######## mult_share_arb ########
[src/rtl/mult_pkg.sv]
// Shared definitions for the multiplier-sharing arbiter: FSM encoding and
// default operand/result widths of the shared mult_wallace.
package mult_pkg;
  localparam int OP_W_DEF  = 8;
  localparam int RES_W_DEF = 17;

  typedef enum logic [1:0] {
    ST_IDLE = 2'd0,
    ST_CALC = 2'd1,
    ST_RESP = 2'd2
  } mult_state_t;
endpackage

[src/rtl/mult_wallace.sv]
// Combinational unsigned multiplier; partial products are summed into a
// RES_W-wide result (zero-extended product).
module mult_wallace #(
  parameter int OP_W  = 8,
  parameter int RES_W = 17
) (
  input  logic [OP_W-1:0]  i_a,
  input  logic [OP_W-1:0]  i_b,
  output logic [RES_W-1:0] o_result_final
);
  logic [RES_W-1:0] w_acc;

  always_comb begin
    w_acc = '0;
    for (int i = 0; i < OP_W; i++) begin
      if (i_b[i]) w_acc = w_acc + (RES_W'(i_a) << i);
    end
  end

  assign o_result_final = w_acc;
endmodule

[src/rtl/mult_share_arb.sv]
// Two-requester round-robin front end sharing one mult_wallace, one operation
// in flight (IDLE -> CALC -> RESP). MULT_SHARE_ARB_STATS_EN adds grant counters.
module mult_share_arb
  import mult_pkg::*;
#(
  parameter int OP_W  = OP_W_DEF,
  parameter int RES_W = RES_W_DEF,
  parameter int CNT_W = 16
) (
  input  logic             clk,
  input  logic             rst,
  input  logic [1:0]       req_valid,
  output logic [1:0]       req_ready,
  input  logic [OP_W-1:0]  req_a0,
  input  logic [OP_W-1:0]  req_b0,
  input  logic [OP_W-1:0]  req_a1,
  input  logic [OP_W-1:0]  req_b1,
  output logic             rsp_valid,
  input  logic             rsp_ready,
  output logic             rsp_id,
  output logic [RES_W-1:0] rsp_result
`ifdef MULT_SHARE_ARB_STATS_EN
  ,
  output logic [CNT_W-1:0] grant_cnt0,
  output logic [CNT_W-1:0] grant_cnt1
`endif
);
  mult_state_t      r_state, w_next;
  logic [OP_W-1:0]  r_a, r_b;
  logic             r_id, r_last;
  logic [RES_W-1:0] r_rsp_result;
  logic             w_win, w_accept;
  logic [RES_W-1:0] w_prod;

  // Round-robin: on a tie the requester not granted last wins.
  always_comb begin
    w_win     = (req_valid == 2'b11) ? ~r_last : req_valid[1];
    req_ready = 2'b00;
    if (r_state == ST_IDLE && !rst && (|req_valid)) req_ready[w_win] = 1'b1;
    w_accept  = |(req_valid & req_ready);
  end

  always_comb begin
    w_next = r_state;
    case (r_state)
      ST_IDLE: if (w_accept) w_next = ST_CALC;
      ST_CALC: w_next = ST_RESP;
      ST_RESP: if (rsp_ready) w_next = ST_IDLE;
      default: w_next = ST_IDLE;
    endcase
  end

  always_ff @(posedge clk) begin
    if (rst) begin
      r_state      <= ST_IDLE;
      r_a          <= '0;
      r_b          <= '0;
      r_id         <= 1'b0;
      r_last       <= 1'b1;
      r_rsp_result <= '0;
    end else begin
      r_state <= w_next;
      if (w_accept) begin
        r_a    <= w_win ? req_a1 : req_a0;
        r_b    <= w_win ? req_b1 : req_b0;
        r_id   <= w_win;
        r_last <= w_win;
      end
      if (r_state == ST_CALC) r_rsp_result <= w_prod;
    end
  end

  mult_wallace #(.OP_W(OP_W), .RES_W(RES_W)) u_mult (
    .i_a            (r_a),
    .i_b            (r_b),
    .o_result_final (w_prod)
  );

  assign rsp_valid  = (r_state == ST_RESP);
  assign rsp_id     = r_id;
  assign rsp_result = r_rsp_result;

`ifdef MULT_SHARE_ARB_STATS_EN
  logic [CNT_W-1:0] r_cnt0, r_cnt1;

  always_ff @(posedge clk) begin
    if (rst) begin
      r_cnt0 <= '0;
      r_cnt1 <= '0;
    end else if (w_accept) begin
      if (w_win) r_cnt1 <= r_cnt1 + 1'b1;
      else       r_cnt0 <= r_cnt0 + 1'b1;
    end
  end

  assign grant_cnt0 = r_cnt0;
  assign grant_cnt1 = r_cnt1;
`endif
endmodule
[config.mk]
export PLATFORM = sky130hd
export DESIGN_NAME = mult_share_arb
export DESIGN_NICKNAME = d
export VERILOG_FILES = /design/src/rtl/mult_pkg.sv /design/src/rtl/mult_wallace.sv /design/src/rtl/mult_share_arb.sv
export SDC_FILE = /design/constraint.sdc
export NUM_CORES = 1
export LEC_CHECK = 0
export CORE_MARGIN = 10
export CORE_UTILIZATION = 35
export DETAILED_ROUTE_END_ITERATION = 6
export GPL_ROUTABILITY_DRIVEN = 1
export GPL_TIMING_DRIVEN = 0
export SLEW_MARGIN = 20
export SYNTH_ARGS = -nofsm -noshare
export SYNTH_HDL_FRONTEND = slang
export SYNTH_SLANG_ARGS = --single-unit
export TNS_END_PERCENT = 20
[constraint.sdc]
create_clock -name clk -period 9.3 [get_ports clk]
set_input_delay 1.395 -clock clk [delete_from_list [all_inputs] [get_ports clk]]
set_output_delay 1.395 -clock clk [all_outputs]
set_load 0.02 [all_outputs]
Fig. 1: mult_share_arb, wires at chosen ports, followed through buffers
Bar = 50 um.
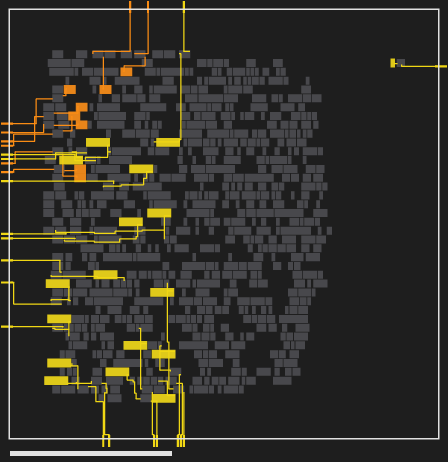
- rsp_result: yellow (direction output; edge 8 left, 7 bottom, 1 right, 1 top; end cells 17; buffers 17; wire 633 um)
- req_a1: orange (direction input; edge 6 left, 2 top; end cells 8; buffers 8; wire 203 um)

Fig. 2: mult_share_arb, sequential cells grouped by signal name
Bar = 50 um. Other sequential cells in the stronger grey, the rest of the logic in the fainter grey.
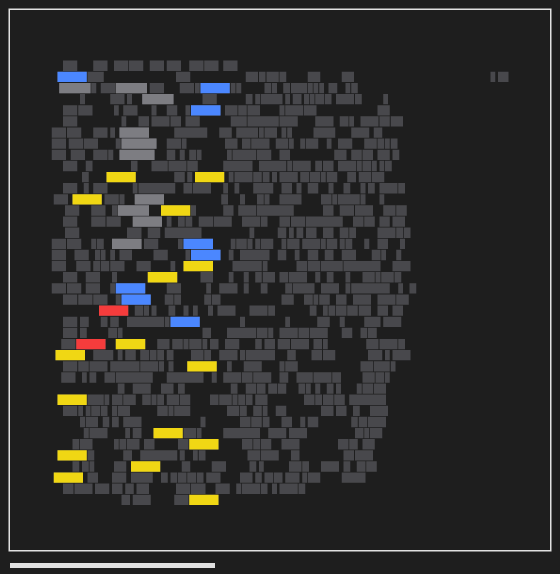
- rsp_result: yellow (placed flops 16)
- r_b: blue (placed flops 8)
- r_state: red (placed flops 2)
- not coloured: 10

Fig. 3: mult_share_arb, routing congestion
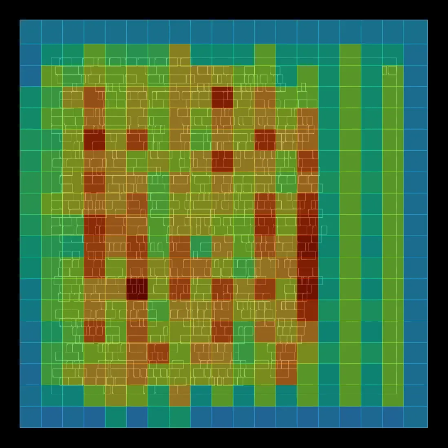
final core utilization: 46.9%
most used routing layer: met2
Total Routing Usage GR: 14.8%

==> worst min-delay path: stages, from the launching register on <==
cell and delay [ns]:
dfxtp_1 0.31, nand2_1 0.05, a21oi_1 0.05
==> power by group <==
| part | leakage (nW) | internal, mW | switching, mW |
|---|---|---|---|
| combinational | 2.10 | 0.117 | 0.141 |
| clock | 0.0701 | 0.107 | 0.0630 |
| sequential | 0.298 | 0.167 | 0.0199 |
| total | 2.47 | 0.391 | 0.224 |
==> results.cfg <==
; flow metrics
[floorplan]
fp-utilization_pct = 36.1

[grt]
use_met2_pct = 24.0
grt_max_degree = 13

[synthesis]
top_area_share_pct = 16.5
yosysChipArea_mm2 = 0.00439
logic_family = AND-OR/OR-AND gates
yosysWarnings = 0
yosys_most_used_dff = dfxtp_1

[outcome]
outcome = completed

[placement]
place_inst = 790

[critical_path]
cp_data_arrival_time_ns = 9.06
path_delay_family = AND-OR/OR-AND gates
path_buffers = 3
crit_path_end_kind = flop

[detailed_routing]
drtIter0Drc = 292

[power]
leakage_nw = 2.47

[sta]
finalHoldViolations = 0
tightest_slew_ns = 0.944
timing.hold.ws_ns = 0.456

[layout]
nNetsFinal = 747
largest_reg_flops = 16
mi_logic_area_mm2 = 0.00368

######## mult2_reward_eval ########
## src/rtl/mult2_reward_eval.sv

```systemverilog
// mult2_reward_eval: sweeps all 2x2-bit operand pairs through a candidate multiplier and accumulates error statistics.
module mult2_reward_eval #(
  parameter int SETTLE = 1
) (
  input  logic       clk,
  input  logic       rst_n,
  input  logic       start_i,
  input  logic       abort_i,
  output logic [1:0] cand_a_o,
  output logic [1:0] cand_b_o,
  input  logic [3:0] cand_p_i,
  output logic       busy_o,
  output logic       done_o,
  output logic       result_valid_o,
  output logic [4:0] err_count_o,
  output logic [7:0] err_sum_o,
  output logic [3:0] first_err_vec_o,
  output logic       first_err_valid_o
);
  typedef enum logic [1:0] {IDLE, RUN, DONE} state_t;
  state_t     state_q;
  logic [3:0] vec_q, cnt_q, fev_q, exact, abs_err;
  logic [4:0] ec_q, diff, abs5;
  logic [7:0] es_q;
  logic       busy_q, done_q, rv_q, fevld_q, sample, mismatch;
  assign exact    = {2'b0, vec_q[3:2]} * {2'b0, vec_q[1:0]};
  assign diff     = {1'b0, cand_p_i} - {1'b0, exact};
  assign abs5     = diff[4] ? -diff : diff;
  assign abs_err  = abs5[3:0];
  assign mismatch = cand_p_i != exact;
  assign sample   = cnt_q == 4'(SETTLE - 1);
  always_ff @(posedge clk or negedge rst_n) begin
    if (!rst_n) begin
      state_q <= IDLE;
      vec_q   <= '0;
      cnt_q   <= '0;
      busy_q  <= 1'b0;
      done_q  <= 1'b0;
      rv_q    <= 1'b0;
      ec_q    <= '0;
      es_q    <= '0;
      fev_q   <= '0;
      fevld_q <= 1'b0;
    end else begin
      done_q <= 1'b0;
      case (state_q)
        IDLE: if (start_i) begin
          state_q <= RUN;
          busy_q  <= 1'b1;
          vec_q   <= '0;
          cnt_q   <= '0;
          rv_q    <= 1'b0;
          ec_q    <= '0;
          es_q    <= '0;
          fev_q   <= '0;
          fevld_q <= 1'b0;
        end
        RUN: if (abort_i) begin
          state_q <= IDLE;
          busy_q  <= 1'b0;
        end else if (sample) begin
          if (mismatch) begin
            ec_q <= ec_q + 5'd1;
            es_q <= es_q + {4'b0, abs_err};
            if (!fevld_q) begin
              fev_q   <= vec_q;
              fevld_q <= 1'b1;
            end
          end
          if (vec_q == 4'hf) begin
            state_q <= DONE;
            busy_q  <= 1'b0;
            done_q  <= 1'b1;
            rv_q    <= 1'b1;
          end else begin
            vec_q <= vec_q + 4'd1;
            cnt_q <= '0;
          end
        end else cnt_q <= cnt_q + 4'd1;
        default: state_q <= IDLE;
      endcase
    end
  end
  assign cand_a_o          = vec_q[3:2];
  assign cand_b_o          = vec_q[1:0];
  assign busy_o            = busy_q;
  assign done_o            = done_q;
  assign result_valid_o    = rv_q;
  assign err_count_o       = ec_q;
  assign err_sum_o         = es_q;
  assign first_err_vec_o   = fev_q;
  assign first_err_valid_o = fevld_q;
endmodule
```

## config.mk

```make
export PLATFORM = sky130hd
export DESIGN_NAME = mult2_reward_eval
export DESIGN_NICKNAME = d
export VERILOG_FILES = /design/src/rtl/mult2_reward_eval.sv
export SDC_FILE = /design/constraint.sdc
export NUM_CORES = 1
export LEC_CHECK = 0
export CAP_MARGIN = 20
export CORE_MARGIN = 1.5
export CORE_UTILIZATION = 53
export DETAILED_ROUTE_END_ITERATION = 8
export GPL_TIMING_DRIVEN = 0
export PLACE_DENSITY = 0.76
export SETUP_SLACK_MARGIN = 0.3
export SLEW_MARGIN = 20
export SYNTH_ARGS = -nofsm -noshare
export SYNTH_HDL_FRONTEND = slang
export SYNTH_SLANG_ARGS = --single-unit
```

## constraint.sdc

```tcl
create_clock -name clk -period 4.5 [get_ports clk]
set_input_delay 0.9 -clock clk [delete_from_list [all_inputs] [get_ports clk]]
set_output_delay 0.9 -clock clk [all_outputs]
set_load 0.005 [all_outputs]
```

==> results.cfg <==
; flow metrics
[outcome]
outcome = completed

[grt]
grt_pass1_wl_um = 7440
use_met2_pct = 40.8
grt_antenna_before_repair = 0

[sta]
fin_crit_ns = 3.81
fin_setup_tns_ns = 0
setup_violations = 0
slew_headroom_pct = 52.5
skew_ns = 0.0105

[floorplan]
coreArea_mm2 = 0.00339
die_w_um = 63.1
fp-utilization_pct = 56.5
tapCellCount = 46

[layout]
mi_logic_area_mm2 = 0.00104
clock_buffers = 6
comb_cells = 150
design.seq.count = 31

[critical_path]
cp_slowest_cell = clkdlybuf4s50_1
crit_path_end_kind = flop
crit_required_ns = 4.76
path_delay_family = simple AND/OR/NAND/NOR gates
cp.depth = 15
cp_max_fo = 5

[cts]
cts_tree = done
clk_path_buf_depth = 2
cts-root-buf = clkbuf_4
hold_buffers = 0

[synthesis]
syn_inst = 205
ys_seq_share_pct = 40.5
syn_avg_cell_area_um2 = 9.34
synthSimpleGateAreaFrac_pct = 19.9
ys_async_sr_fraction_pct = 100
enable_flop_cells = 0

[power]
top_power_group = combinational cells
irDropWorstVdd_mv = 0.269
powerDensity_mw_per_mm2 = 439

[detailed_routing]
drtAntennaViolNets = 0
wl_um = 4290

[flow_run]
warnings = 27
maxCapViolCount = 0

[hold_path]
min_path_cells = 1

[placement]
dpl.hpwl_um = 3140
[worst paths after layout]
path                            slack (ns)        endpoint           start
worst max-delay path                  0.69    err_sum_o[7]     cand_p_i[0]
worst min register to register        0.53  err_count_o[3]  err_count_o[3]
min in group asynchronous             0.61    err_sum_o[3]           rst_n
max in group asynchronous             3.43    err_sum_o[7]           rst_n
worst max register to register        0.80    err_sum_o[7]        vec_q[3]
worst min-delay path                  0.53  err_count_o[3]  err_count_o[3]
[metrics by stage]
step                      instances  hold WS (ns)
after global routing            290         0.552
after detailed placement        283         0.502
final                           290         0.526
after floorplan                 205         0.484
after global placement          283         0.492
after CTS                       290         0.524
Fig. 4: mult2_reward_eval, close-up of the layout
Bar = 10 um. Window x 3 to 28, y 3 to 28 um. Cells in grey, sequential cells in the stronger grey; small squares are vias.
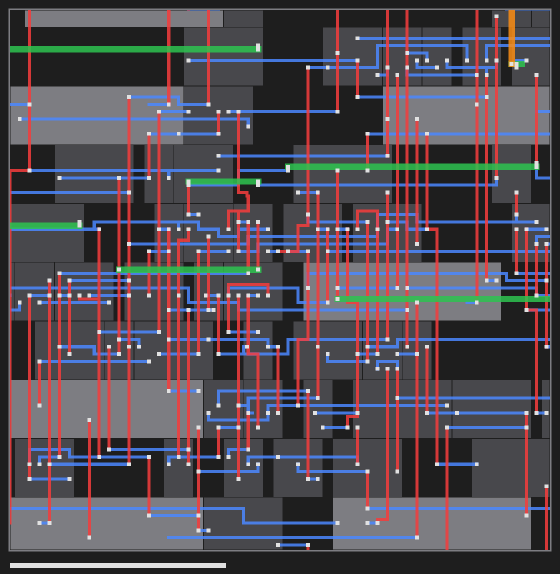
- met3: green
- met2: red
- met1: blue
- met4: orange
- sequential cells in the window: 6
- cells with their middle in the window: 49
- netlist names of flops here include: err_sum_o (6)

Fig. 5: mult2_reward_eval, routing congestion
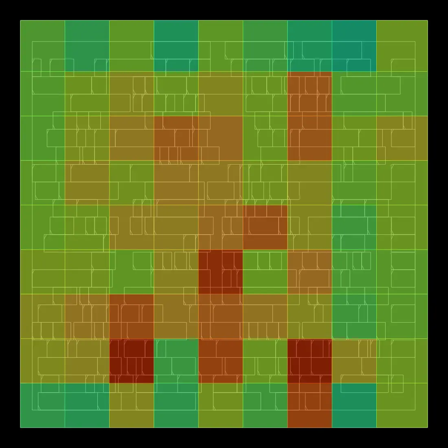
M1 GR Usage: 28.9%
final core utilization: 69.6%

Fig. 6: mult2_reward_eval, sequential cells grouped by signal name
Bar = 20 um. Other sequential cells in the stronger grey, the rest of the logic in the fainter grey.
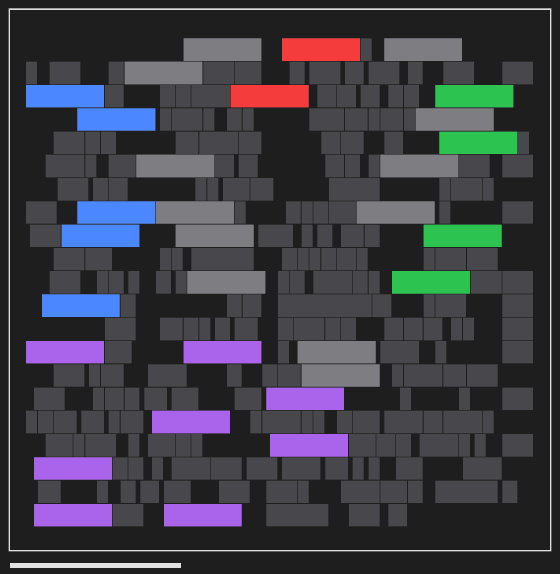
- first_err_vec_o: green (placed flops 4)
- state_q: red (placed flops 2)
- err_count_o: blue (placed flops 5)
- err_sum_o: purple (placed flops 8)
- not coloured: 12


######## tx_packetizer_flat ########
Fig. 7: tx_packetizer_flat, wires at chosen ports, followed through buffers
Bar = 50 um.
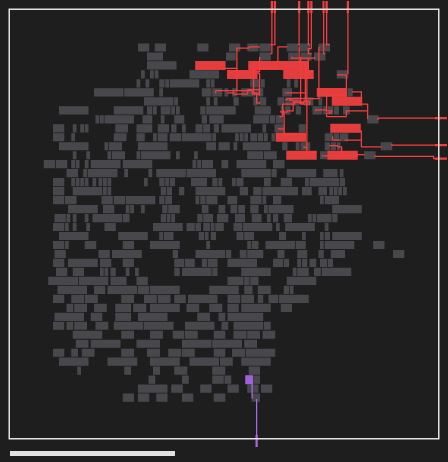
[src/rtl/tx_pkg.sv]
// rtl/tx_pkg.sv - shared state type, packet geometry and header byte helper for the packetizer
package tx_pkg;
    localparam int PIX_PER_PKT = 32;
    localparam int DATA_LAT    = 6;
    localparam int HDR_LEN     = 4;
    localparam int PAY_BYTES   = PIX_PER_PKT * 3 / 2;
    localparam int LAT_W       = $clog2(DATA_LAT + 1);
    localparam logic [7:0] LEN_BYTE = 8'(3 + PAY_BYTES);

    typedef enum logic [2:0] {
        ST_IDLE,
        ST_HDR,
        ST_WAITPIX,
        ST_PACK,
        ST_WAITDONE
    } tx_state_e;

    function automatic logic [7:0] hdr_byte(input logic [1:0] idx, input logic frm,
                                            input logic [6:0] seq, input logic [15:0] add);
        case (idx)
            2'd0:    return LEN_BYTE;
            2'd1:    return {frm, seq};
            2'd2:    return add[15:8];
            default: return add[7:0];
        endcase
    endfunction
endpackage

[src/rtl/tx_packetizer_if.sv]
// rtl/tx_packetizer_if.sv - byte stream from the packetizer to the radio TX FIFO writer
interface tx_packetizer_if;
    logic [7:0] tdata;
    logic       tvalid;
    logic       tready;
    logic       tlast;

    modport master (output tdata, output tvalid, output tlast, input tready);
    modport slave  (input tdata, input tvalid, input tlast, output tready);
endinterface

[src/rtl/tx_byte_reg.sv]
// rtl/tx_byte_reg.sv - one-entry hold register driving the outgoing byte stream
module tx_byte_reg (
    input  logic       Cclk,
    input  logic       rstn,
    input  logic       in_valid,
    input  logic [7:0] in_data,
    input  logic       in_last,
    output logic       in_ready,
    tx_packetizer_if.master tx
);
    // A new byte may enter when the slot is empty or its occupant leaves this cycle.
    assign in_ready = !tx.tvalid || tx.tready;

    always_ff @(posedge Cclk or negedge rstn) begin
        if (!rstn) begin
            tx.tvalid <= 1'b0;
            tx.tdata  <= 8'h00;
            tx.tlast  <= 1'b0;
        end else if (in_valid && in_ready) begin
            tx.tvalid <= 1'b1;
            tx.tdata  <= in_data;
            tx.tlast  <= in_last;
        end else if (tx.tready) begin
            tx.tvalid <= 1'b0;
            tx.tlast  <= 1'b0;
        end
    end
endmodule

[src/rtl/tx_packetizer.sv]
// rtl/tx_packetizer.sv - packs the 12-bit pixel stream into headered radio packets paced by tx_done
module tx_packetizer
    import tx_pkg::*;
(
    input  logic        Cclk,
    input  logic        rstn,
    input  logic        TranEn,
    input  logic [11:0] TranData,
    input  logic        TranFrame,
    input  logic [15:0] TranAdd,
    output logic        NextData,
    tx_packetizer_if.master tx,
    input  logic        tx_done,
    output logic        busy,
    output logic [10:0] pkt_cnt
);
    tx_state_e        state, state_n;
    logic [1:0]       byte_idx;
    logic [LAT_W-1:0] lat_cnt;
    logic [5:0]       pix_cnt;
    logic             odd_pix, en_lost, hdr_frm;
    logic [15:0]      hdr_add;
    logic [6:0]       seq;
    logic [11:0]      pix_a, pix_b, pix_val;
    logic             push, push_last, in_ready, start, sample, done_ok, lat_done, final_pix;
    logic [7:0]       push_data;

    assign lat_done  = lat_cnt == LAT_W'(DATA_LAT - 1);
    assign final_pix = pix_cnt == 6'(PIX_PER_PKT);
    // The final byte must have left before tx_done can close the packet.
    assign done_ok   = (state == ST_WAITDONE) && tx_done && !tx.tvalid;
    assign pix_val   = NextData ? TranData : 12'h000;
    assign busy      = state != ST_IDLE;

    always_ff @(posedge Cclk or negedge rstn) begin
        if (!rstn) state <= ST_IDLE;
        else       state <= state_n;
    end

    always_comb begin
        state_n   = state;
        push      = 1'b0;
        push_data = 8'h00;
        push_last = 1'b0;
        start     = 1'b0;
        sample    = 1'b0;
        NextData  = 1'b0;
        case (state)
            ST_IDLE: begin
                if (TranEn) begin
                    start   = 1'b1;
                    state_n = ST_HDR;
                end
            end
            ST_HDR: begin
                if (in_ready) begin
                    push      = 1'b1;
                    push_data = hdr_byte(byte_idx, hdr_frm, seq, hdr_add);
                    if (byte_idx == 2'(HDR_LEN - 1)) state_n = ST_WAITPIX;
                end
            end
            ST_WAITPIX: begin
                // Once the window has closed, pixels are padded with zeros and memory is left alone.
                if (lat_done && in_ready) begin
                    sample   = 1'b1;
                    NextData = TranEn && !en_lost;
                    if (odd_pix) state_n = ST_PACK;
                end
            end
            ST_PACK: begin
                if (in_ready) begin
                    push = 1'b1;
                    case (byte_idx)
                        2'd0:    push_data = pix_a[11:4];
                        2'd1:    push_data = {pix_a[3:0], pix_b[11:8]};
                        default: push_data = pix_b[7:0];
                    endcase
                    if (byte_idx == 2'd2) begin
                        push_last = final_pix;
                        state_n   = final_pix ? ST_WAITDONE : ST_WAITPIX;
                    end
                end
            end
            ST_WAITDONE: begin
                if (done_ok) begin
                    start   = TranEn;
                    state_n = TranEn ? ST_HDR : ST_IDLE;
                end
            end
            default: state_n = ST_IDLE;
        endcase
        if (start) begin
            push      = 1'b1;
            push_data = LEN_BYTE;
        end
    end

    always_ff @(posedge Cclk or negedge rstn) begin
        if (!rstn) begin
            byte_idx <= 2'd0;
            lat_cnt  <= '0;
            pix_cnt  <= 6'd0;
            odd_pix  <= 1'b0;
            en_lost  <= 1'b0;
            hdr_frm  <= 1'b0;
            hdr_add  <= 16'h0000;
            seq      <= 7'd0;
            pkt_cnt  <= 11'd0;
            pix_a    <= 12'h000;
            pix_b    <= 12'h000;
        end else begin
            if (start) begin
                hdr_add  <= TranAdd;
                hdr_frm  <= TranFrame;
                byte_idx <= 2'd1;
                pix_cnt  <= 6'd0;
                odd_pix  <= 1'b0;
                en_lost  <= 1'b0;
            end else if (push) begin
                byte_idx <= (state == ST_PACK && byte_idx == 2'd2) ? 2'd0 : byte_idx + 2'd1;
            end
            if (start || sample)  lat_cnt <= '0;
            else if (!lat_done)   lat_cnt <= lat_cnt + LAT_W'(1);
            if (sample) begin
                if (odd_pix) pix_b <= pix_val;
                else         pix_a <= pix_val;
                odd_pix <= !odd_pix;
                pix_cnt <= pix_cnt + 6'd1;
                if (!TranEn) en_lost <= 1'b1;
            end
            if (done_ok) begin
                seq     <= seq + 7'd1;
                pkt_cnt <= pkt_cnt + 11'd1;
            end
            if (start && TranFrame) begin
                seq     <= 7'd0;
                pkt_cnt <= 11'd0;
            end
        end
    end

    tx_byte_reg u_byte_reg (
        .Cclk      (Cclk),
        .rstn      (rstn),
        .in_valid  (push),
        .in_data   (push_data),
        .in_last   (push_last),
        .in_ready  (in_ready),
        .tx        (tx)
    );
endmodule

[src/flat_wrapper.sv]
// flat-port wrapper written by rule: the top's interface ports become plain ports
module tx_packetizer_flat import tx_pkg::*;
  (Cclk, rstn, TranEn, TranData, TranFrame, TranAdd, NextData, tx_done, busy, pkt_cnt, tx_tdata, tx_tvalid, tx_tlast, tx_tready);
  tx_packetizer_if tx_i ();
  input  logic Cclk;
  input  logic rstn;
  input  logic TranEn;
  input  logic [11:0] TranData;
  input  logic TranFrame;
  input  logic [15:0] TranAdd;
  output logic NextData;
  input  logic tx_done;
  output logic busy;
  output logic [10:0] pkt_cnt;
  output wire logic [$bits(tx_i.tdata)-1:0] tx_tdata;
  output wire logic [$bits(tx_i.tvalid)-1:0] tx_tvalid;
  output wire logic [$bits(tx_i.tlast)-1:0] tx_tlast;
  input wire logic [$bits(tx_i.tready)-1:0] tx_tready;
  assign tx_tdata = tx_i.tdata;
  assign tx_tvalid = tx_i.tvalid;
  assign tx_tlast = tx_i.tlast;
  assign tx_i.tready = tx_tready;
  tx_packetizer u_core (.Cclk(Cclk), .rstn(rstn), .TranEn(TranEn), .TranData(TranData), .TranFrame(TranFrame), .TranAdd(TranAdd), .NextData(NextData), .tx(tx_i), .tx_done(tx_done), .busy(busy), .pkt_cnt(pkt_cnt));
endmodule
[config.mk]
export PLATFORM = sky130hd
export DESIGN_NAME = tx_packetizer_flat
export DESIGN_NICKNAME = d
export VERILOG_FILES = /design/src/rtl/tx_pkg.sv /design/src/rtl/tx_packetizer_if.sv /design/src/rtl/tx_byte_reg.sv /design/src/rtl/tx_packetizer.sv /design/src/flat_wrapper.sv
export SDC_FILE = /design/constraint.sdc
export NUM_CORES = 1
export LEC_CHECK = 0
export CAP_MARGIN = 5
export CORE_MARGIN = 10
export CORE_UTILIZATION = 35
export CTS_BUF_LIST = sky130_fd_sc_hd__clkbuf_8
export CTS_CLUSTER_DIAMETER = 60
export CTS_CLUSTER_SIZE = 8
export DETAILED_ROUTE_END_ITERATION = 10
export GPL_TIMING_DRIVEN = 0
export PLACE_DENSITY = 0.6
export RECOVER_POWER = 50
export SLEW_MARGIN = 20
export SYNTH_ARGS = -nofsm -noshare
export SYNTH_HDL_FRONTEND = slang
export SYNTH_SLANG_ARGS = --single-unit
[constraint.sdc]
create_clock -name Cclk -period 3.89 [get_ports Cclk]
set_input_delay 1.167 -clock Cclk [delete_from_list [all_inputs] [get_ports Cclk]]
set_output_delay 1.167 -clock Cclk [all_outputs]
set_load 0.1 [all_outputs]
==> results.cfg <==
; flow metrics
[critical_path]
cp.depth = 5
timing.rr.end = u_core.hdr_add[9]
start_kind = input pin

[hold_path]
hold_class = flop to flop

[grt]
use_met2_pct = 20.3

[layout]
comb_cells = 290
most-common-layout-cells = dfrtp_1, nand2_1, clkdlybuf4s50_1
top_regs = u_core.hdr_add (16), u_core.pix_a (12), u_core.pix_b (12)
drive_above_1_share_pct = 14.1
fillCellCount = 1184
final_common_cell = dfrtp_1

[sta]
drv_slew = 47
min_period_over_period_pct = 97.0
fmax_mhz = 265

[outcome]
violations = max-capacitance violations, max-slew violations
outcome = finished, violations left

[synthesis]
logic_family = simple AND/OR/NAND/NOR gates
synthTopCellsByCount = dfrtp_1, nand2_1, mux2_2
yosys_most_used_dff = dfrtp_1

[flow_run]
maxCapViolCount = 1

[cts]
numCtsBuffers = 9

[placement]
preCtsSetupSlack_ns = -0.995
dpl-instance-area_mm2 = 0.00497
place_inst = 606

[floorplan]
die_w_um = 130
dieArea_mm2 = 0.0168

[detailed_routing]
vias = 3158
wl_um = 10200
Notes on Fig. 7 above:
- pkt_cnt: red (direction output; edge 8 top, 3 right; end cells 11; buffers 11; wire 492 um)
- NextData: purple (direction output; edge bottom; end cells 1; buffers 1; wire 16.1 um)

==> what timing repair did <==
item	in CTS	in global routing
pin swaps	1	0
setup endpoints to repair	2	1
buffers inserted	1	0
endpoints found under the hold margin	0	0
gates cloned	0	0
resized	8	1
==> report_power, final <==
part	total [mW]	leakage [nW]	switching, mW	internal [mW]
combinational	1.76	1.13	1.13	0.629
clock	0.702	0.121	0.309	0.393
sequential	1.41	1.11	0.222	1.19
total	3.87	2.36	1.66	2.21

######## accel_loader ########
Fig. 8: accel_loader, wires at chosen ports, followed through buffers
Bar = 20 um.
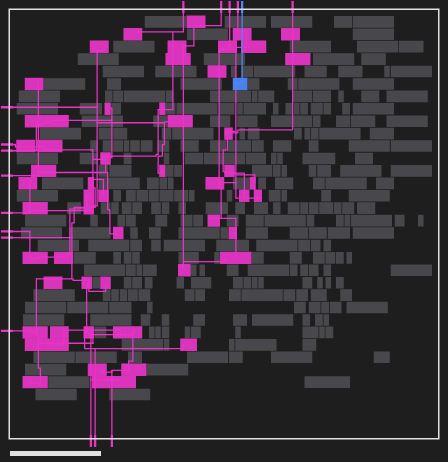
Fig. 9: accel_loader, sequential cells grouped by signal name
Bar = 20 um. Other sequential cells in the stronger grey, the rest of the logic in the fainter grey.
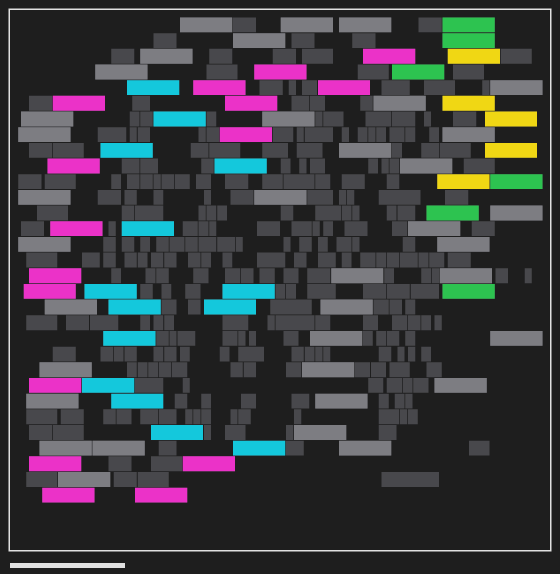
$ cat config.mk
export PLATFORM = sky130hd
export DESIGN_NAME = accel_loader
export DESIGN_NICKNAME = d
export VERILOG_FILES = /design/src/rtl/accel_pkg.sv /design/src/rtl/accel_loader.sv
export SDC_FILE = /design/constraint.sdc
export NUM_CORES = 1
export LEC_CHECK = 0
export CAP_MARGIN = 25
export CORE_UTILIZATION = 45
export CTS_BUF_LIST = sky130_fd_sc_hd__clkbuf_4 sky130_fd_sc_hd__clkbuf_8
export DETAILED_ROUTE_END_ITERATION = 8
export DONT_BUFFER_PORTS = 1
export PLACE_DENSITY = 0.64
export SLEW_MARGIN = 20
export SYNTH_ARGS = -nofsm -noshare
export SYNTH_HDL_FRONTEND = slang
export SYNTH_SLANG_ARGS = --single-unit
$ cat constraint.sdc
create_clock -name clk -period 2.2 [get_ports clk]
set_input_delay 0.33 -clock clk [delete_from_list [all_inputs] [get_ports clk]]
set_output_delay 0.33 -clock clk [all_outputs]
set_load 0.005 [all_outputs]
$ cat src/rtl/accel_pkg.sv
// Shared packet and loader-state definitions for the accelerator stream loader,
// the core and the assembler-side packet packer.
package accel_pkg;

    typedef enum logic [1:0] {
        PKT_INSTR = 2'b00,
        PKT_DATA  = 2'b01,
        PKT_START = 2'b10,
        PKT_RSVD  = 2'b11
    } pkt_type_e;

    typedef enum logic [1:0] {
        ST_IDLE,
        ST_LOAD_INSTR,
        ST_LOAD_DATA,
        ST_START
    } loader_state_e;

    // Header layout: packet type in the top HDR_TYPE_W bits, word count in the rest.
    localparam int HDR_TYPE_W = 2;

endpackage

$ cat src/rtl/accel_loader.sv
// Stream-to-memory loader: decodes packet headers from a valid/ready word stream,
// writes instruction/data memories through registered write ports, and pulses start.
module accel_loader
    import accel_pkg::*;
#(
    parameter int WORD_W      = 16,
    parameter int NUM_SIZE    = 16,
    parameter int INSTR_WIDTH = 16,
    parameter int BUFFER_LEN  = 32,
    parameter int INSTR_DEPTH = 64
) (
    input  logic                           clk,
    input  logic                           rst,
    input  logic [WORD_W-1:0]              in_data,
    input  logic                           in_valid,
    output logic                           in_ready,
    input  logic                           acc_busy,
    input  logic                           err_clr,
    output logic                           instr_we,
    output logic [$clog2(INSTR_DEPTH)-1:0] instr_addr,
    output logic [INSTR_WIDTH-1:0]         instr_wdata,
    output logic                           mem_we,
    output logic [$clog2(BUFFER_LEN)-1:0]  mem_addr,
    output logic [NUM_SIZE-1:0]            mem_wdata,
    output logic                           start,
    output logic                           busy,
    output logic                           err
);

    localparam int CNT_W = WORD_W - HDR_TYPE_W;
    localparam int IAW   = $clog2(INSTR_DEPTH);
    localparam int DAW   = $clog2(BUFFER_LEN);

    loader_state_e    state;
    logic [CNT_W-1:0] idx;
    logic [CNT_W-1:0] remaining;
    pkt_type_e        hdr_type;
    logic [CNT_W-1:0] hdr_count;
    logic             xfer;
    logic             fits;
    logic             err_set;

    // Operands are two's complement; dropping high bits keeps the sign as long
    // as the host packed them at NUM_SIZE width.
    function automatic logic signed [NUM_SIZE-1:0] to_num(input logic [WORD_W-1:0] w);
        return w[NUM_SIZE-1:0];
    endfunction

    assign hdr_type  = pkt_type_e'(in_data[WORD_W-1 -: HDR_TYPE_W]);
    assign hdr_count = in_data[CNT_W-1:0];
    assign xfer      = in_valid & in_ready;
    assign busy      = (state != ST_IDLE);

    // Ready is forced low while reset is held so no word can slip in during reset.
    always_comb begin
        in_ready = 1'b0;
        if (rst) begin
            case (state)
                ST_IDLE:                     in_ready = ~acc_busy;
                ST_LOAD_INSTR, ST_LOAD_DATA: in_ready = 1'b1;
                default:                     in_ready = 1'b0;
            endcase
        end
    end

    always_comb begin
        fits = (state == ST_LOAD_INSTR) ? (int'(idx) < INSTR_DEPTH) : (int'(idx) < BUFFER_LEN);
        err_set = 1'b0;
        if (xfer) begin
            if (state == ST_IDLE && hdr_type == PKT_RSVD)
                err_set = 1'b1;
            else if ((state == ST_LOAD_INSTR || state == ST_LOAD_DATA) && !fits)
                err_set = 1'b1;
        end
    end

    always_ff @(posedge clk or negedge rst) begin
        if (!rst) begin
            state       <= ST_IDLE;
            idx         <= '0;
            remaining   <= '0;
            instr_we    <= 1'b0;
            instr_addr  <= '0;
            instr_wdata <= '0;
            mem_we      <= 1'b0;
            mem_addr    <= '0;
            mem_wdata   <= '0;
            start       <= 1'b0;
            err         <= 1'b0;
        end else begin
            instr_we <= 1'b0;
            mem_we   <= 1'b0;
            start    <= 1'b0;
            err      <= err_set | (err & ~err_clr);
            case (state)
                ST_IDLE: begin
                    if (xfer) begin
                        case (hdr_type)
                            PKT_INSTR, PKT_DATA: begin
                                if (hdr_count != '0) begin
                                    state     <= (hdr_type == PKT_INSTR) ? ST_LOAD_INSTR : ST_LOAD_DATA;
                                    idx       <= '0;
                                    remaining <= hdr_count;
                                end
                            end
                            PKT_START: begin
                                state <= ST_START;
                                start <= 1'b1;
                            end
                            default: ;
                        endcase
                    end
                end
                // Words beyond the memory depth are drained without a write.
                ST_LOAD_INSTR, ST_LOAD_DATA: begin
                    if (xfer) begin
                        if (fits) begin
                            if (state == ST_LOAD_INSTR) begin
                                instr_we    <= 1'b1;
                                instr_addr  <= idx[IAW-1:0];
                                instr_wdata <= in_data[INSTR_WIDTH-1:0];
                            end else begin
                                mem_we    <= 1'b1;
                                mem_addr  <= idx[DAW-1:0];
                                mem_wdata <= to_num(in_data);
                            end
                        end
                        idx       <= idx + 1'b1;
                        remaining <= remaining - 1'b1;
                        if (remaining == 1) state <= ST_IDLE;
                    end
                end
                ST_START: state <= ST_IDLE;
                default:  state <= ST_IDLE;
            endcase
        end
    end

endmodule

==> results.cfg <==
; flow metrics
[detailed_routing]
drtPass1Iterations = 4
wl_met3_um = 463

[layout]
fillCellCount = 726
dominant_cells = flip-flops and latches
layout.nonclk_buf_share_pct = 5.79

[synthesis]
syn_area_mm2 = 0.00378
ys_seq_share_pct = 50.9
ys.flops = 77

[power]
leakage_nw = 1.98

[cts]
clk_path_buf_depth = 2
cts_sinks = 77
clk_pin_slew_ns = 0.08

[outcome]
outcome = completed

[critical_path]
r2r_cells = 6
path_buffers = 1

[sta]
fin_setup_tns_ns = 0

[floorplan]
num_rows = 33
dieHeight_um = 93.7
About Fig. 8:
- acc_busy: blue (direction input; edge top; end cells 1; buffers 0; wire 17.2 um)
- in_data: magenta (direction input; edge 8 left, 5 top, 3 bottom; end cells 57; buffers 0; wire 854 um)

About Fig. 9:
- instr_addr: green (placed flops 6)
- mem_addr: yellow (placed flops 5; where top right)
- mem_wdata: magenta (placed flops 16)
- remaining: cyan (placed flops 14)

## power groups by stage
stage          Sequential (mW)  Clock, mW  Combinational, mW
2_1_floorplan             2.12          0               1.25
3_3_place_gp              2.21          0               1.55
3_5_place_dp              2.22          0               1.61
4_1_cts                   2.20       1.03               1.65
5_1_grt                   2.25       1.08               1.89
6_report                  2.19       1.01               1.69
## timing repair
item	CTS	global route
gates cloned	0	0
hold endpoints to repair	77	0
hold buffers	2	0
gates resized	1	11
endpoints found under the setup margin	5	68
setup buffers	0	0

######## board_loader ########
Fig. 10: board_loader, sequential cells grouped by signal name
Bar = 100 um. Other sequential cells in the stronger grey, the rest of the logic in the fainter grey.
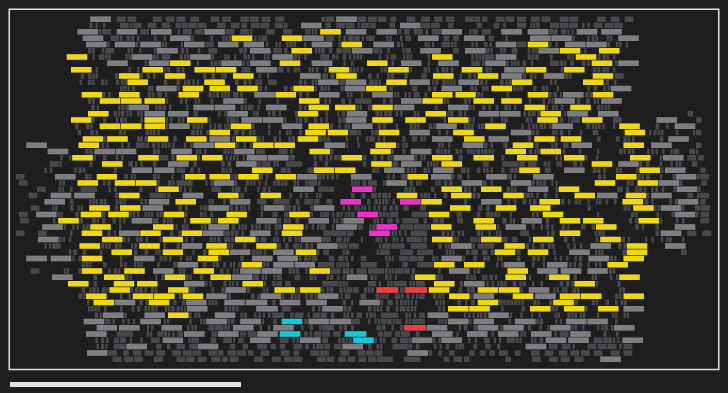
Fig. 11: board_loader, gate families picked out
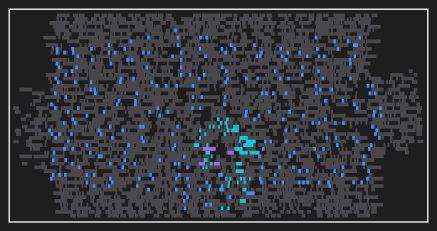
`config.mk`:
```
export PLATFORM = sky130hd
export DESIGN_NAME = board_loader
export DESIGN_NICKNAME = d
export VERILOG_FILES = /design/src/rtl/board_loader.sv
export SDC_FILE = /design/constraint.sdc
export NUM_CORES = 1
export LEC_CHECK = 0
export ABC_AREA = 1
export CAP_MARGIN = 20
export CORE_ASPECT_RATIO = 0.5
export CORE_MARGIN = 2
export CORE_UTILIZATION = 45
export CTS_BUF_LIST = sky130_fd_sc_hd__clkbuf_2
export DETAILED_ROUTE_END_ITERATION = 6
export HOLD_SLACK_MARGIN = 0.08
export PLACE_DENSITY = 0.67
export SLEW_MARGIN = 20
export SYNTH_ARGS = -nofsm -noshare
export SYNTH_HDL_FRONTEND = slang
export SYNTH_SLANG_ARGS = --single-unit
export TNS_END_PERCENT = 50
```
`constraint.sdc`:
```
create_clock -name clk -period 2.2 [get_ports clk]
set_input_delay 0.44 -clock clk [delete_from_list [all_inputs] [get_ports clk]]
set_output_delay 0.44 -clock clk [all_outputs]
set_load 0.05 [all_outputs]
```
`src/rtl/board_loader.sv`:
```
// board_loader: receives a 66-byte serialized chess position over valid/ready,
// validates it, and publishes a frozen snapshot for move generation and check logic.
`ifndef PIECE_BITS
`define PIECE_BITS 4
`endif
`ifndef EMPTY_POSN
`define EMPTY_POSN 4'd0
`endif
`ifndef WHITE_PAWN
`define WHITE_PAWN 4'd1
`endif
`ifndef WHITE_KNIT
`define WHITE_KNIT 4'd2
`endif
`ifndef WHITE_BISH
`define WHITE_BISH 4'd3
`endif
`ifndef WHITE_ROOK
`define WHITE_ROOK 4'd4
`endif
`ifndef WHITE_QUEN
`define WHITE_QUEN 4'd5
`endif
`ifndef WHITE_KING
`define WHITE_KING 4'd6
`endif
`ifndef BLACK_PAWN
`define BLACK_PAWN 4'd9
`endif
`ifndef BLACK_KNIT
`define BLACK_KNIT 4'd10
`endif
`ifndef BLACK_BISH
`define BLACK_BISH 4'd11
`endif
`ifndef BLACK_ROOK
`define BLACK_ROOK 4'd12
`endif
`ifndef BLACK_QUEN
`define BLACK_QUEN 4'd13
`endif
`ifndef BLACK_KING
`define BLACK_KING 4'd14
`endif

module board_loader #(
   parameter int PIECE_WIDTH = `PIECE_BITS,
   parameter int SIDE_WIDTH  = PIECE_WIDTH * 8,
   parameter int BOARD_WIDTH = PIECE_WIDTH * 64
) (
   input  logic                   clk,
   input  logic                   reset,
   input  logic [7:0]             in_data,
   input  logic                   in_valid,
   output logic                   in_ready,
   input  logic                   abort,
   input  logic                   release_req,
   output logic [BOARD_WIDTH-1:0] board,
   output logic                   white_to_move,
   output logic [3:0]             castle_mask,
   output logic [3:0]             en_passant_col,
   output logic                   board_valid,
   output logic                   load_error,
   output logic                   busy
);

   typedef enum logic [2:0] {
      RX_SQ    = 3'd0,
      RX_FLAGS = 3'd1,
      RX_EP    = 3'd2,
      CHECK    = 3'd3,
      EMIT     = 3'd4,
      HOLD     = 3'd5
   } state_t;

   state_t                 state_q, state_d;
   logic [5:0]             sq_q, sq_d;
   logic [1:0]             wk_cnt_q, wk_cnt_d;
   logic [1:0]             bk_cnt_q, bk_cnt_d;
   logic                   fmt_err_q, fmt_err_d;
   logic [PIECE_WIDTH-1:0] stage_q [64];
   logic [PIECE_WIDTH-1:0] stage_d [64];
   logic                   stage_wtm_q, stage_wtm_d;
   logic [3:0]             stage_castle_q, stage_castle_d;
   logic [3:0]             stage_ep_q, stage_ep_d;
   logic [BOARD_WIDTH-1:0] board_q, board_d;
   logic                   wtm_q, wtm_d;
   logic [3:0]             castle_q, castle_d;
   logic [3:0]             ep_q, ep_d;
   logic                   board_valid_q, board_valid_d;
   logic                   load_error_q, load_error_d;
   logic                   busy_q, busy_d;
   logic                   rx_state_s, accept_s, clear_s;
   logic [PIECE_WIDTH-1:0] code_s;

   function automatic logic [1:0] sat_inc(input logic [1:0] cnt, input logic hit);
      logic [1:0] res;
      if (hit && (cnt != 2'd3)) res = cnt + 2'd1;
      else                      res = cnt;
      return res;
   endfunction

   // Ready is also gated by reset so nothing is offered while the block is held in reset.
   assign rx_state_s = (state_q == RX_SQ) || (state_q == RX_FLAGS) || (state_q == RX_EP);
   assign in_ready   = reset && !abort && rx_state_s;
   assign accept_s   = in_valid && in_ready;
   assign code_s     = in_data[PIECE_WIDTH-1:0];

   // Next-state, staging and publish computation
   always_comb begin
      state_d        = state_q;
      sq_d           = sq_q;
      wk_cnt_d       = wk_cnt_q;
      bk_cnt_d       = bk_cnt_q;
      fmt_err_d      = fmt_err_q;
      stage_d        = stage_q;
      stage_wtm_d    = stage_wtm_q;
      stage_castle_d = stage_castle_q;
      stage_ep_d     = stage_ep_q;
      board_d        = board_q;
      wtm_d          = wtm_q;
      castle_d       = castle_q;
      ep_d           = ep_q;
      board_valid_d  = 1'b0;
      load_error_d   = 1'b0;
      clear_s        = 1'b0;
      case (state_q)
         RX_SQ: begin
            if (abort) begin
               clear_s = 1'b1;
            end else if (accept_s) begin
               stage_d[sq_q] = code_s;
               fmt_err_d     = fmt_err_q | ((in_data >> PIECE_WIDTH) != 8'd0);
               wk_cnt_d      = sat_inc(wk_cnt_q, code_s == `WHITE_KING);
               bk_cnt_d      = sat_inc(bk_cnt_q, code_s == `BLACK_KING);
               sq_d          = sq_q + 6'd1;
               state_d       = (sq_q == 6'd63) ? RX_FLAGS : RX_SQ;
            end else begin
               state_d = RX_SQ;
            end
         end
         RX_FLAGS: begin
            if (abort) begin
               state_d = RX_SQ;
               clear_s = 1'b1;
            end else if (accept_s) begin
               stage_wtm_d    = in_data[0];
               stage_castle_d = in_data[4:1];
               fmt_err_d      = fmt_err_q | (in_data[7:5] != 3'd0);
               state_d        = RX_EP;
            end else begin
               state_d = RX_FLAGS;
            end
         end
         RX_EP: begin
            if (abort) begin
               state_d = RX_SQ;
               clear_s = 1'b1;
            end else if (accept_s) begin
               stage_ep_d = in_data[3:0];
               fmt_err_d  = fmt_err_q | (in_data[7:4] != 4'd0) | (in_data[3:0] > 4'd8);
               state_d    = CHECK;
            end else begin
               state_d = RX_EP;
            end
         end
         CHECK: begin
            // Published registers load here so they appear together with the board_valid pulse.
            if (fmt_err_q || (wk_cnt_q != 2'd1) || (bk_cnt_q != 2'd1)) begin
               load_error_d = 1'b1;
               state_d      = RX_SQ;
               clear_s      = 1'b1;
            end else begin
               for (int r = 0; r < 8; r++) begin
                  for (int c = 0; c < 8; c++) begin
                     board_d[r*SIDE_WIDTH + c*PIECE_WIDTH +: PIECE_WIDTH] = stage_q[r*8 + c];
                  end
               end
               wtm_d         = stage_wtm_q;
               castle_d      = stage_castle_q;
               ep_d          = stage_ep_q;
               board_valid_d = 1'b1;
               state_d       = EMIT;
            end
         end
         EMIT: begin
            state_d = HOLD;
         end
         HOLD: begin
            if (release_req || abort) begin
               state_d = RX_SQ;
               clear_s = 1'b1;
            end else begin
               state_d = HOLD;
            end
         end
         default: begin
            state_d = RX_SQ;
            clear_s = 1'b1;
         end
      endcase
      sq_d      = clear_s ? 6'd0 : sq_d;
      wk_cnt_d  = clear_s ? 2'd0 : wk_cnt_d;
      bk_cnt_d  = clear_s ? 2'd0 : bk_cnt_d;
      fmt_err_d = clear_s ? 1'b0 : fmt_err_d;
      busy_d    = (state_d != RX_SQ) || (sq_d != 6'd0);
   end

   // State, staging and published registers
   always_ff @(posedge clk or negedge reset) begin
      if (!reset) begin
         state_q        <= RX_SQ;
         sq_q           <= 6'd0;
         wk_cnt_q       <= 2'd0;
         bk_cnt_q       <= 2'd0;
         fmt_err_q      <= 1'b0;
         for (int s = 0; s < 64; s++) stage_q[s] <= `EMPTY_POSN;
         stage_wtm_q    <= 1'b1;
         stage_castle_q <= 4'd0;
         stage_ep_q     <= 4'b1000;
         board_q        <= {64{`EMPTY_POSN}};
         wtm_q          <= 1'b1;
         castle_q       <= 4'd0;
         ep_q           <= 4'b1000;
         board_valid_q  <= 1'b0;
         load_error_q   <= 1'b0;
         busy_q         <= 1'b0;
      end else begin
         state_q        <= state_d;
         sq_q           <= sq_d;
         wk_cnt_q       <= wk_cnt_d;
         bk_cnt_q       <= bk_cnt_d;
         fmt_err_q      <= fmt_err_d;
         stage_q        <= stage_d;
         stage_wtm_q    <= stage_wtm_d;
         stage_castle_q <= stage_castle_d;
         stage_ep_q     <= stage_ep_d;
         board_q        <= board_d;
         wtm_q          <= wtm_d;
         castle_q       <= castle_d;
         ep_q           <= ep_d;
         board_valid_q  <= board_valid_d;
         load_error_q   <= load_error_d;
         busy_q         <= busy_d;
      end
   end

   assign board          = board_q;
   assign white_to_move  = wtm_q;
   assign castle_mask    = castle_q;
   assign en_passant_col = ep_q;
   assign board_valid    = board_valid_q;
   assign load_error     = load_error_q;
   assign busy           = busy_q;

endmodule

```
==> results.cfg <==
; flow metrics
[critical_path]
cp_data_arrival_time_ns = 1.86
crit_end = in_ready
cp_max_fo = 2
crit_start = state_q[1]

[layout]
antenna_cells = 1
syn_to_final_growth_pct = 26.7
seqCellArea_mm2 = 0.0137
comb_cells = 1510
sh_comb_area_pct = 24.4
layout.nonclk_buf_share_pct = 15.3

[cts]
clk_path_buf_depth = 3
cts_sinks = 547
clock_latency_ns = 1.06

[floorplan]
dieHeight_um = 155
dieArea_mm2 = 0.0474
io_pins = 282

[sta]
fin_crit_ns = 2.30
skew_ns = 0.0690
min_period_over_period_pct = 105
setup_violations = 2
finalHoldViolations = 0
fin_setup_tns_ns = -0.107
fin_ws_ns = -0.104

[detailed_routing]
drtPass1Iterations = 5
wirelength_met1_um = 24000
wl_per_cell_um = 16.4
top_layer = met4

[outcome]
outcome = finished, violations left
violations = negative setup slack

[placement]
gp_congestion = 0.802
dpl.hpwl_um = 33600
dpl-instance-area_mm2 = 0.0244
preCtsSetupSlack_ns = -0.189

[grt]
grt_max_degree = 150

[synthesis]
ys_async_sr_fraction_pct = 100
yosys-mux-area-fraction_pct = 0
logic_family = simple AND/OR/NAND/NOR gates
yosysChipArea_mm2 = 0.0205

[power]
leakage_nw = 14.1
irDropWorstVdd_mv = 0.313

[flow_run]
warnings = 39
About Fig. 10:
- stage_q: yellow (placed flops 256)
- sq_q: magenta (placed flops 6; where middle)
- state_q: red (placed flops 3)
- stage_ep_q: cyan (placed flops 4; where bottom middle)

About Fig. 11:
- adder and majority cells: purple (cells 5; most used ha_1)
- NOR gates: cyan (cells 51; most used nor2_1)
- inverting AOI/OAI gates: blue (cells 281; most used o21ai_0; where widely spread)

==> metal layers <==
metal	global-route usage, %	vias up
li1	-	7797
met1	30.8	7862
met2	39.0	306
met3	3.95	69
met4	7.34	0
met5	0	-
==> power by group <==
group          internal (mW)  switching [mW]
Clock                   2.26            3.85
Sequential              10.3           0.133
Combinational          0.268           0.662
==> worst max-delay path, delay by kind of cell, from the launching register on <==
kind | cells | cell delay, ns
flops | 1 | 0.44
buf+inv | 2 | 0.20
compound gates | 1 | 0.16
simple gates | 1 | 0.07

######## turfio_surf_bringup ########
Fig. 12: turfio_surf_bringup, routing congestion
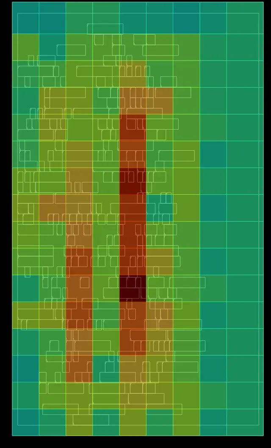
Fig. 13: turfio_surf_bringup, sequential cells grouped by signal name
Bar = 20 um. Other sequential cells in the stronger grey, the rest of the logic in the fainter grey.
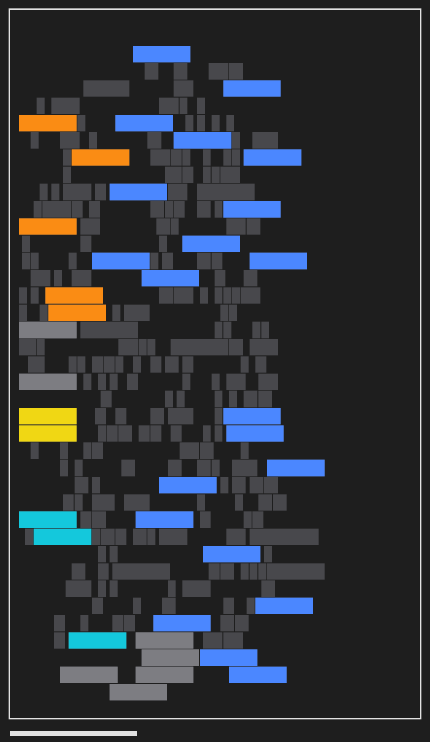
Fig. 14: turfio_surf_bringup, wires at chosen ports, followed through buffers
Bar = 20 um.
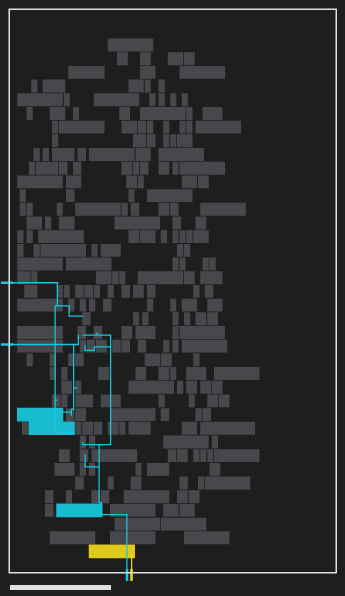
File: src/rtl/turfio_surf_pkg.sv
// turfio_surf_pkg: shared state encoding, default parameters and output decode
package turfio_surf_pkg;
    localparam int DEF_TIMEOUT_CYC = 2**20;
    localparam int DEF_LOCK_CNT    = 16;
    localparam int DEF_HOLDOFF_CYC = 1024;
    localparam int DEF_M1RST_LEN   = 4;
    typedef enum logic [2:0] {
        ST_IDLE    = 3'd0,
        ST_TRAIN   = 3'd1,
        ST_CLKON   = 3'd2,
        ST_VALID   = 3'd3,
        ST_M1RST   = 3'd4,
        ST_READY   = 3'd5,
        ST_HOLDOFF = 3'd6
    } state_t;
    typedef struct packed {
        logic train;
        logic rackclk_en;
        logic surf_valid;
        logic mode1rst;
        logic ready;
    } outs_t;
    function automatic outs_t state_outs(state_t s);
        return '{train:      s inside {ST_TRAIN, ST_CLKON, ST_HOLDOFF},
                 rackclk_en: s inside {ST_CLKON, ST_VALID, ST_M1RST, ST_READY},
                 surf_valid: s inside {ST_VALID, ST_M1RST, ST_READY},
                 mode1rst:   s == ST_M1RST,
                 ready:      s == ST_READY};
    endfunction
endpackage

File: src/rtl/turfio_surf_lockdet.sv
// turfio_surf_lockdet: saturating run counter of nonzero DOUT words, lock once LOCK_CNT reached
module turfio_surf_lockdet import turfio_surf_pkg::*; #(
    parameter int LOCK_CNT = DEF_LOCK_CNT
) (
    input  logic       sysclk_i,
    input  logic       rstn_i,
    input  logic       clr_i,
    input  logic [7:0] dout_i,
    output logic       lock_o
);
    localparam int CW = $clog2(LOCK_CNT) + 1;
    logic [CW-1:0] cnt_q, cnt_d;
    always_comb begin
        cnt_d = (clr_i || dout_i == 8'h00) ? '0 : cnt_q + CW'(cnt_q != CW'(LOCK_CNT));
    end
    always_ff @(posedge sysclk_i or negedge rstn_i) begin
        if (!rstn_i) cnt_q <= '0;
        else         cnt_q <= cnt_d;
    end
    assign lock_o = cnt_q == CW'(LOCK_CNT);
endmodule

File: src/rtl/turfio_surf_bringup.sv
// turfio_surf_bringup: SURF link bringup sequencer (train, clock on, lock, mode1reset, ready, retry)
module turfio_surf_bringup import turfio_surf_pkg::*; #(
    parameter int TIMEOUT_CYC = DEF_TIMEOUT_CYC,
    parameter int LOCK_CNT    = DEF_LOCK_CNT,
    parameter int HOLDOFF_CYC = DEF_HOLDOFF_CYC,
    parameter int M1RST_LEN   = DEF_M1RST_LEN
) (
    input  logic       sysclk_i,
    input  logic       rstn_i,
    input  logic       enable_i,
    input  logic [7:0] dout_i,
    output logic       train_o,
    output logic       rackclk_en_o,
    output logic       surf_valid_o,
    output logic       mode1rst_o,
    output logic       ready_o,
    output logic       fail_o,
    output logic [2:0] state_o
);
    localparam int MAX_CYC = (TIMEOUT_CYC > HOLDOFF_CYC)
                             ? ((TIMEOUT_CYC > M1RST_LEN) ? TIMEOUT_CYC : M1RST_LEN)
                             : ((HOLDOFF_CYC > M1RST_LEN) ? HOLDOFF_CYC : M1RST_LEN);
    localparam int TW = $clog2(MAX_CYC) + 1;
    state_t        state_q, state_d;
    logic [TW-1:0] tmr_q, tmr_d;
    logic [1:0]    rst_sync_q, rst_sync_d;
    logic          en_prev_q, fail_q, fail_d, lock;
    outs_t         outs_q;
    turfio_surf_lockdet #(.LOCK_CNT(LOCK_CNT)) u_lockdet (
        .sysclk_i (sysclk_i),
        .rstn_i   (rstn_i),
        .clr_i    (state_q != ST_CLKON),
        .dout_i   (dout_i),
        .lock_o   (lock)
    );
    always_comb begin
        rst_sync_d = {rst_sync_q[0], 1'b1};
        state_d = state_q;
        if (!rst_sync_q[1] || !enable_i) state_d = ST_IDLE;
        else begin
            case (state_q)
                ST_IDLE:    state_d = ST_TRAIN;
                ST_TRAIN:   state_d = ST_CLKON;
                ST_CLKON:   state_d = lock ? ST_VALID : (tmr_q == TW'(TIMEOUT_CYC - 1)) ? ST_HOLDOFF : ST_CLKON;
                ST_VALID:   state_d = ST_M1RST;
                ST_M1RST:   state_d = (tmr_q == TW'(M1RST_LEN - 1)) ? ST_READY : ST_M1RST;
                ST_READY:   state_d = ST_READY;
                ST_HOLDOFF: state_d = (tmr_q == TW'(HOLDOFF_CYC - 1)) ? ST_TRAIN : ST_HOLDOFF;
                default:    state_d = ST_IDLE;
            endcase
        end
        tmr_d = (state_d != state_q) ? '0 : tmr_q + TW'(tmr_q != '1);
        fail_d = (enable_i && !en_prev_q) ? 1'b0
               : fail_q || (state_q == ST_CLKON && state_d == ST_HOLDOFF);
    end
    always_ff @(posedge sysclk_i or negedge rstn_i) begin
        if (!rstn_i) begin
            rst_sync_q <= '0;
            state_q    <= ST_IDLE;
            tmr_q      <= '0;
            en_prev_q  <= 1'b0;
            fail_q     <= 1'b0;
            outs_q     <= '0;
        end else begin
            rst_sync_q <= rst_sync_d;
            state_q    <= state_d;
            tmr_q      <= tmr_d;
            en_prev_q  <= enable_i;
            fail_q     <= fail_d;
            outs_q     <= state_outs(state_d);
        end
    end
    assign train_o      = outs_q.train;
    assign rackclk_en_o = outs_q.rackclk_en;
    assign surf_valid_o = outs_q.surf_valid;
    assign mode1rst_o   = outs_q.mode1rst;
    assign ready_o      = outs_q.ready;
    assign fail_o       = fail_q;
    assign state_o      = state_q;
endmodule

File: config.mk
export PLATFORM = sky130hd
export DESIGN_NAME = turfio_surf_bringup
export DESIGN_NICKNAME = d
export VERILOG_FILES = /design/src/rtl/turfio_surf_pkg.sv /design/src/rtl/turfio_surf_lockdet.sv /design/src/rtl/turfio_surf_bringup.sv
export SDC_FILE = /design/constraint.sdc
export NUM_CORES = 1
export LEC_CHECK = 0
export ABC_AREA = 1
export ABC_CLOCK_PERIOD_IN_PS = 4870
export CAP_MARGIN = 15
export CORE_ASPECT_RATIO = 1.75
export CORE_UTILIZATION = 30
export DETAILED_ROUTE_END_ITERATION = 7
export DONT_BUFFER_PORTS = 1
export GPL_TIMING_DRIVEN = 0
export PLACE_DENSITY = 0.53
export SYNTH_ARGS = -nofsm -noshare
export SYNTH_HDL_FRONTEND = slang
export SYNTH_HIERARCHICAL = 1
export SYNTH_SLANG_ARGS = --single-unit
File: constraint.sdc
create_clock -name sysclk_i -period 4.87 [get_ports sysclk_i]
set_input_delay 0.487 -clock sysclk_i [delete_from_list [all_inputs] [get_ports sysclk_i]]
set_output_delay 0.487 -clock sysclk_i [all_outputs]
set_load 0.05 [all_outputs]
==> results.cfg <==
; flow metrics
[outcome]
outcome = completed

[synthesis]
yosysChipArea_mm2 = 0.00206
ys.flops = 38
netlist_top_cells_area = dfrtp_1, nor2_2, nor2_1
yosys_most_used_dff = dfrtp_1
synthSimpleGateAreaFrac_pct = 33.4

[cts]
htreeDepth = 2
cts_sinks = 38

[floorplan]
dieHeight_um = 112
coreArea_mm2 = 0.00659

[layout]
instances_no_fill = 332
final_util_pct = 35.7
fillCellCount = 721
comb_cells = 175

[grt]
track_usage_pct = 12.6
grt_pass1_wl_um = 6840
grt-ovfl-total = 0
grt_max_degree = 39

[sta]
rsz0062_at_grt = false
drv_slew = 0
finalHoldViolations = 0

[power]
clock_net_power_uw = 368
leakage_nw = 1.08
irDropWorstVdd_mv = 0.261
swShare_pct = 24.7
finalPower_uw = 789
p_int_uw = 595

[detailed_routing]
vias = 1514
wl_um = 4050

[placement]
dpl-instance-area_mm2 = 0.00216
gp_congestion = 0.787

[critical_path]
r2r_cells = 14
crit_path_end_kind = flop
timing.rr.end = tmr_q[18]
Notes on Fig. 12 above:
met3 Use GR: 2.97%
most used routing layer: met2

Notes on Fig. 13 above:
- tmr_q: blue (placed flops 21)
- rst_sync_q: yellow (placed flops 2)
- state_o: cyan (placed flops 3)
- u_lockdet/cnt_q: orange (placed flops 5)

Notes on Fig. 14 above:
- state_o: cyan (direction output; edge 2 left, 1 bottom; end cells 3; buffers 0; wire 159 um)
- ready_o: yellow (direction output; edge bottom; end cells 1; buffers 0; wire 3.40 um)

layer usage:
layer	vias to the layer above	GRT usage, %	share of wire, %
met5	-	0	0
li1	766	-	-
met2	22	24.2	56
met4	0	7.11	3.0
met3	7	2.97	2.7
met1	719	11.5	38
worst max-delay path, cell delays in order, from the launching register on:
cell and delay (ns):
dfrtp_1 0.44, nand2_1 0.13, nor2_4 0.04, nand2_2 0.08, nor2_1 0.07, nand3_1 0.09, ha_1 0.18, ha_1 0.22
nand2_1 0.13, nor2_1 0.21, nand3_1 0.16, nor2_1 0.16, nand3b_1 0.11, xor2_1 0.17, nor2_2 0.06

######## decode_pipe_stage ########
Fig. 15: decode_pipe_stage, sequential cells grouped by signal name
Bar = 50 um. Other sequential cells in the stronger grey, the rest of the logic in the fainter grey.
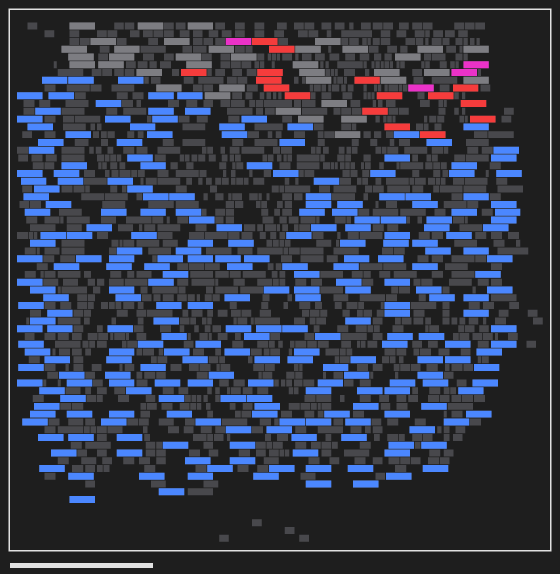
Fig. 16: decode_pipe_stage, close-up of the layout
Bar = 10 um. Window x 35 to 60, y 35 to 60 um. Cells in grey, sequential cells in the stronger grey; small squares are vias.
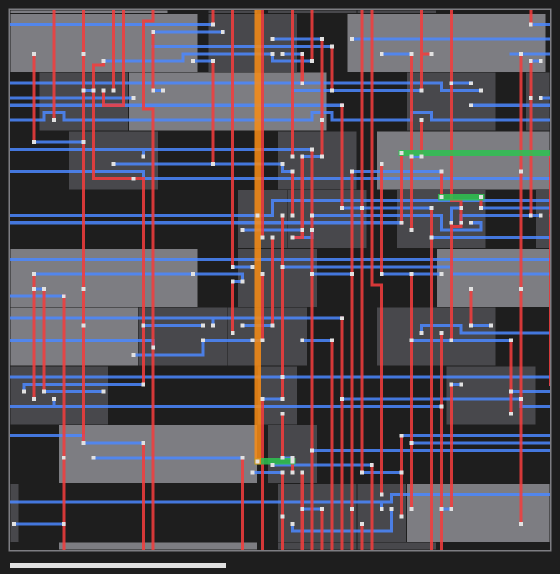
Fig. 17: decode_pipe_stage, gate families picked out
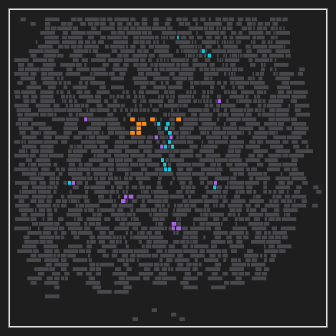
==> config.mk <==
export PLATFORM = sky130hd
export DESIGN_NAME = decode_pipe_stage
export DESIGN_NICKNAME = d
export VERILOG_FILES = /design/src/rtl/decode_pkg.sv /design/src/rtl/regfile_2r1w.sv /design/src/rtl/decode_pipe_stage.sv
export SDC_FILE = /design/constraint.sdc
export NUM_CORES = 1
export LEC_CHECK = 0
export CORE_MARGIN = 2
export CORE_UTILIZATION = 48
export CTS_CLUSTER_SIZE = 28
export DETAILED_ROUTE_END_ITERATION = 10
export GPL_TIMING_DRIVEN = 0
export HOLD_SLACK_MARGIN = 0.05
export PLACE_DENSITY_LB_ADDON = 0.3
export SLEW_MARGIN = 20
export SYNTH_ARGS = -nofsm -noshare
export SYNTH_HDL_FRONTEND = slang
export SYNTH_HIERARCHICAL = 1
export SYNTH_SLANG_ARGS = --single-unit
==> constraint.sdc <==
create_clock -name clk_i -period 16.6 [get_ports clk_i]
set_input_delay 1.66 -clock clk_i [delete_from_list [all_inputs] [get_ports clk_i]]
set_output_delay 1.66 -clock clk_i [all_outputs]
set_load 0.02 [all_outputs]
==> src/rtl/decode_pkg.sv <==
// Shared decode definitions: instruction field offsets and the D/E pipeline record.
// The record is sized for the widest supported configuration; narrower builds zero-extend.
package decode_pkg;

  localparam int unsigned PMax = 32;
  localparam int unsigned DMax = 64;
  localparam int unsigned FMax = 8;
  localparam int unsigned RMax = 8;

  typedef struct packed {
    logic            valid;
    logic [PMax-1:0] next_pc;
    logic [FMax-1:0] funct;
    logic [RMax-1:0] rd;
    logic [DMax-1:0] rs;
    logic [DMax-1:0] rt;
  } de_rec_t;

  function automatic int unsigned ra1_lsb(input int unsigned f);
    return f;
  endfunction

  function automatic int unsigned ra2_lsb(input int unsigned f, input int unsigned r);
    return f + r;
  endfunction

  function automatic int unsigned rd_lsb(input int unsigned f, input int unsigned r);
    return f + 2 * r;
  endfunction

endpackage

==> src/rtl/regfile_2r1w.sv <==
// 2**R x D register file, two combinational read ports with write bypass, one write port.
module regfile_2r1w
  import decode_pkg::*;
#(
  parameter int unsigned D        = 16,
  parameter int unsigned R        = 4,
  parameter int unsigned ZERO_REG = 1
) (
  input  logic         clk_i,
  input  logic         rst_i,
  input  logic [R-1:0] ra1_i,
  input  logic [R-1:0] ra2_i,
  output logic [D-1:0] rd1_o,
  output logic [D-1:0] rd2_o,
  input  logic         we_i,
  input  logic [R-1:0] wa_i,
  input  logic [D-1:0] wd_i
);

  localparam int unsigned N = 2 ** R;

  logic [D-1:0] r_mem [N];
  logic         w_wr_en;

  assign w_wr_en = we_i && !((ZERO_REG != 0) && (wa_i == '0));

  always_ff @(posedge clk_i or posedge rst_i) begin
    if (rst_i) begin
      for (int unsigned k = 0; k < N; k++) begin
        r_mem[k] <= '0;
      end
    end else if (w_wr_en) begin
      r_mem[wa_i] <= wd_i;
    end
  end

  // Zero-register forcing is applied last so it also overrides the bypass.
  always_comb begin
    rd1_o = r_mem[ra1_i];
    if (we_i && (wa_i == ra1_i)) rd1_o = wd_i;
    if ((ZERO_REG != 0) && (ra1_i == '0)) rd1_o = '0;
  end

  always_comb begin
    rd2_o = r_mem[ra2_i];
    if (we_i && (wa_i == ra2_i)) rd2_o = wd_i;
    if ((ZERO_REG != 0) && (ra2_i == '0)) rd2_o = '0;
  end

endmodule

==> src/rtl/decode_pipe_stage.sv <==
// Decode stage: slices instruction fields, reads operands and holds the D/E pipeline register
// with flush-over-stall priority.
module decode_pipe_stage
  import decode_pkg::*;
#(
  parameter int unsigned I        = 16,
  parameter int unsigned P        = 16,
  parameter int unsigned D        = 16,
  parameter int unsigned R        = 4,
  parameter int unsigned F        = 4,
  parameter int unsigned ZERO_REG = 1
) (
  input  logic         clk_i,
  input  logic         rst_i,
  input  logic         valid_i,
  input  logic [I-1:0] instr_i,
  input  logic [P-1:0] next_pc_i,
  input  logic         stall_i,
  input  logic         flush_i,
  input  logic         we3,
  input  logic [R-1:0] wa3,
  input  logic [D-1:0] wd3,
  output logic         ready_o,
  output logic         valid_o,
  output logic [P-1:0] next_pc_o,
  output logic [F-1:0] funct_o,
  output logic [R-1:0] rd_o,
  output logic [D-1:0] rs_o,
  output logic [D-1:0] rt_o
);

  localparam int unsigned Ra1Lsb = ra1_lsb(F);
  localparam int unsigned Ra2Lsb = ra2_lsb(F, R);
  localparam int unsigned RdLsb  = rd_lsb(F, R);

  if (I < F + 3 * R) begin : g_bad_instr_width
    $error("decode_pipe_stage: instruction width I too small for F+3R");
  end
  if ((P > PMax) || (D > DMax) || (F > FMax) || (R > RMax)) begin : g_bad_rec_width
    $error("decode_pipe_stage: parameter exceeds decode_pkg record width");
  end

  logic [R-1:0] w_ra1;
  logic [R-1:0] w_ra2;
  logic [D-1:0] w_rd1;
  logic [D-1:0] w_rd2;
  de_rec_t      w_de_d;
  de_rec_t      r_de;
  logic         w_unused_de;

  assign w_ra1 = instr_i[Ra1Lsb +: R];
  assign w_ra2 = instr_i[Ra2Lsb +: R];

  regfile_2r1w #(
    .D        (D),
    .R        (R),
    .ZERO_REG (ZERO_REG)
  ) u_regfile (
    .clk_i (clk_i),
    .rst_i (rst_i),
    .ra1_i (w_ra1),
    .ra2_i (w_ra2),
    .rd1_o (w_rd1),
    .rd2_o (w_rd2),
    .we_i  (we3),
    .wa_i  (wa3),
    .wd_i  (wd3)
  );

  always_comb begin
    w_de_d = '0;
    if (flush_i) begin
      w_de_d = '0;
    end else if (stall_i) begin
      w_de_d = r_de;
    end else if (valid_i) begin
      w_de_d.valid          = 1'b1;
      w_de_d.next_pc[P-1:0] = next_pc_i;
      w_de_d.funct[F-1:0]   = instr_i[F-1:0];
      w_de_d.rd[R-1:0]      = instr_i[RdLsb +: R];
      w_de_d.rs[D-1:0]      = w_rd1;
      w_de_d.rt[D-1:0]      = w_rd2;
    end
  end

  always_ff @(posedge clk_i or posedge rst_i) begin
    if (rst_i) begin
      r_de <= '0;
    end else begin
      r_de <= w_de_d;
    end
  end

  assign ready_o   = !stall_i;
  assign valid_o   = r_de.valid;
  assign next_pc_o = r_de.next_pc[P-1:0];
  assign funct_o   = r_de.funct[F-1:0];
  assign rd_o      = r_de.rd[R-1:0];
  assign rs_o      = r_de.rs[D-1:0];
  assign rt_o      = r_de.rt[D-1:0];

  // Upper record bits beyond the configured widths stay zero and are never observed.
  assign w_unused_de = ^r_de;

endmodule
==> results.cfg <==
; flow metrics
[critical_path]
cp_data_arrival_time_ns = 2.88
crit_path_end_kind = primary output
path_delay_family = buffers and inverters

[detailed_routing]
drc_errors = 0
wl_um = 48400
vias = 11900
drtPass1Iterations = 5

[placement]
preCtsSetupSlack_ns = 11.78
numPortBuffers = 108

[power]
p_int_mw = 1.64
power_frac_clock_pct = 33.7

[layout]
syn_to_final_growth_pct = 17.2
n_all_inverters = 3
design.seq.count = 313

[hold_path]
min_to = u_regfile/r_mem[249]

[cts]
numCtsBuffers = 35
cts_resized = 0

[grt]
grt_pass1_wl_um = 73700
track_usage_pct = 27.2

[outcome]
outcome = completed
## Picture notes: Fig. 15
- u_regfile/r_mem: blue (placed flops 256)
- rs_o: red (placed flops 16)
- rd_o: magenta (placed flops 4; where top right)
- not coloured: 37

## Picture notes: Fig. 16
- met2: red
- met1: blue
- met3: green
- met4: orange
- netlist names of flops here include: u_regfile/r_mem (9)
- cells with their middle in the window: 27
- most frequent: dfrtp_1 (9), mux2_2 (7), mux2i_1 (5)
- sequential cells in the window: 9

## Picture notes: Fig. 17
- AND and OR gates: purple (cells 13; most used or3_1; where middle)
- XOR/XNOR gates: orange (cells 8; most used xnor2_1)
- NOR gates: cyan (cells 16; most used nor2_2)

layer usage:
layer / routed length [um] / global-route usage (%)
met1: 20500 / 38.4
met4: 2110 / 11.6
met3: 3390 / 4.47
met2: 22400 / 41.8
met5: 0 / 0
logic make-up after synthesis:
kind of cell	Yosys count	share of synthesized area, %
AND-OR/OR-AND	216	9.05
XOR/XNOR	8	0.426
buffers and inverters	145	4.38
flip-flops	313	47.6
multiplexers	435	33.8
AND/OR/NAND/NOR	133	4.73

######## dbg_mem_xfer_engine ########
Fig. 18: dbg_mem_xfer_engine, wires at chosen ports, followed through buffers
Bar = 50 um.
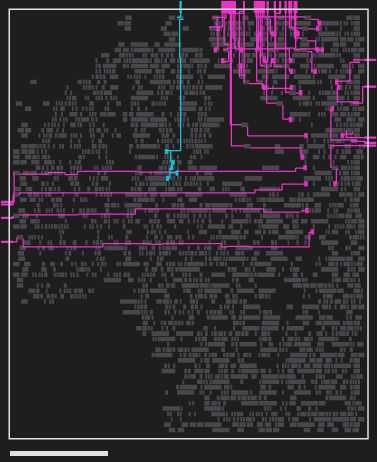
Fig. 19: dbg_mem_xfer_engine, M3 wires
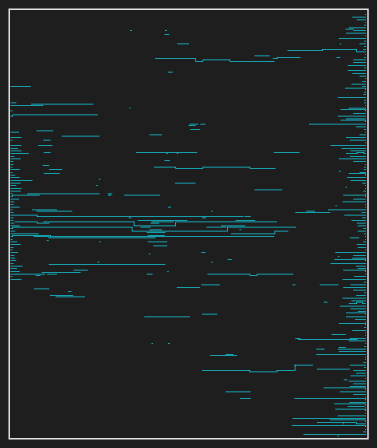
--- config.mk ---
export PLATFORM = sky130hd
export DESIGN_NAME = dbg_mem_xfer_engine
export DESIGN_NICKNAME = d
export VERILOG_FILES = /design/src/rtl/dbg_mem_xfer_engine.sv
export SDC_FILE = /design/constraint.sdc
export NUM_CORES = 1
export LEC_CHECK = 0
export ABC_AREA = 1
export CELL_PAD_IN_SITES_DETAIL_PLACEMENT = 0
export CELL_PAD_IN_SITES_GLOBAL_PLACEMENT = 1
export CORE_ASPECT_RATIO = 1.2
export CORE_UTILIZATION = 31
export CTS_BUF_LIST = sky130_fd_sc_hd__clkbuf_8
export CTS_CLUSTER_SIZE = 24
export DETAILED_ROUTE_END_ITERATION = 8
export HOLD_SLACK_MARGIN = 0.06
export PLACE_DENSITY = 0.89
export SYNTH_ARGS = -nofsm -noshare
export SYNTH_HDL_FRONTEND = slang
export SYNTH_SLANG_ARGS = --single-unit
export TNS_END_PERCENT = 30
--- constraint.sdc ---
create_clock -name CPU_CLK -period 4.53 [get_ports CPU_CLK]
set_input_delay 0.453 -clock CPU_CLK [delete_from_list [all_inputs] [get_ports CPU_CLK]]
set_output_delay 0.453 -clock CPU_CLK [all_outputs]
set_load 0.05 [all_outputs]
--- src/rtl/dbg_mem_xfer_engine.sv ---
`default_nettype none
// ============================================================================
//  Module   : dbg_mem_xfer_engine
//  Purpose  : Moves 32-bit word streams into (load) or out of (dump) one of
//             NUM_CH memories through their debug second ports
//             (A2/WD2/WE2/RD2). The CPU core is held in reset while a
//             transfer is in progress.
//  Ports    :
//    CPU_CLK, CPU_RST        clock, asynchronous active-high reset
//    cmd_valid/cmd_ready     command handshake (ready only while idle)
//    cmd_op                  0 = load (host->memory), 1 = dump (memory->host)
//    cmd_ch, cmd_base,       target channel, byte base address, word count
//    cmd_words
//    in_valid/in_ready/      load data stream
//    in_data
//    out_valid/out_ready/    dump data stream
//    out_data
//    abort                   synchronous cancel of the running transfer
//    dbg_a2/dbg_wd2/dbg_we2  per-channel debug port drive (channel k at
//                            slice k)
//    dbg_rd2                 per-channel debug port read data
//    core_hold               core reset request
//    busy, done, err         status (done = 1-cycle pulse, err = sticky)
//  Revision : 1.0 - initial release
// ============================================================================
module dbg_mem_xfer_engine #(
  parameter int NUM_CH      = 2,
  parameter int DEPTH_WORDS = 4096,
  parameter int RD_LAT      = 1,
  parameter int CNT_W       = 13,
  localparam int CH_W       = (NUM_CH > 1) ? $clog2(NUM_CH) : 1
) (
  input  logic                  CPU_CLK,
  input  logic                  CPU_RST,
  input  logic                  cmd_valid,
  output logic                  cmd_ready,
  input  logic                  cmd_op,
  input  logic [CH_W-1:0]       cmd_ch,
  input  logic [31:0]           cmd_base,
  input  logic [CNT_W-1:0]      cmd_words,
  input  logic                  in_valid,
  output logic                  in_ready,
  input  logic [31:0]           in_data,
  output logic                  out_valid,
  input  logic                  out_ready,
  output logic [31:0]           out_data,
  input  logic                  abort,
  output logic [NUM_CH*32-1:0]  dbg_a2,
  output logic [NUM_CH*32-1:0]  dbg_wd2,
  output logic [NUM_CH*4-1:0]   dbg_we2,
  input  logic [NUM_CH*32-1:0]  dbg_rd2,
  output logic                  core_hold,
  output logic                  busy,
  output logic                  done,
  output logic                  err
);

  typedef enum logic [2:0] {
    IDLE     = 3'd0,
    LOAD     = 3'd1,
    RD_ISSUE = 3'd2,
    RD_WAIT  = 3'd3,
    RD_OUT   = 3'd4,
    FINISH   = 3'd5
  } state_t;

  localparam logic [2:0] LAT_LAST = 3'(RD_LAT);

  state_t             state, state_nxt;
  logic [CH_W-1:0]    ch_q;
  logic [CNT_W-1:0]   words_q;
  logic [CNT_W-1:0]   cnt;
  logic [CNT_W-1:0]   cnt_inc;
  logic [31:0]        addr_q;      // address of the next word to move
  logic [31:0]        a2_q;
  logic [31:0]        wd2_q;
  logic [3:0]         we2_q;
  logic [2:0]         lat_cnt;
  logic [31:0]        rd2_sel;
  logic [31:0]        base_word;

  logic               ch_bad;
  logic               range_bad;
  logic [32:0]        span;
  logic               accept_ok;
  logic               reject;
  logic               load_fire;
  logic               out_fire;
  logic               last_word;
  logic               abort_hit;

  // Byte-lane bits of the base address carry no meaning.
  logic               unused_base_lsbs;
  assign unused_base_lsbs = ^cmd_base[1:0];

  assign base_word = {cmd_base[31:2], 2'b00};
  assign cnt_inc   = cnt + CNT_W'(1);
  assign last_word = (cnt_inc == words_q);

  // Range check on the word index; 33 bits so the sum can never wrap.
  assign span      = 33'(cmd_base[31:2]) + 33'(cmd_words);
  assign range_bad = (span > 33'(DEPTH_WORDS));
  assign ch_bad    = (32'(cmd_ch) >= 32'(NUM_CH));

  // --------------------------------------------------------------------------
  // State register
  // --------------------------------------------------------------------------
  always_ff @(posedge CPU_CLK or posedge CPU_RST) begin
    if (CPU_RST) begin
      state <= IDLE;
    end else begin
      state <= state_nxt;
    end
  end

  // --------------------------------------------------------------------------
  // Next-state and handshake decode. abort suppresses every handshake in the
  // cycle it is seen, so a word offered alongside abort is never consumed.
  // --------------------------------------------------------------------------
  always_comb begin
    state_nxt = state;
    in_ready  = 1'b0;
    out_valid = 1'b0;
    done      = 1'b0;
    accept_ok = 1'b0;
    reject    = 1'b0;
    load_fire = 1'b0;
    out_fire  = 1'b0;
    abort_hit = 1'b0;

    case (state)
      IDLE: begin
        if (cmd_valid) begin
          if (ch_bad || range_bad) begin
            reject = 1'b1;
          end else begin
            accept_ok = 1'b1;
            if (cmd_words == '0) begin
              state_nxt = FINISH;
            end else if (cmd_op) begin
              state_nxt = RD_ISSUE;
            end else begin
              state_nxt = LOAD;
            end
          end
        end
      end

      LOAD: begin
        in_ready  = !abort;
        load_fire = in_valid && !abort;
        if (abort) begin
          abort_hit = 1'b1;
          state_nxt = IDLE;
        end else if (load_fire && last_word) begin
          state_nxt = FINISH;
        end
      end

      RD_ISSUE: begin
        if (abort) begin
          abort_hit = 1'b1;
          state_nxt = IDLE;
        end else begin
          state_nxt = RD_WAIT;
        end
      end

      RD_WAIT: begin
        if (abort) begin
          abort_hit = 1'b1;
          state_nxt = IDLE;
        end else if (lat_cnt == LAT_LAST) begin
          state_nxt = RD_OUT;
        end
      end

      RD_OUT: begin
        out_valid = !abort;
        out_fire  = out_ready && !abort;
        if (abort) begin
          abort_hit = 1'b1;
          state_nxt = IDLE;
        end else if (out_fire) begin
          state_nxt = last_word ? FINISH : RD_ISSUE;
        end
      end

      FINISH: begin
        done      = !abort;
        abort_hit = abort;
        state_nxt = IDLE;
      end

      default: begin
        state_nxt = IDLE;
      end
    endcase
  end

  assign cmd_ready = (state == IDLE);
  assign busy      = (state != IDLE);
  // Asserted combinationally in the accept cycle so the core is stopped
  // before the first debug-port access.
  assign core_hold = (state != IDLE) || accept_ok;

  // --------------------------------------------------------------------------
  // Datapath
  // --------------------------------------------------------------------------
  always_ff @(posedge CPU_CLK or posedge CPU_RST) begin
    if (CPU_RST) begin
      ch_q     <= '0;
      words_q  <= '0;
      cnt      <= '0;
      addr_q   <= '0;
      a2_q     <= '0;
      wd2_q    <= '0;
      we2_q    <= '0;
      lat_cnt  <= '0;
      out_data <= '0;
      err      <= 1'b0;
    end else begin
      // Write strobe is a single-cycle pulse per accepted word.
      we2_q <= 4'b0000;

      if (accept_ok) begin
        ch_q    <= cmd_ch;
        words_q <= cmd_words;
        cnt     <= '0;
        addr_q  <= base_word;
        if (state_nxt == RD_ISSUE) begin
          a2_q   <= base_word;
          addr_q <= base_word + 32'd4;
        end
      end

      if (load_fire) begin
        a2_q   <= addr_q;
        wd2_q  <= in_data;
        we2_q  <= 4'b1111;
        addr_q <= addr_q + 32'd4;
        cnt    <= cnt_inc;
      end

      if (state == RD_ISSUE) begin
        lat_cnt <= 3'd1;
      end else if (state == RD_WAIT) begin
        lat_cnt <= lat_cnt + 3'd1;
        if (lat_cnt == LAT_LAST) begin
          out_data <= rd2_sel;
        end
      end

      if (out_fire) begin
        cnt <= cnt_inc;
        if (state_nxt == RD_ISSUE) begin
          a2_q   <= addr_q;
          addr_q <= addr_q + 32'd4;
        end
      end

      // Leaving a transfer (normal end or abort) parks the debug port.
      if ((state != IDLE) && (state_nxt == IDLE)) begin
        a2_q  <= '0;
        wd2_q <= '0;
      end

      if (reject || abort_hit) begin
        err <= 1'b1;
      end else if (accept_ok) begin
        err <= 1'b0;
      end
    end
  end

  // --------------------------------------------------------------------------
  // Per-channel fan-out: only the selected channel sees the registered drive.
  // --------------------------------------------------------------------------
  for (genvar k = 0; k < NUM_CH; k++) begin : g_ch
    logic sel;
    assign sel = (ch_q == CH_W'(k));
    assign dbg_a2[32*k +: 32]  = sel ? a2_q  : 32'd0;
    assign dbg_wd2[32*k +: 32] = sel ? wd2_q : 32'd0;
    assign dbg_we2[4*k +: 4]   = sel ? we2_q : 4'd0;
  end

  always_comb begin
    rd2_sel = '0;
    for (int k = 0; k < NUM_CH; k++) begin
      if (ch_q == CH_W'(k)) begin
        rd2_sel = dbg_rd2[32*k +: 32];
      end
    end
  end

endmodule
`default_nettype wire

==> results.cfg <==
; flow metrics
[outcome]
outcome = completed

[layout]
final_util_pct = 42.4
buffers = 354
syn_to_final_growth_pct = 34.2
most-common-layout-cells = nand2_1, inv_1, clkdlybuf4s50_1
dominant_cells = combinational gates
fin_area_mm2 = 0.0161
sh_seq_area_pct = 25.4
design.seq.count = 163

[grt]
grt_pass1_wl_um = 64800
grt-ovfl-total = 0
grtUsageMet3_pct = 5.78

[cts]
htreeDepth = 4
clock_latency_ns = 0.49
hold_buffers = 0

[sta]
fin_crit_ns = 4.13
timing.hold.ws_ns = 0.343
fin_ws_ns = 0.399
rsz0062_at_grt = false

[power]
leakage_nw = 8.27

[synthesis]
ys_types = 46
synth_adder_area_share_pct = 2.04
syn_area_mm2 = 0.0120
syn_inst = 1882
aoi_share_pct = 11.1
yosysCellCount = 1882
ys.flops = 163

[critical_path]
critPathMostFrequentCell = nand2_1
r2r_cells = 16

[detailed_routing]
wl_met2_um = 19400
drtAntennaViolNets = 0
wirelength_met1_um = 18400

[flow_run]
maxCapViolCount = 0

[floorplan]
io_pins = 324
## Picture notes: Fig. 18
- in_data: magenta (direction input; edge 23 top, 5 right, 4 left; end cells 32; buffers 32; wire 1730 um)
- abort: cyan (direction input; edge top; end cells 5; buffers 1; wire 103 um)

## Picture notes: Fig. 19
- wire length on this layer: 3050 um
- nets with wire on the layer: 289
- longest straight run: 113 um
- main direction: horizontal
- share of all routed wire: 7.2%

worst max-delay path: cells and delay by family:
kind	cells	cell delay, ns
xor+xnor	1	0.24
buf+inv	3	0.98
fa+ha+maj	1	0.46
compound gates	2	0.48
simple gates	8	1.06
power groups by stage:
stage / Sequential [mW] / Clock, mW / Combinational (mW)
global route: 1.70 / 1.17 / 1.43
global placement: 1.70 / 0 / 1.28
floorplan: 1.68 / 0 / 0.829
finish: 1.68 / 1.07 / 1.30
detailed placement: 1.70 / 0 / 1.30
CTS: 1.68 / 1.11 / 1.30

######## reg_display_scanner ########
Fig. 20: reg_display_scanner, gate families picked out
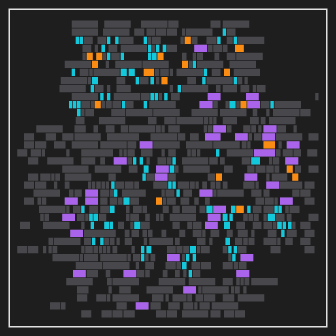
Fig. 21: reg_display_scanner, close-up of the layout
Bar = 10 um. Window x 14 to 39, y 14 to 39 um. Cells in grey, sequential cells in the stronger grey; small squares are vias.
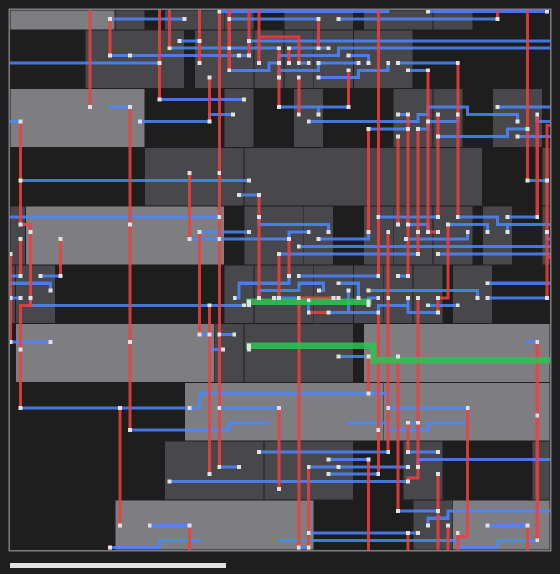
Fig. 22: reg_display_scanner, routing congestion
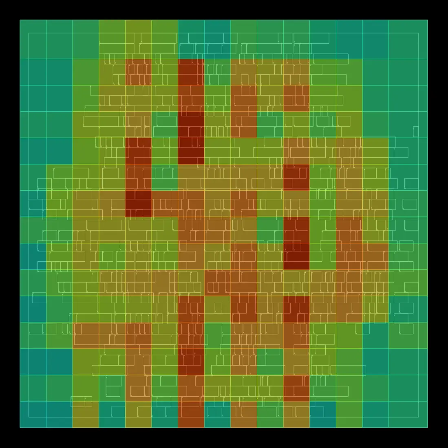
<file path="config.mk">
export PLATFORM = sky130hd
export DESIGN_NAME = reg_display_scanner
export DESIGN_NICKNAME = d
export VERILOG_FILES = /design/src/rtl/reg_display_scanner_pkg.sv /design/src/rtl/reg_display_scanner_nibble.sv /design/src/rtl/reg_display_scanner.sv
export SDC_FILE = /design/constraint.sdc
export NUM_CORES = 1
export LEC_CHECK = 0
export ABC_CLOCK_PERIOD_IN_PS = 6100
export CAP_MARGIN = 10
export CORE_MARGIN = 2
export CORE_UTILIZATION = 46
export DETAILED_ROUTE_END_ITERATION = 8
export GPL_ROUTABILITY_DRIVEN = 0
export PLACE_DENSITY = 0.72
export SLEW_MARGIN = 20
export SYNTH_ARGS = -nofsm -noshare
export SYNTH_HDL_FRONTEND = slang
export SYNTH_SLANG_ARGS = --single-unit
</file>
<file path="constraint.sdc">
create_clock -name clock -period 6.1 [get_ports clock]
set_clock_uncertainty 0.1 [all_clocks]
set_input_delay 1.22 -clock clock [delete_from_list [all_inputs] [get_ports clock]]
set_output_delay 1.22 -clock clock [all_outputs]
set_load 0.05 [all_outputs]
</file>
<file path="src/rtl/reg_display_scanner_pkg.sv">
// Shared types and constants for the register display scanner.
package reg_display_pkg;

  // Frame sequencer states
  typedef enum logic [1:0] {
    IDLE    = 2'd0,
    SETTLE  = 2'd1,
    CAPTURE = 2'd2,
    EMIT    = 2'd3
  } state_t;

  // Pending index request latch
  typedef enum logic [1:0] {
    PEND_NONE = 2'd0,
    PEND_INC  = 2'd1,
    PEND_DEC  = 2'd2
  } pend_t;

  // ASCII characters used in the frame
  localparam logic [7:0] CH_R     = 8'h52;
  localparam logic [7:0] CH_COLON = 8'h3A;
  localparam logic [7:0] CH_0     = 8'h30;
  localparam logic [7:0] CH_A     = 8'h41;

  // Characters per frame and derived widths
  localparam int FRAME_LEN = 12;
  localparam int IDX_W     = 5;
  localparam int CNT_W     = 4;

endpackage

</file>
<file path="src/rtl/reg_display_scanner_nibble.sv">
// Combinational 4-bit to uppercase ASCII hex digit. Values 0-9 double as
// decimal digits.
module nibble_to_ascii
  import reg_display_pkg::*;
(
  input  logic [3:0] i_nibble,
  output logic [7:0] o_char
);

  // Map 0-9 onto '0'-'9' and 10-15 onto 'A'-'F'
  always_comb begin
    o_char = CH_0 + {4'b0000, i_nibble};
    if (i_nibble >= 4'd10) begin
      o_char = CH_A + {4'b0000, i_nibble} - 8'd10;
    end
  end

endmodule

</file>
<file path="src/rtl/reg_display_scanner.sv">
// Debug read-out engine: selects a register via rdisp, snapshots ddisp and
// streams "Rnn:HHHHHHHH" frames over a valid/ready character interface.
module reg_display_scanner
  import reg_display_pkg::*;
#(
  parameter int SCAN_DIV = 50_000_000
) (
  input  logic             clock,
  input  logic             reset,
  input  logic             btn_next,
  input  logic             btn_prev,
  input  logic             auto_en,
  output logic [IDX_W-1:0] rdisp,
  input  logic [31:0]      ddisp,
  output logic [7:0]       char_data,
  output logic             char_valid,
  input  logic             char_ready,
  output logic             frame_start
);

  localparam int TICK_W = (SCAN_DIV > 2) ? $clog2(SCAN_DIV) : 1;
  localparam logic [TICK_W-1:0] TICK_MAX = TICK_W'(SCAN_DIV - 1);
  localparam logic [CNT_W-1:0]  LAST_CHAR = CNT_W'(FRAME_LEN - 1);

  state_t             r_state;
  state_t             w_state_next;
  logic               r_armed;
  logic [IDX_W-1:0]   r_index;
  pend_t              r_pending;
  pend_t              w_pending_next;
  logic [TICK_W-1:0]  r_tick_cnt;
  logic               w_tick;
  logic [31:0]        r_snapshot;
  logic [CNT_W-1:0]   r_char_cnt;
  logic               w_emit;
  logic               w_handshake;
  logic               w_consume;
  logic [3:0]         w_tens;
  logic [3:0]         w_ones;
  logic [7:0]         w_tens_char;
  logic [7:0]         w_ones_char;
  logic [7:0]         w_hex_char [8];
  logic [2:0]         w_hex_sel;
  logic [7:0]         w_char;

  assign w_emit      = (r_state == EMIT);
  assign w_handshake = w_emit && char_ready;
  // The first edge after reset release is spent in IDLE without advancing,
  // so the first frame appears after edge 4.
  assign w_consume   = (r_state == IDLE) && r_armed;
  assign w_tick      = auto_en && (r_tick_cnt == TICK_MAX);

  // State register and arming flag
  always_ff @(posedge clock or posedge reset) begin
    if (reset) begin
      r_state <= IDLE;
      r_armed <= 1'b0;
    end else begin
      r_state <= w_state_next;
      r_armed <= 1'b1;
    end
  end

  // Next-state logic: one cycle each in IDLE/SETTLE/CAPTURE, then 12 chars
  always_comb begin
    w_state_next = r_state;
    case (r_state)
      IDLE:    if (r_armed) w_state_next = SETTLE;
      SETTLE:  w_state_next = CAPTURE;
      CAPTURE: w_state_next = EMIT;
      EMIT:    if (w_handshake && (r_char_cnt == LAST_CHAR)) w_state_next = IDLE;
      default: w_state_next = IDLE;
    endcase
  end

  // Request latch: buttons beat the auto tick, both buttons together cancel,
  // and the value is cleared when IDLE consumes it
  always_comb begin
    w_pending_next = w_consume ? PEND_NONE : r_pending;
    if (btn_next && !btn_prev) begin
      w_pending_next = PEND_INC;
    end else if (btn_prev && !btn_next) begin
      w_pending_next = PEND_DEC;
    end else if (!btn_next && !btn_prev && w_tick) begin
      w_pending_next = PEND_INC;
    end
  end

  // Pending request register
  always_ff @(posedge clock or posedge reset) begin
    if (reset) begin
      r_pending <= PEND_NONE;
    end else begin
      r_pending <= w_pending_next;
    end
  end

  // Index register: modulo-32 step applied only in IDLE
  always_ff @(posedge clock or posedge reset) begin
    if (reset) begin
      r_index <= '0;
    end else if (w_consume) begin
      case (r_pending)
        PEND_INC: r_index <= r_index + 5'd1;
        PEND_DEC: r_index <= r_index - 5'd1;
        default:  r_index <= r_index;
      endcase
    end
  end

  // Auto-advance divider, held at zero while disabled
  always_ff @(posedge clock or posedge reset) begin
    if (reset) begin
      r_tick_cnt <= '0;
    end else if (!auto_en || (r_tick_cnt == TICK_MAX)) begin
      r_tick_cnt <= '0;
    end else begin
      r_tick_cnt <= r_tick_cnt + 1'b1;
    end
  end

  // Snapshot capture and character counter
  always_ff @(posedge clock or posedge reset) begin
    if (reset) begin
      r_snapshot <= '0;
      r_char_cnt <= '0;
    end else if (r_state == CAPTURE) begin
      r_snapshot <= ddisp;
      r_char_cnt <= '0;
    end else if (w_handshake) begin
      r_char_cnt <= r_char_cnt + 1'b1;
    end
  end

  // Decimal split of the index by compare-subtract
  always_comb begin
    w_tens = 4'd0;
    w_ones = r_index[3:0];
    if (r_index >= 5'd30) begin
      w_tens = 4'd3;
      w_ones = 4'(r_index - 5'd30);
    end else if (r_index >= 5'd20) begin
      w_tens = 4'd2;
      w_ones = 4'(r_index - 5'd20);
    end else if (r_index >= 5'd10) begin
      w_tens = 4'd1;
      w_ones = 4'(r_index - 5'd10);
    end
  end

  nibble_to_ascii u_tens (
    .i_nibble (w_tens),
    .o_char   (w_tens_char)
  );

  nibble_to_ascii u_ones (
    .i_nibble (w_ones),
    .o_char   (w_ones_char)
  );

  genvar gi;
  generate
    for (gi = 0; gi < 8; gi++) begin : g_hex
      nibble_to_ascii u_hex (
        .i_nibble (r_snapshot[4*gi +: 4]),
        .o_char   (w_hex_char[gi])
      );
    end
  endgenerate

  // Chars 4..11 carry nibbles 7..0 (MSB first)
  assign w_hex_sel = 3'(4'd11 - r_char_cnt);

  // Character select; zero outside EMIT
  always_comb begin
    w_char = 8'h00;
    if (w_emit) begin
      case (r_char_cnt)
        4'd0:    w_char = CH_R;
        4'd1:    w_char = w_tens_char;
        4'd2:    w_char = w_ones_char;
        4'd3:    w_char = CH_COLON;
        default: w_char = w_hex_char[w_hex_sel];
      endcase
    end
  end

  assign rdisp       = r_index;
  assign char_data   = w_char;
  assign char_valid  = w_emit;
  assign frame_start = w_emit && (r_char_cnt == '0);

endmodule

</file>
==> results.cfg <==
; flow metrics
[flow_run]
maxCapViolCount = 0

[grt]
grt_max_degree = 54
use_met2_pct = 30.2

[synthesis]
aoi_share_pct = 17.0
enable_flop_cells = 0
top_area_share_pct = 37.1
yosys_most_used_dff = dfrtp_1
xor_area_share_pct = 7.21
yosys-mux-area-fraction_pct = 6.20

[hold_path]
hold_class = flop to flop
min_to = r_pending[0]

[critical_path]
cpPeakStageDelay_ns = 0.84
r2r_cells = 5
critPathKind = flop to primary output
cp_data_arrival_time_ns = 3.84
crit_path_end_kind = primary output
cp.depth = 11

[layout]
instances_no_fill = 737
drive_above_1_share_pct = 7.99
syn_to_final_growth_pct = 18.0
final_common_cell = dfrtp_1

[sta]
fmax_mhz = 194
rsz0062_at_grt = false
finalHoldViolations = 0
min_period_over_period_pct = 84.5

[cts]
cts-root-buf = clkbuf_8
hold_buffers = 0
cts_resized = 0
htreeDepth = 3
cts_tree = done

[floorplan]
coreArea_mm2 = 0.0103
io_pins = 53

[detailed_routing]
wl_per_cell_um = 14.3
wl_um = 10600
wl_met3_um = 467
top_layer = met4

[power]
clock_net_power_uw = 478

[placement]
place_inst = 721
dpl.hpwl_um = 7740

[outcome]
outcome = completed
## Picture notes: Fig. 20
- adder and majority cells: purple (cells 36; most used ha_1)
- NOR gates: cyan (cells 90; most used nor2_1)
- AND and OR gates: orange (cells 18; most used and3_1)

## Picture notes: Fig. 21
- met3: green
- met2: red
- met1: blue
- cells with their middle in the window: 40
- sequential cells in the window: 7
- netlist names of flops here include: r_snapshot (7)
- most frequent: dfrtp_1 (7), nand2_1 (5), nor2_1 (5)

## Picture notes: Fig. 22
Total Routing Usage GR: 19.8%
met3 Use GR: 3.89%
final core utilization: 55.8%

[sequential cells by signal (all words and copies together) (netlist names)]
register    cells
r_char_cnt      4
r_snapshot     32
r_tick_cnt     26
rdisp           5
r_armed         1
r_pending       2
r_state         2
[area by class of cell]
class,instances,area (um^2),area share [%]
Timing Repair Buffer,53,526,9.16
Clock buffer,10,138,2.40
Clock inverter,6,115,2.01
Sequential cell,72,1800,31.4
Multi-Input combinational cell,428,2860,49.9
Inverter,32,121,2.12
Tap cell,136,170,2.97

######## ijvm_fetch_unit ########
Fig. 23: ijvm_fetch_unit, sequential cells grouped by signal name
Bar = 50 um. Other sequential cells in the stronger grey, the rest of the logic in the fainter grey.
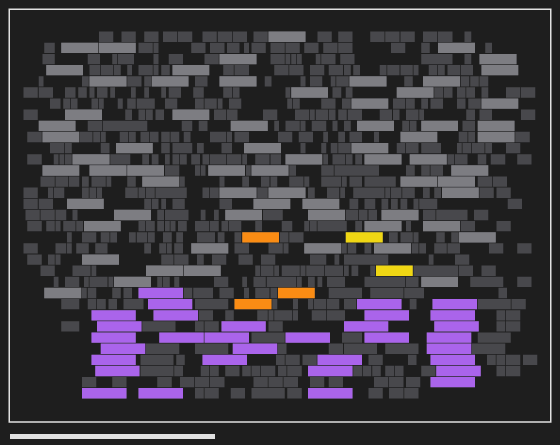
Fig. 24: ijvm_fetch_unit, wires at chosen ports, followed through buffers
Bar = 50 um.
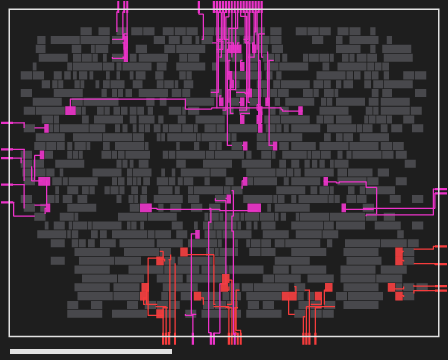
### config.mk
export PLATFORM = sky130hd
export DESIGN_NAME = ijvm_fetch_unit
export DESIGN_NICKNAME = d
export VERILOG_FILES = /design/src/rtl/ijvm_fetch_unit.sv
export SDC_FILE = /design/constraint.sdc
export NUM_CORES = 1
export LEC_CHECK = 0
export CAP_MARGIN = 25
export CORE_ASPECT_RATIO = 0.75
export CORE_MARGIN = 3
export CORE_UTILIZATION = 47
export CTS_BUF_LIST = sky130_fd_sc_hd__clkbuf_8
export CTS_CLUSTER_DIAMETER = 150
export DETAILED_ROUTE_END_ITERATION = 10
export HOLD_SLACK_MARGIN = 0.02
export PLACE_DENSITY = 0.72
export SYNTH_ARGS = -nofsm -noshare
export SYNTH_HDL_FRONTEND = slang
export SYNTH_SLANG_ARGS = --single-unit
### constraint.sdc
create_clock -name clk -period 4.8 [get_ports clk]
set_input_delay 0.48 -clock clk [delete_from_list [all_inputs] [get_ports clk]]
set_output_delay 0.48 -clock clk [all_outputs]
set_load 0.02 [all_outputs]
### src/rtl/ijvm_fetch_unit.sv
// IJVM instruction fetch unit: streams sequential bytes from the fetch PC into a
// small prefetch queue that exposes the next opcode (mbr1) and 16-bit operand (mbr2).
module ijvm_fetch_unit #(
    parameter int unsigned WORD_WIDTH    = 8,
    parameter int unsigned ADDRESS_WIDTH = 32,
    parameter int unsigned QUEUE_DEPTH   = 4
) (
    input  logic                       clk,
    input  logic                       rst_n,
    input  logic                       pc_load,
    input  logic [ADDRESS_WIDTH-1:0]   pc_in,
    input  logic                       consume1,
    input  logic                       consume2,
    output logic                       fetch,
    output logic [ADDRESS_WIDTH-1:0]   byte_address,
    input  logic [WORD_WIDTH-1:0]      byte_data,
    output logic [WORD_WIDTH-1:0]      mbr1,
    output logic                       mbr1_valid,
    output logic [2*WORD_WIDTH-1:0]    mbr2,
    output logic                       mbr2_valid,
    output logic [ADDRESS_WIDTH-1:0]   pc_out
);

    localparam int unsigned PW = (QUEUE_DEPTH > 1) ? $clog2(QUEUE_DEPTH) : 1;
    localparam int unsigned CW = PW + 1;
    localparam logic [CW:0] DEPTH_W = (CW + 1)'(QUEUE_DEPTH);

    logic [ADDRESS_WIDTH-1:0] fpc_q, fpc_d;
    logic [ADDRESS_WIDTH-1:0] head_pc_q, head_pc_d;
    logic                     inflight_q, inflight_d;
    logic [PW-1:0]            rd_ptr_q, rd_ptr_d;
    logic [PW-1:0]            wr_ptr_q, wr_ptr_d;
    logic [CW-1:0]            count_q, count_d;
    logic [WORD_WIDTH-1:0]    mem_q [QUEUE_DEPTH];

    logic [CW:0]              occupancy;
    logic                     push;
    logic [1:0]               pop_n;
    logic [PW-1:0]            rd_ptr_p1;

    assign occupancy  = {1'b0, count_q} + {{CW{1'b0}}, inflight_q};
    assign fetch      = rst_n && !pc_load && (occupancy < DEPTH_W);
    assign byte_address = fpc_q;
    assign push       = inflight_q && !pc_load;

    assign mbr1_valid = (count_q >= CW'(1));
    assign mbr2_valid = (count_q >= CW'(2));
    assign rd_ptr_p1  = rd_ptr_q + PW'(1);
    assign mbr1       = mbr1_valid ? mem_q[rd_ptr_q] : '0;
    assign mbr2       = mbr2_valid ? {mem_q[rd_ptr_q], mem_q[rd_ptr_p1]} : '0;
    assign pc_out     = head_pc_q;

    // consume2 wins over consume1; a consume the queue cannot satisfy is dropped.
    always_comb begin
        pop_n = 2'd0;
        if (!pc_load) begin
            if (consume2 && mbr2_valid)
                pop_n = 2'd2;
            else if (consume1 && mbr1_valid)
                pop_n = 2'd1;
        end
    end

    always_comb begin
        fpc_d      = fpc_q;
        head_pc_d  = head_pc_q;
        inflight_d = 1'b0;
        rd_ptr_d   = rd_ptr_q;
        wr_ptr_d   = wr_ptr_q;
        count_d    = count_q;
        if (pc_load) begin
            fpc_d     = pc_in;
            head_pc_d = pc_in;
            rd_ptr_d  = '0;
            wr_ptr_d  = '0;
            count_d   = '0;
        end else begin
            if (fetch) begin
                fpc_d      = fpc_q + ADDRESS_WIDTH'(1);
                inflight_d = 1'b1;
            end
            if (push)
                wr_ptr_d = wr_ptr_q + PW'(1);
            rd_ptr_d  = rd_ptr_q + PW'(pop_n);
            head_pc_d = head_pc_q + ADDRESS_WIDTH'(pop_n);
            count_d   = count_q + CW'(push) - CW'(pop_n);
        end
    end

    always_ff @(posedge clk or negedge rst_n) begin
        if (!rst_n) begin
            fpc_q      <= '0;
            head_pc_q  <= '0;
            inflight_q <= 1'b0;
            rd_ptr_q   <= '0;
            wr_ptr_q   <= '0;
            count_q    <= '0;
        end else begin
            fpc_q      <= fpc_d;
            head_pc_q  <= head_pc_d;
            inflight_q <= inflight_d;
            rd_ptr_q   <= rd_ptr_d;
            wr_ptr_q   <= wr_ptr_d;
            count_q    <= count_d;
        end
    end

    // Queue storage needs no reset: entries are only visible through count_q.
    always_ff @(posedge clk) begin
        if (push)
            mem_q[wr_ptr_q] <= byte_data;
    end

endmodule

==> results.cfg <==
; flow metrics
[outcome]
outcome = completed

[layout]
buffers = 140
mi_logic_area_mm2 = 0.00266
antenna_cells = 0
n_all_inverters = 18
instances_no_fill = 801
dominant_cells = flip-flops and latches
fillCellCount = 890
most-common-layout-cells = clkdlybuf4s50_1, dfrtp_1, nand2_1
final_util_pct = 65.2

[synthesis]
ys.flops = 104
yosysMostFrequentCell = dfrtp_1
synth.largest_area_cell = dfrtp_1
xor_area_share_pct = 5.65
syn_inst = 510

[floorplan]
io_pins = 136
dieHeight_um = 100
fp-utilization_pct = 49.5

[detailed_routing]
wl_um = 15900
vias_per_cell = 5.88
wl_per_cell_um = 19.8
drc_errors = 0

[critical_path]
crit_path_end_kind = flop
reg2reg_from = count_q[1]
cp_slowest_cell = nor4_4
crit_end = pc_out[30]

[power]
leakage_nw = 2.80
swShare_pct = 34.5
clock_net_power_uw = 713

[sta]
tightest_slew_ns = 0.805
setup_violations = 0

[cts]
clk_pin_slew_ns = 0.11
clk_path_buf_depth = 2
hold_buffers = 0

[hold_path]
hold_class = input pin to asynchronous set/reset pin

[placement]
place_inst = 784
Notes on Fig. 23 above:
- mem_q: purple (placed flops 32; where a band across the bottom)
- rd_ptr_q: yellow (placed flops 2)
- count_q: orange (placed flops 3)

Notes on Fig. 24 above:
- pc_in: magenta (direction input; edge 21 top, 5 left, 4 bottom, 2 right; end cells 34; buffers 32; wire 1040 um)
- mbr2: red (direction output; edge 12 bottom, 4 right; end cells 16; buffers 16; wire 304 um)

[per-layer routing]
metal / track usage [%] / vias to the layer above / share of wire [%]
met2: 36.0 / 172 / 45
met1: 37.3 / 2364 / 46
li1: - / 2151 / -
met3: 5.71 / 19 / 7.3
met5: 0 / - / 0
met4: 5.73 / 0 / 1.6
[critical path, delay by kind of cell, from the launching register on]
family	cells	cell delay (ns)
compound gates	1	0.08
flops	1	0.40
simple gates	6	1.55
xor+xnor	1	0.18
fa+ha+maj	2	0.60
buf+inv	3	0.29

######## pwm_duty_decoder ########
Fig. 25: pwm_duty_decoder, gate families picked out
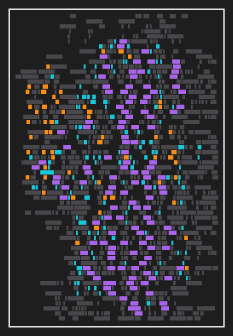
Fig. 26: pwm_duty_decoder, wires at chosen ports, followed through buffers
Bar = 20 um.
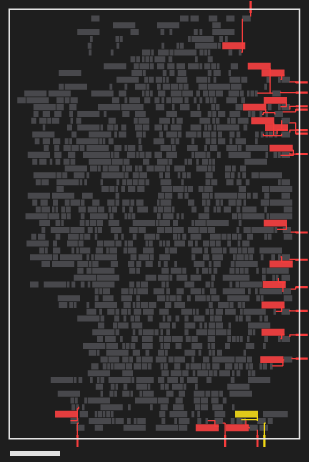
===== src/rtl/pwm_duty_decoder_pkg.sv =====
// pwm_duty_decoder_pkg: duty codes, FSM states and defaults shared by the PWM generator and decoder
package pwm_duty_decoder_pkg;
  localparam logic [2:0] OPC_0   = 3'b000;
  localparam logic [2:0] OPC_25  = 3'b001;
  localparam logic [2:0] OPC_50  = 3'b010;
  localparam logic [2:0] OPC_75  = 3'b011;
  localparam logic [2:0] OPC_100 = 3'b100;
  localparam int DEFAULT_PERIOD = 100000;
  typedef enum logic [1:0] {IDLE = 2'd0, HIGH = 2'd1, LOW = 2'd2} state_e;
endpackage


===== src/rtl/pwm_sync_edge.sv =====
// pwm_sync_edge: two-flop synchronizer plus edge flop producing rise/fall strobes
module pwm_sync_edge (
  input  logic clk_i,
  input  logic rst_i,
  input  logic pwm_i,
  output logic s,
  output logic rise,
  output logic fall
);
  logic s1, p;
  // Shift the asynchronous input through s1 -> s -> p
  always_ff @(posedge clk_i or posedge rst_i)
    if (rst_i) {p, s, s1} <= '0;
    else {p, s, s1} <= {s, s1, pwm_i};
  assign rise = s & ~p;
  assign fall = ~s & p;
endmodule


===== src/rtl/pwm_duty_decoder.sv =====
// pwm_duty_decoder: measures PWM period, high time and nearest duty step, with edge-loss timeout
module pwm_duty_decoder
  import pwm_duty_decoder_pkg::*;
#(
  parameter int Width         = 17,
  parameter int TimeoutCycles = 120000
) (
  input  logic             clk_i,
  input  logic             rst_i,
  input  logic             pwm_i,
  output logic [Width-1:0] period_o,
  output logic [Width-1:0] high_o,
  output logic [2:0]       opc_o,
  output logic             valid_o,
  output logic             timeout_o
);
  localparam logic [Width-1:0] CntMax  = '1;
  localparam logic [Width-1:0] One     = Width'(1);
  localparam logic [Width-1:0] ToLimit = Width'(TimeoutCycles);
  logic s, rise, fall, edge_seen, expire;
  state_e state_q, state_d;
  logic [Width-1:0] per_q, per_d, hi_q, hi_d, to_q, to_d, per_inc, hi_inc, period_d, high_d;
  logic [2:0] opc_d, cls;
  logic valid_d, timeout_d;
  logic [Width+2:0] h8, p1, p3, p5, p7;

  pwm_sync_edge u_sync (
    .clk_i(clk_i),
    .rst_i(rst_i),
    .pwm_i(pwm_i),
    .s    (s),
    .rise (rise),
    .fall (fall)
  );

  // Divide-free duty classification of the counts about to be latched
  always_comb begin
    h8  = {hi_q, 3'b000};
    p1  = {3'b000, per_q};
    p3  = (p1 << 1) + p1;
    p5  = (p1 << 2) + p1;
    p7  = (p1 << 3) - p1;
    cls = h8 < p1 ? OPC_0 : h8 < p3 ? OPC_25 : h8 < p5 ? OPC_50 : h8 < p7 ? OPC_75 : OPC_100;
  end

  // Next state, saturating counters, timeout detection and output latching
  always_comb begin
    edge_seen = rise | fall;
    expire    = !edge_seen && to_q == ToLimit - One;
    to_d      = edge_seen ? '0 : to_q == ToLimit ? to_q : to_q + One;
    per_inc   = per_q == CntMax ? per_q : per_q + One;
    hi_inc    = hi_q == CntMax ? hi_q : hi_q + One;
    state_d   = state_q;
    per_d     = per_q;
    hi_d      = hi_q;
    period_d  = period_o;
    high_d    = high_o;
    opc_d     = opc_o;
    valid_d   = 1'b0;
    timeout_d = timeout_o;
    case (state_q)
      IDLE: if (rise) begin
        state_d = HIGH;
        per_d   = One;
        hi_d    = One;
      end
      HIGH: begin
        per_d = per_inc;
        if (fall) state_d = LOW;
        else hi_d = hi_inc;
      end
      LOW: if (rise) begin
        period_d  = per_q;
        high_d    = hi_q;
        opc_d     = cls;
        valid_d   = 1'b1;
        timeout_d = 1'b0;
        state_d   = HIGH;
        per_d     = One;
        hi_d      = One;
      end else per_d = per_inc;
      default: state_d = IDLE;
    endcase
    if (expire) begin
      timeout_d = 1'b1;
      period_d  = '0;
      high_d    = '0;
      opc_d     = s ? OPC_100 : OPC_0;
      valid_d   = 1'b1;
      state_d   = IDLE;
      per_d     = '0;
      hi_d      = '0;
    end
  end

  // State, counter and output registers
  always_ff @(posedge clk_i or posedge rst_i)
    if (rst_i) begin
      state_q   <= IDLE;
      per_q     <= '0;
      hi_q      <= '0;
      to_q      <= '0;
      period_o  <= '0;
      high_o    <= '0;
      opc_o     <= OPC_0;
      valid_o   <= 1'b0;
      timeout_o <= 1'b0;
    end else begin
      state_q   <= state_d;
      per_q     <= per_d;
      hi_q      <= hi_d;
      to_q      <= to_d;
      period_o  <= period_d;
      high_o    <= high_d;
      opc_o     <= opc_d;
      valid_o   <= valid_d;
      timeout_o <= timeout_d;
    end
endmodule


===== config.mk =====
export PLATFORM = sky130hd
export DESIGN_NAME = pwm_duty_decoder
export DESIGN_NICKNAME = d
export VERILOG_FILES = /design/src/rtl/pwm_duty_decoder_pkg.sv /design/src/rtl/pwm_sync_edge.sv /design/src/rtl/pwm_duty_decoder.sv
export SDC_FILE = /design/constraint.sdc
export NUM_CORES = 1
export LEC_CHECK = 0
export CORE_ASPECT_RATIO = 1.5
export CORE_MARGIN = 2
export CORE_UTILIZATION = 45
export DETAILED_ROUTE_END_ITERATION = 16
export GPL_TIMING_DRIVEN = 0
export PLACE_DENSITY_LB_ADDON = 0.3
export REMOVE_ABC_BUFFERS = 1
export SKIP_LAST_GASP = 1
export SYNTH_ARGS = -nofsm -noshare
export SYNTH_HDL_FRONTEND = slang
export SYNTH_SLANG_ARGS = --single-unit

===== constraint.sdc =====
create_clock -name clk_i -period 11.65 [get_ports clk_i]
set_input_delay 1.165 -clock clk_i [delete_from_list [all_inputs] [get_ports clk_i]]
set_output_delay 1.165 -clock clk_i [all_outputs]
set_load 0.01 [all_outputs]

==> results.cfg <==
; flow metrics
[synthesis]
syn_avg_cell_area_um2 = 8.47
syn_inst = 984
aoi_share_pct = 19.6
syn_area_mm2 = 0.00833
synth_adder_area_share_pct = 19.0
top_area_share_pct = 28.5

[sta]
rsz0062_at_grt = false
slew_headroom_pct = 39.3
fin_ws_ns = 7.07
skew_ns = 0.00708
fmax_mhz = 218
fin_crit_ns = 4.58

[critical_path]
cp_max_fo = 11
reg2reg_from = per_q[0]
cpPeakStageDelay_ns = 0.63
crit_start = per_q[0]

[cts]
htreeDepth = 3
cts-root-buf = clkbuf_16
clk_path_buf_depth = 2
numCtsBuffers = 9
cts_sinks = 95

[outcome]
outcome = completed

[floorplan]
dieArea_mm2 = 0.0196
io_pins = 42

[power]
pg_seq_uw = 406
leakage_nw = 4.12
top_power_group = combinational cells
p_int_uw = 826
p_comb_uw = 651
power_frac_seq_pct = 29.4
swShare_pct = 40.2

[grt]
track_usage_pct = 22.8
grt_max_degree = 57

[layout]
dominant_cells = combinational gates
layout.nonclk_buf_share_pct = 4.94
syn_to_final_growth_pct = 11.4

[flow_run]
maxCapViolCount = 0

[detailed_routing]
wl_per_cell_um = 17.2
## Picture notes: Fig. 25
- NOR gates: cyan (cells 121; most used nor2_1)
- adder and majority cells: purple (cells 125; most used ha_1)
- AND and OR gates: orange (cells 56; most used and2_1)

## Picture notes: Fig. 26
- high_o: red (direction output; edge 13 right, 3 bottom, 1 top; end cells 17; buffers 17; wire 202 um)
- timeout_o: yellow (direction output; edge bottom; end cells 1; buffers 1; wire 14.6 um)

sequential cells by signal (all words and copies together) (netlist names):
name       count
hi_q          17
period_o      17
state_q        2
valid_o        1
opc_o          3
per_q         17
u_sync.s1      1
u_sync.p       1
u_sync.s       1
timeout_o      1
high_o        17
to_q          17
per-layer routing:
| layer | routed length (um) | global-route usage, % | vias up |
|---|---|---|---|
| met4 | 612 | 9.32 | 0 |
| met1 | 8550 | 25.8 | 3506 |
| li1 | - | - | 3615 |
| met3 | 626 | 2.76 | 37 |
| met2 | 11400 | 42.6 | 118 |
| met5 | 0 | 0 | - |

######## fc_mac_layer ########
==> config.mk <==
export PLATFORM = sky130hd
export DESIGN_NAME = fc_mac_layer
export DESIGN_NICKNAME = d
export VERILOG_FILES = /design/src/rtl/fc_mac_layer.sv
export SDC_FILE = /design/constraint.sdc
export NUM_CORES = 2
export LEC_CHECK = 0
export CAP_MARGIN = 20
export CORE_ASPECT_RATIO = 0.7
export CORE_MARGIN = 2
export CORE_UTILIZATION = 66
export CTS_BUF_LIST = sky130_fd_sc_hd__clkbuf_4 sky130_fd_sc_hd__clkbuf_8
export DETAILED_ROUTE_END_ITERATION = 16
export GPL_ROUTABILITY_DRIVEN = 0
export GPL_TIMING_DRIVEN = 1
export PLACE_DENSITY = 0.83
export SETUP_SLACK_MARGIN = 0.05
export SYNTH_ARGS = -nofsm -noshare
export SYNTH_HDL_FRONTEND = slang
export SYNTH_SLANG_ARGS = --single-unit
export TNS_END_PERCENT = 20
==> constraint.sdc <==
create_clock -name clk -period 13.58 [get_ports clk]
set_clock_uncertainty 0.2 [all_clocks]
set_input_delay 2.716 -clock clk [delete_from_list [all_inputs] [get_ports clk]]
set_output_delay 2.716 -clock clk [all_outputs]
set_load 0.05 [all_outputs]
==> src/rtl/fc_mac_layer.sv <==
// fc_mac_layer: one fully-connected layer engine.
// Holds an input vector x[IN_CELL] and a weight matrix w[OUT_CELL][IN_CELL]. Both are loaded
// through the external write bus. On start it computes OUT_CELL signed fixed-point dot
// products, one MAC per cycle. Each result is streamed out with optional ReLU and saturation.
//
// Ports:
//   clk, reset_n        clock (rising edge), asynchronous active-low reset
//   ex_we/ex_sel        write enable; buffer select (0 = input, 1 = weight)
//   ex_addr/ex_value    word address within the selected buffer; signed write data
//   start, relu_en      run request; ReLU mode, sampled together with start
//   busy                computation in progress (writes and start are ignored while set)
//   out_valid           out_addr/out_value hold a fresh result this cycle
//   out_addr/out_value  output neuron index and its saturated result
//   done                one-cycle pulse when the layer has finished
module fc_mac_layer #(
  parameter int unsigned IN_CELL  = 14,
  parameter int unsigned OUT_CELL = 10,
  parameter int unsigned DATA_W   = 16,
  parameter int unsigned FRAC_W   = 10,
  parameter int unsigned ACC_W    = 40,
  parameter int unsigned ADDR_W   = 16,
  localparam int unsigned OUT_AW  = (OUT_CELL > 1) ? $clog2(OUT_CELL) : 1
) (
  input  logic                     clk,
  input  logic                     reset_n,
  input  logic                     ex_we,
  input  logic                     ex_sel,
  input  logic [ADDR_W-1:0]        ex_addr,
  input  logic signed [DATA_W-1:0] ex_value,
  input  logic                     start,
  input  logic                     relu_en,
  output logic                     busy,
  output logic                     out_valid,
  output logic [OUT_AW-1:0]        out_addr,
  output logic signed [DATA_W-1:0] out_value,
  output logic                     done
);

  localparam int unsigned IW      = (IN_CELL > 1) ? $clog2(IN_CELL) : 1;
  localparam int unsigned W_DEPTH = IN_CELL * OUT_CELL;
  localparam int unsigned WW      = (W_DEPTH > 1) ? $clog2(W_DEPTH) : 1;

  localparam logic signed [ACC_W-1:0] SatMax = {{(ACC_W-DATA_W+1){1'b0}}, {(DATA_W-1){1'b1}}};
  localparam logic signed [ACC_W-1:0] SatMin = {{(ACC_W-DATA_W+1){1'b1}}, {(DATA_W-1){1'b0}}};

  typedef enum logic [1:0] {StIdle, StMac, StEmit, StDone} state_e;

  state_e                     state_q;
  logic [IW-1:0]              i_q;
  logic [OUT_AW-1:0]          o_q;
  logic signed [ACC_W-1:0]    acc_q;
  logic                       relu_q;

  // Buffers are plain register arrays with no reset: contents survive reset.
  logic signed [DATA_W-1:0]   x_mem [IN_CELL];
  logic signed [DATA_W-1:0]   w_mem [W_DEPTH];

  logic [WW-1:0]              w_idx;
  logic signed [DATA_W-1:0]   x_rd, w_rd;
  logic signed [2*DATA_W-1:0] prod;
  logic signed [ACC_W-1:0]    prod_ext, shifted, clipped;
  logic signed [DATA_W-1:0]   result;

  always_ff @(posedge clk) begin
    if (ex_we && !busy) begin
      if (!ex_sel && (32'(ex_addr) < IN_CELL)) begin
        x_mem[IW'(ex_addr)] <= ex_value;
      end
      if (ex_sel && (32'(ex_addr) < W_DEPTH)) begin
        w_mem[WW'(ex_addr)] <= ex_value;
      end
    end
  end

  always_comb begin
    w_idx    = WW'(32'(o_q) * IN_CELL + 32'(i_q));
    x_rd     = x_mem[i_q];
    w_rd     = w_mem[w_idx];
    prod     = x_rd * w_rd;
    prod_ext = {{(ACC_W-2*DATA_W){prod[2*DATA_W-1]}}, prod};
    // Arithmetic shift floors toward -inf.
    shifted  = acc_q >>> FRAC_W;
    clipped  = shifted;
    if (relu_q && shifted[ACC_W-1]) begin
      clipped = '0;
    end else if (shifted > SatMax) begin
      clipped = SatMax;
    end else if (shifted < SatMin) begin
      clipped = SatMin;
    end
    result   = DATA_W'(clipped);
  end

  always_ff @(posedge clk or negedge reset_n) begin
    if (!reset_n) begin
      state_q   <= StIdle;
      i_q       <= '0;
      o_q       <= '0;
      acc_q     <= '0;
      relu_q    <= 1'b0;
      busy      <= 1'b0;
      out_valid <= 1'b0;
      out_addr  <= '0;
      out_value <= '0;
      done      <= 1'b0;
    end else begin
      out_valid <= 1'b0;
      done      <= 1'b0;
      case (state_q)
        StIdle: begin
          if (start) begin
            relu_q  <= relu_en;
            o_q     <= '0;
            i_q     <= '0;
            acc_q   <= '0;
            busy    <= 1'b1;
            state_q <= StMac;
          end
        end
        StMac: begin
          acc_q <= acc_q + prod_ext;
          if (i_q == IW'(IN_CELL - 1)) begin
            state_q <= StEmit;
          end else begin
            i_q <= i_q + IW'(1);
          end
        end
        StEmit: begin
          out_value <= result;
          out_addr  <= o_q;
          out_valid <= 1'b1;
          acc_q     <= '0;
          i_q       <= '0;
          if (o_q == OUT_AW'(OUT_CELL - 1)) begin
            state_q <= StDone;
          end else begin
            o_q     <= o_q + OUT_AW'(1);
            state_q <= StMac;
          end
        end
        StDone: begin
          done    <= 1'b1;
          busy    <= 1'b0;
          state_q <= StIdle;
        end
        default: state_q <= StIdle;
      endcase
    end
  end

endmodule

Fig. 27: fc_mac_layer, wires at chosen ports, followed through buffers
Bar = 100 um.
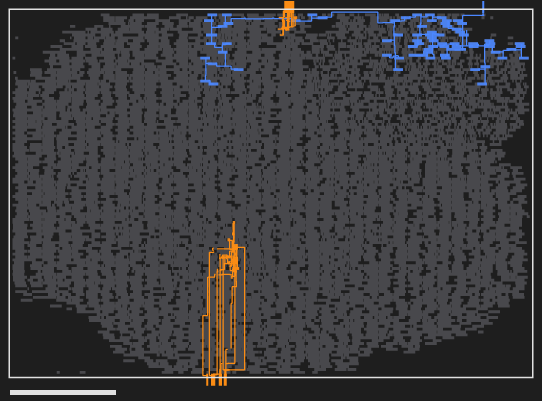
- ex_addr: orange (direction input; edge 8 bottom, 8 top; end cells 27; buffers 16; wire 1560 um)
- reset_n: blue (direction input; edge top; end cells 74; buffers 2; wire 795 um)

Fig. 28: fc_mac_layer, close-up of the layout
Bar = 10 um. Window x 111 to 136, y 74 to 99 um. Cells in grey, sequential cells in the stronger grey; small squares are vias.
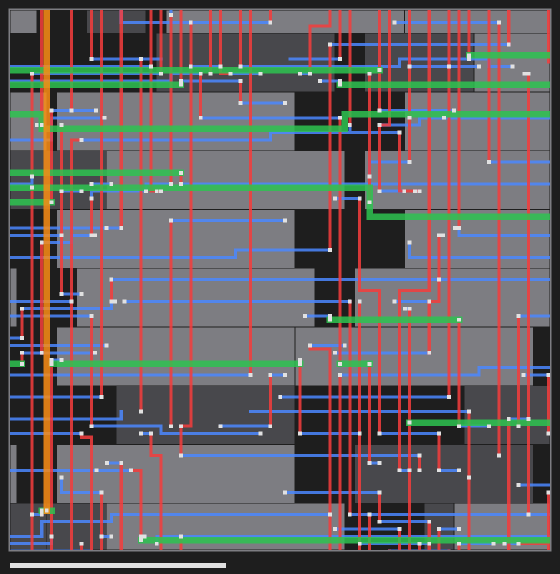
- met1: blue
- met4: orange
- met3: green
- met2: red
- netlist names of flops here include: w_mem (12)
- most frequent: edfxtp_1 (12), mux4_2 (3), clkbuf_8 (2)
- sequential cells in the window: 12
- cells with their middle in the window: 19

==> results.cfg <==
; flow metrics
[cts]
clk_pin_slew_ns = 0.07
clk_path_buf_depth = 4

[synthesis]
logic_family = multiplexers
xor_area_share_pct = 0.405
synth_adder_area_share_pct = 7.54
netlist_top_cells_area = edfxtp_1, mux4_2, fa_1

[grt]
grt_use_met1_pct = 49.3
grt_pass1_vias = 59300

[sta]
finalHoldViolations = 0
fmax_mhz = 81.9
fin_ws_ns = 1.37

[outcome]
outcome = completed

[layout]
antenna_cells = 9
sh_comb_area_pct = 26.0
n_all_inverters = 416

[critical_path]
start_kind = flop
crit_required_ns = 14.36

[placement]
dpl-instance-area_mm2 = 0.115

[floorplan]
dieHeight_um = 346
[final timing paths]
path	to	slack, ns	depth (start not counted)
worst min register to register	out_value[12]	0.29	2
worst max register to register	acc_q[39]	1.37	34
worst max-delay path	acc_q[39]	1.37	34
max in group asynchronous	i_q[0]	11.25	2
min in group asynchronous	out_value[13]	1.31	1
worst min-delay path	out_value[12]	0.29	2


## Gallery

Routing congestion.
picture 1
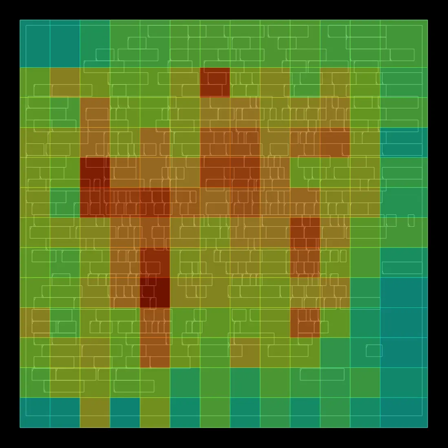
picture 2
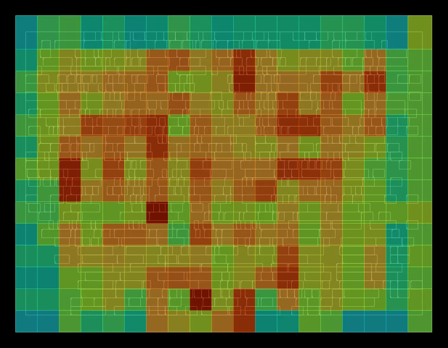
picture 3
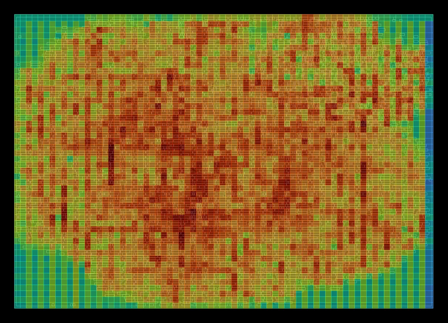
picture 4
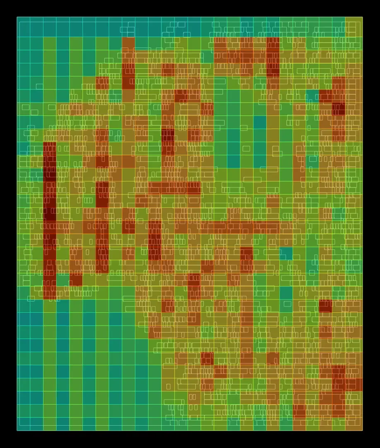
picture 5
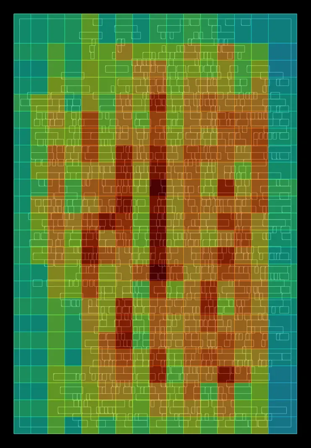
picture 6
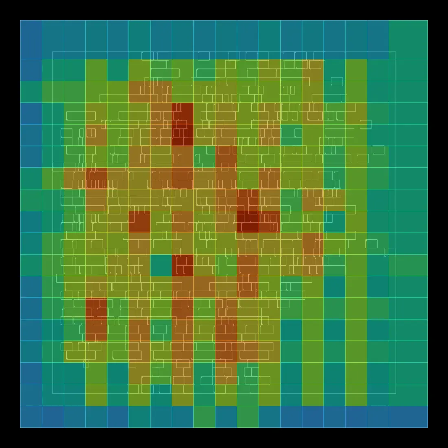
- most wire per cell: picture 3
- dbg_mem_xfer_engine = picture 4
- accel_loader = picture 1
- pwm_duty_decoder = picture 5
- tx_packetizer_flat = picture 6
- ijvm_fetch_unit = picture 2
- fc_mac_layer = picture 3


==> notes/layouts.md <==
Pictures saved along the way, in no particular order.

Sequential cells grouped by signal name.
image #1
Bar = 100 um. Other sequential cells in the stronger grey, the rest of the logic in the fainter grey.
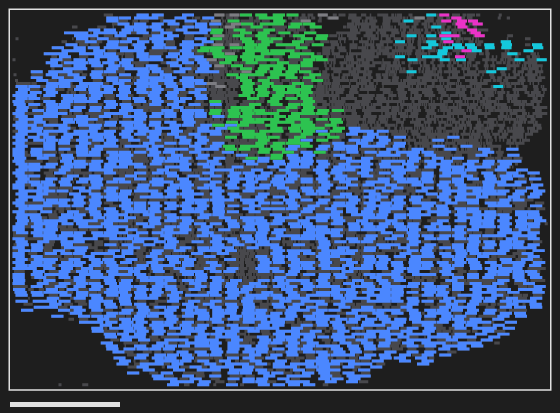
image #2
Bar = 20 um. Other sequential cells in the stronger grey, the rest of the logic in the fainter grey.
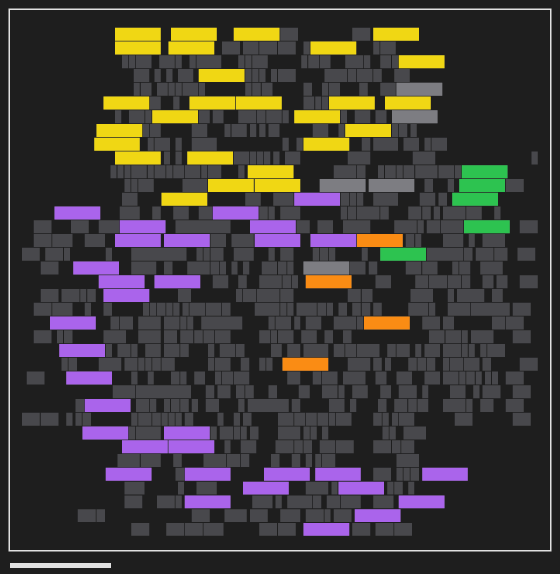
image #3
Bar = 50 um. Other sequential cells in the stronger grey, the rest of the logic in the fainter grey.
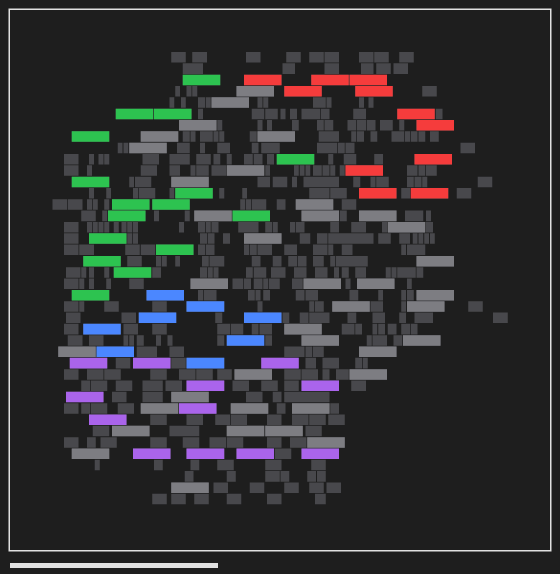
image #4
Bar = 50 um. Other sequential cells in the stronger grey, the rest of the logic in the fainter grey.
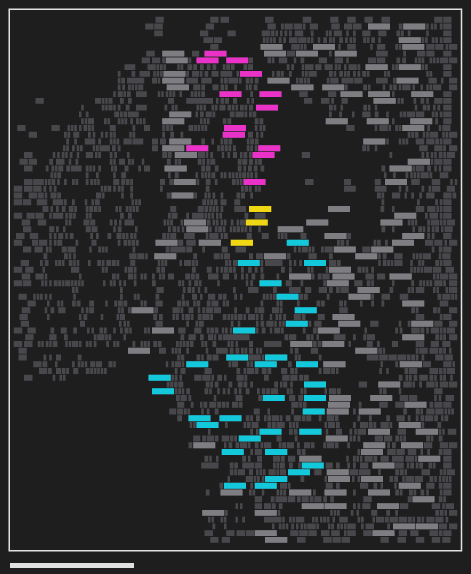
tx_packetizer_flat: image #3
dbg_mem_xfer_engine: image #4
reg_display_scanner: image #2
fc_mac_layer: image #1

Power figures rest on the tool's default switching activity, not on a simulated workload.
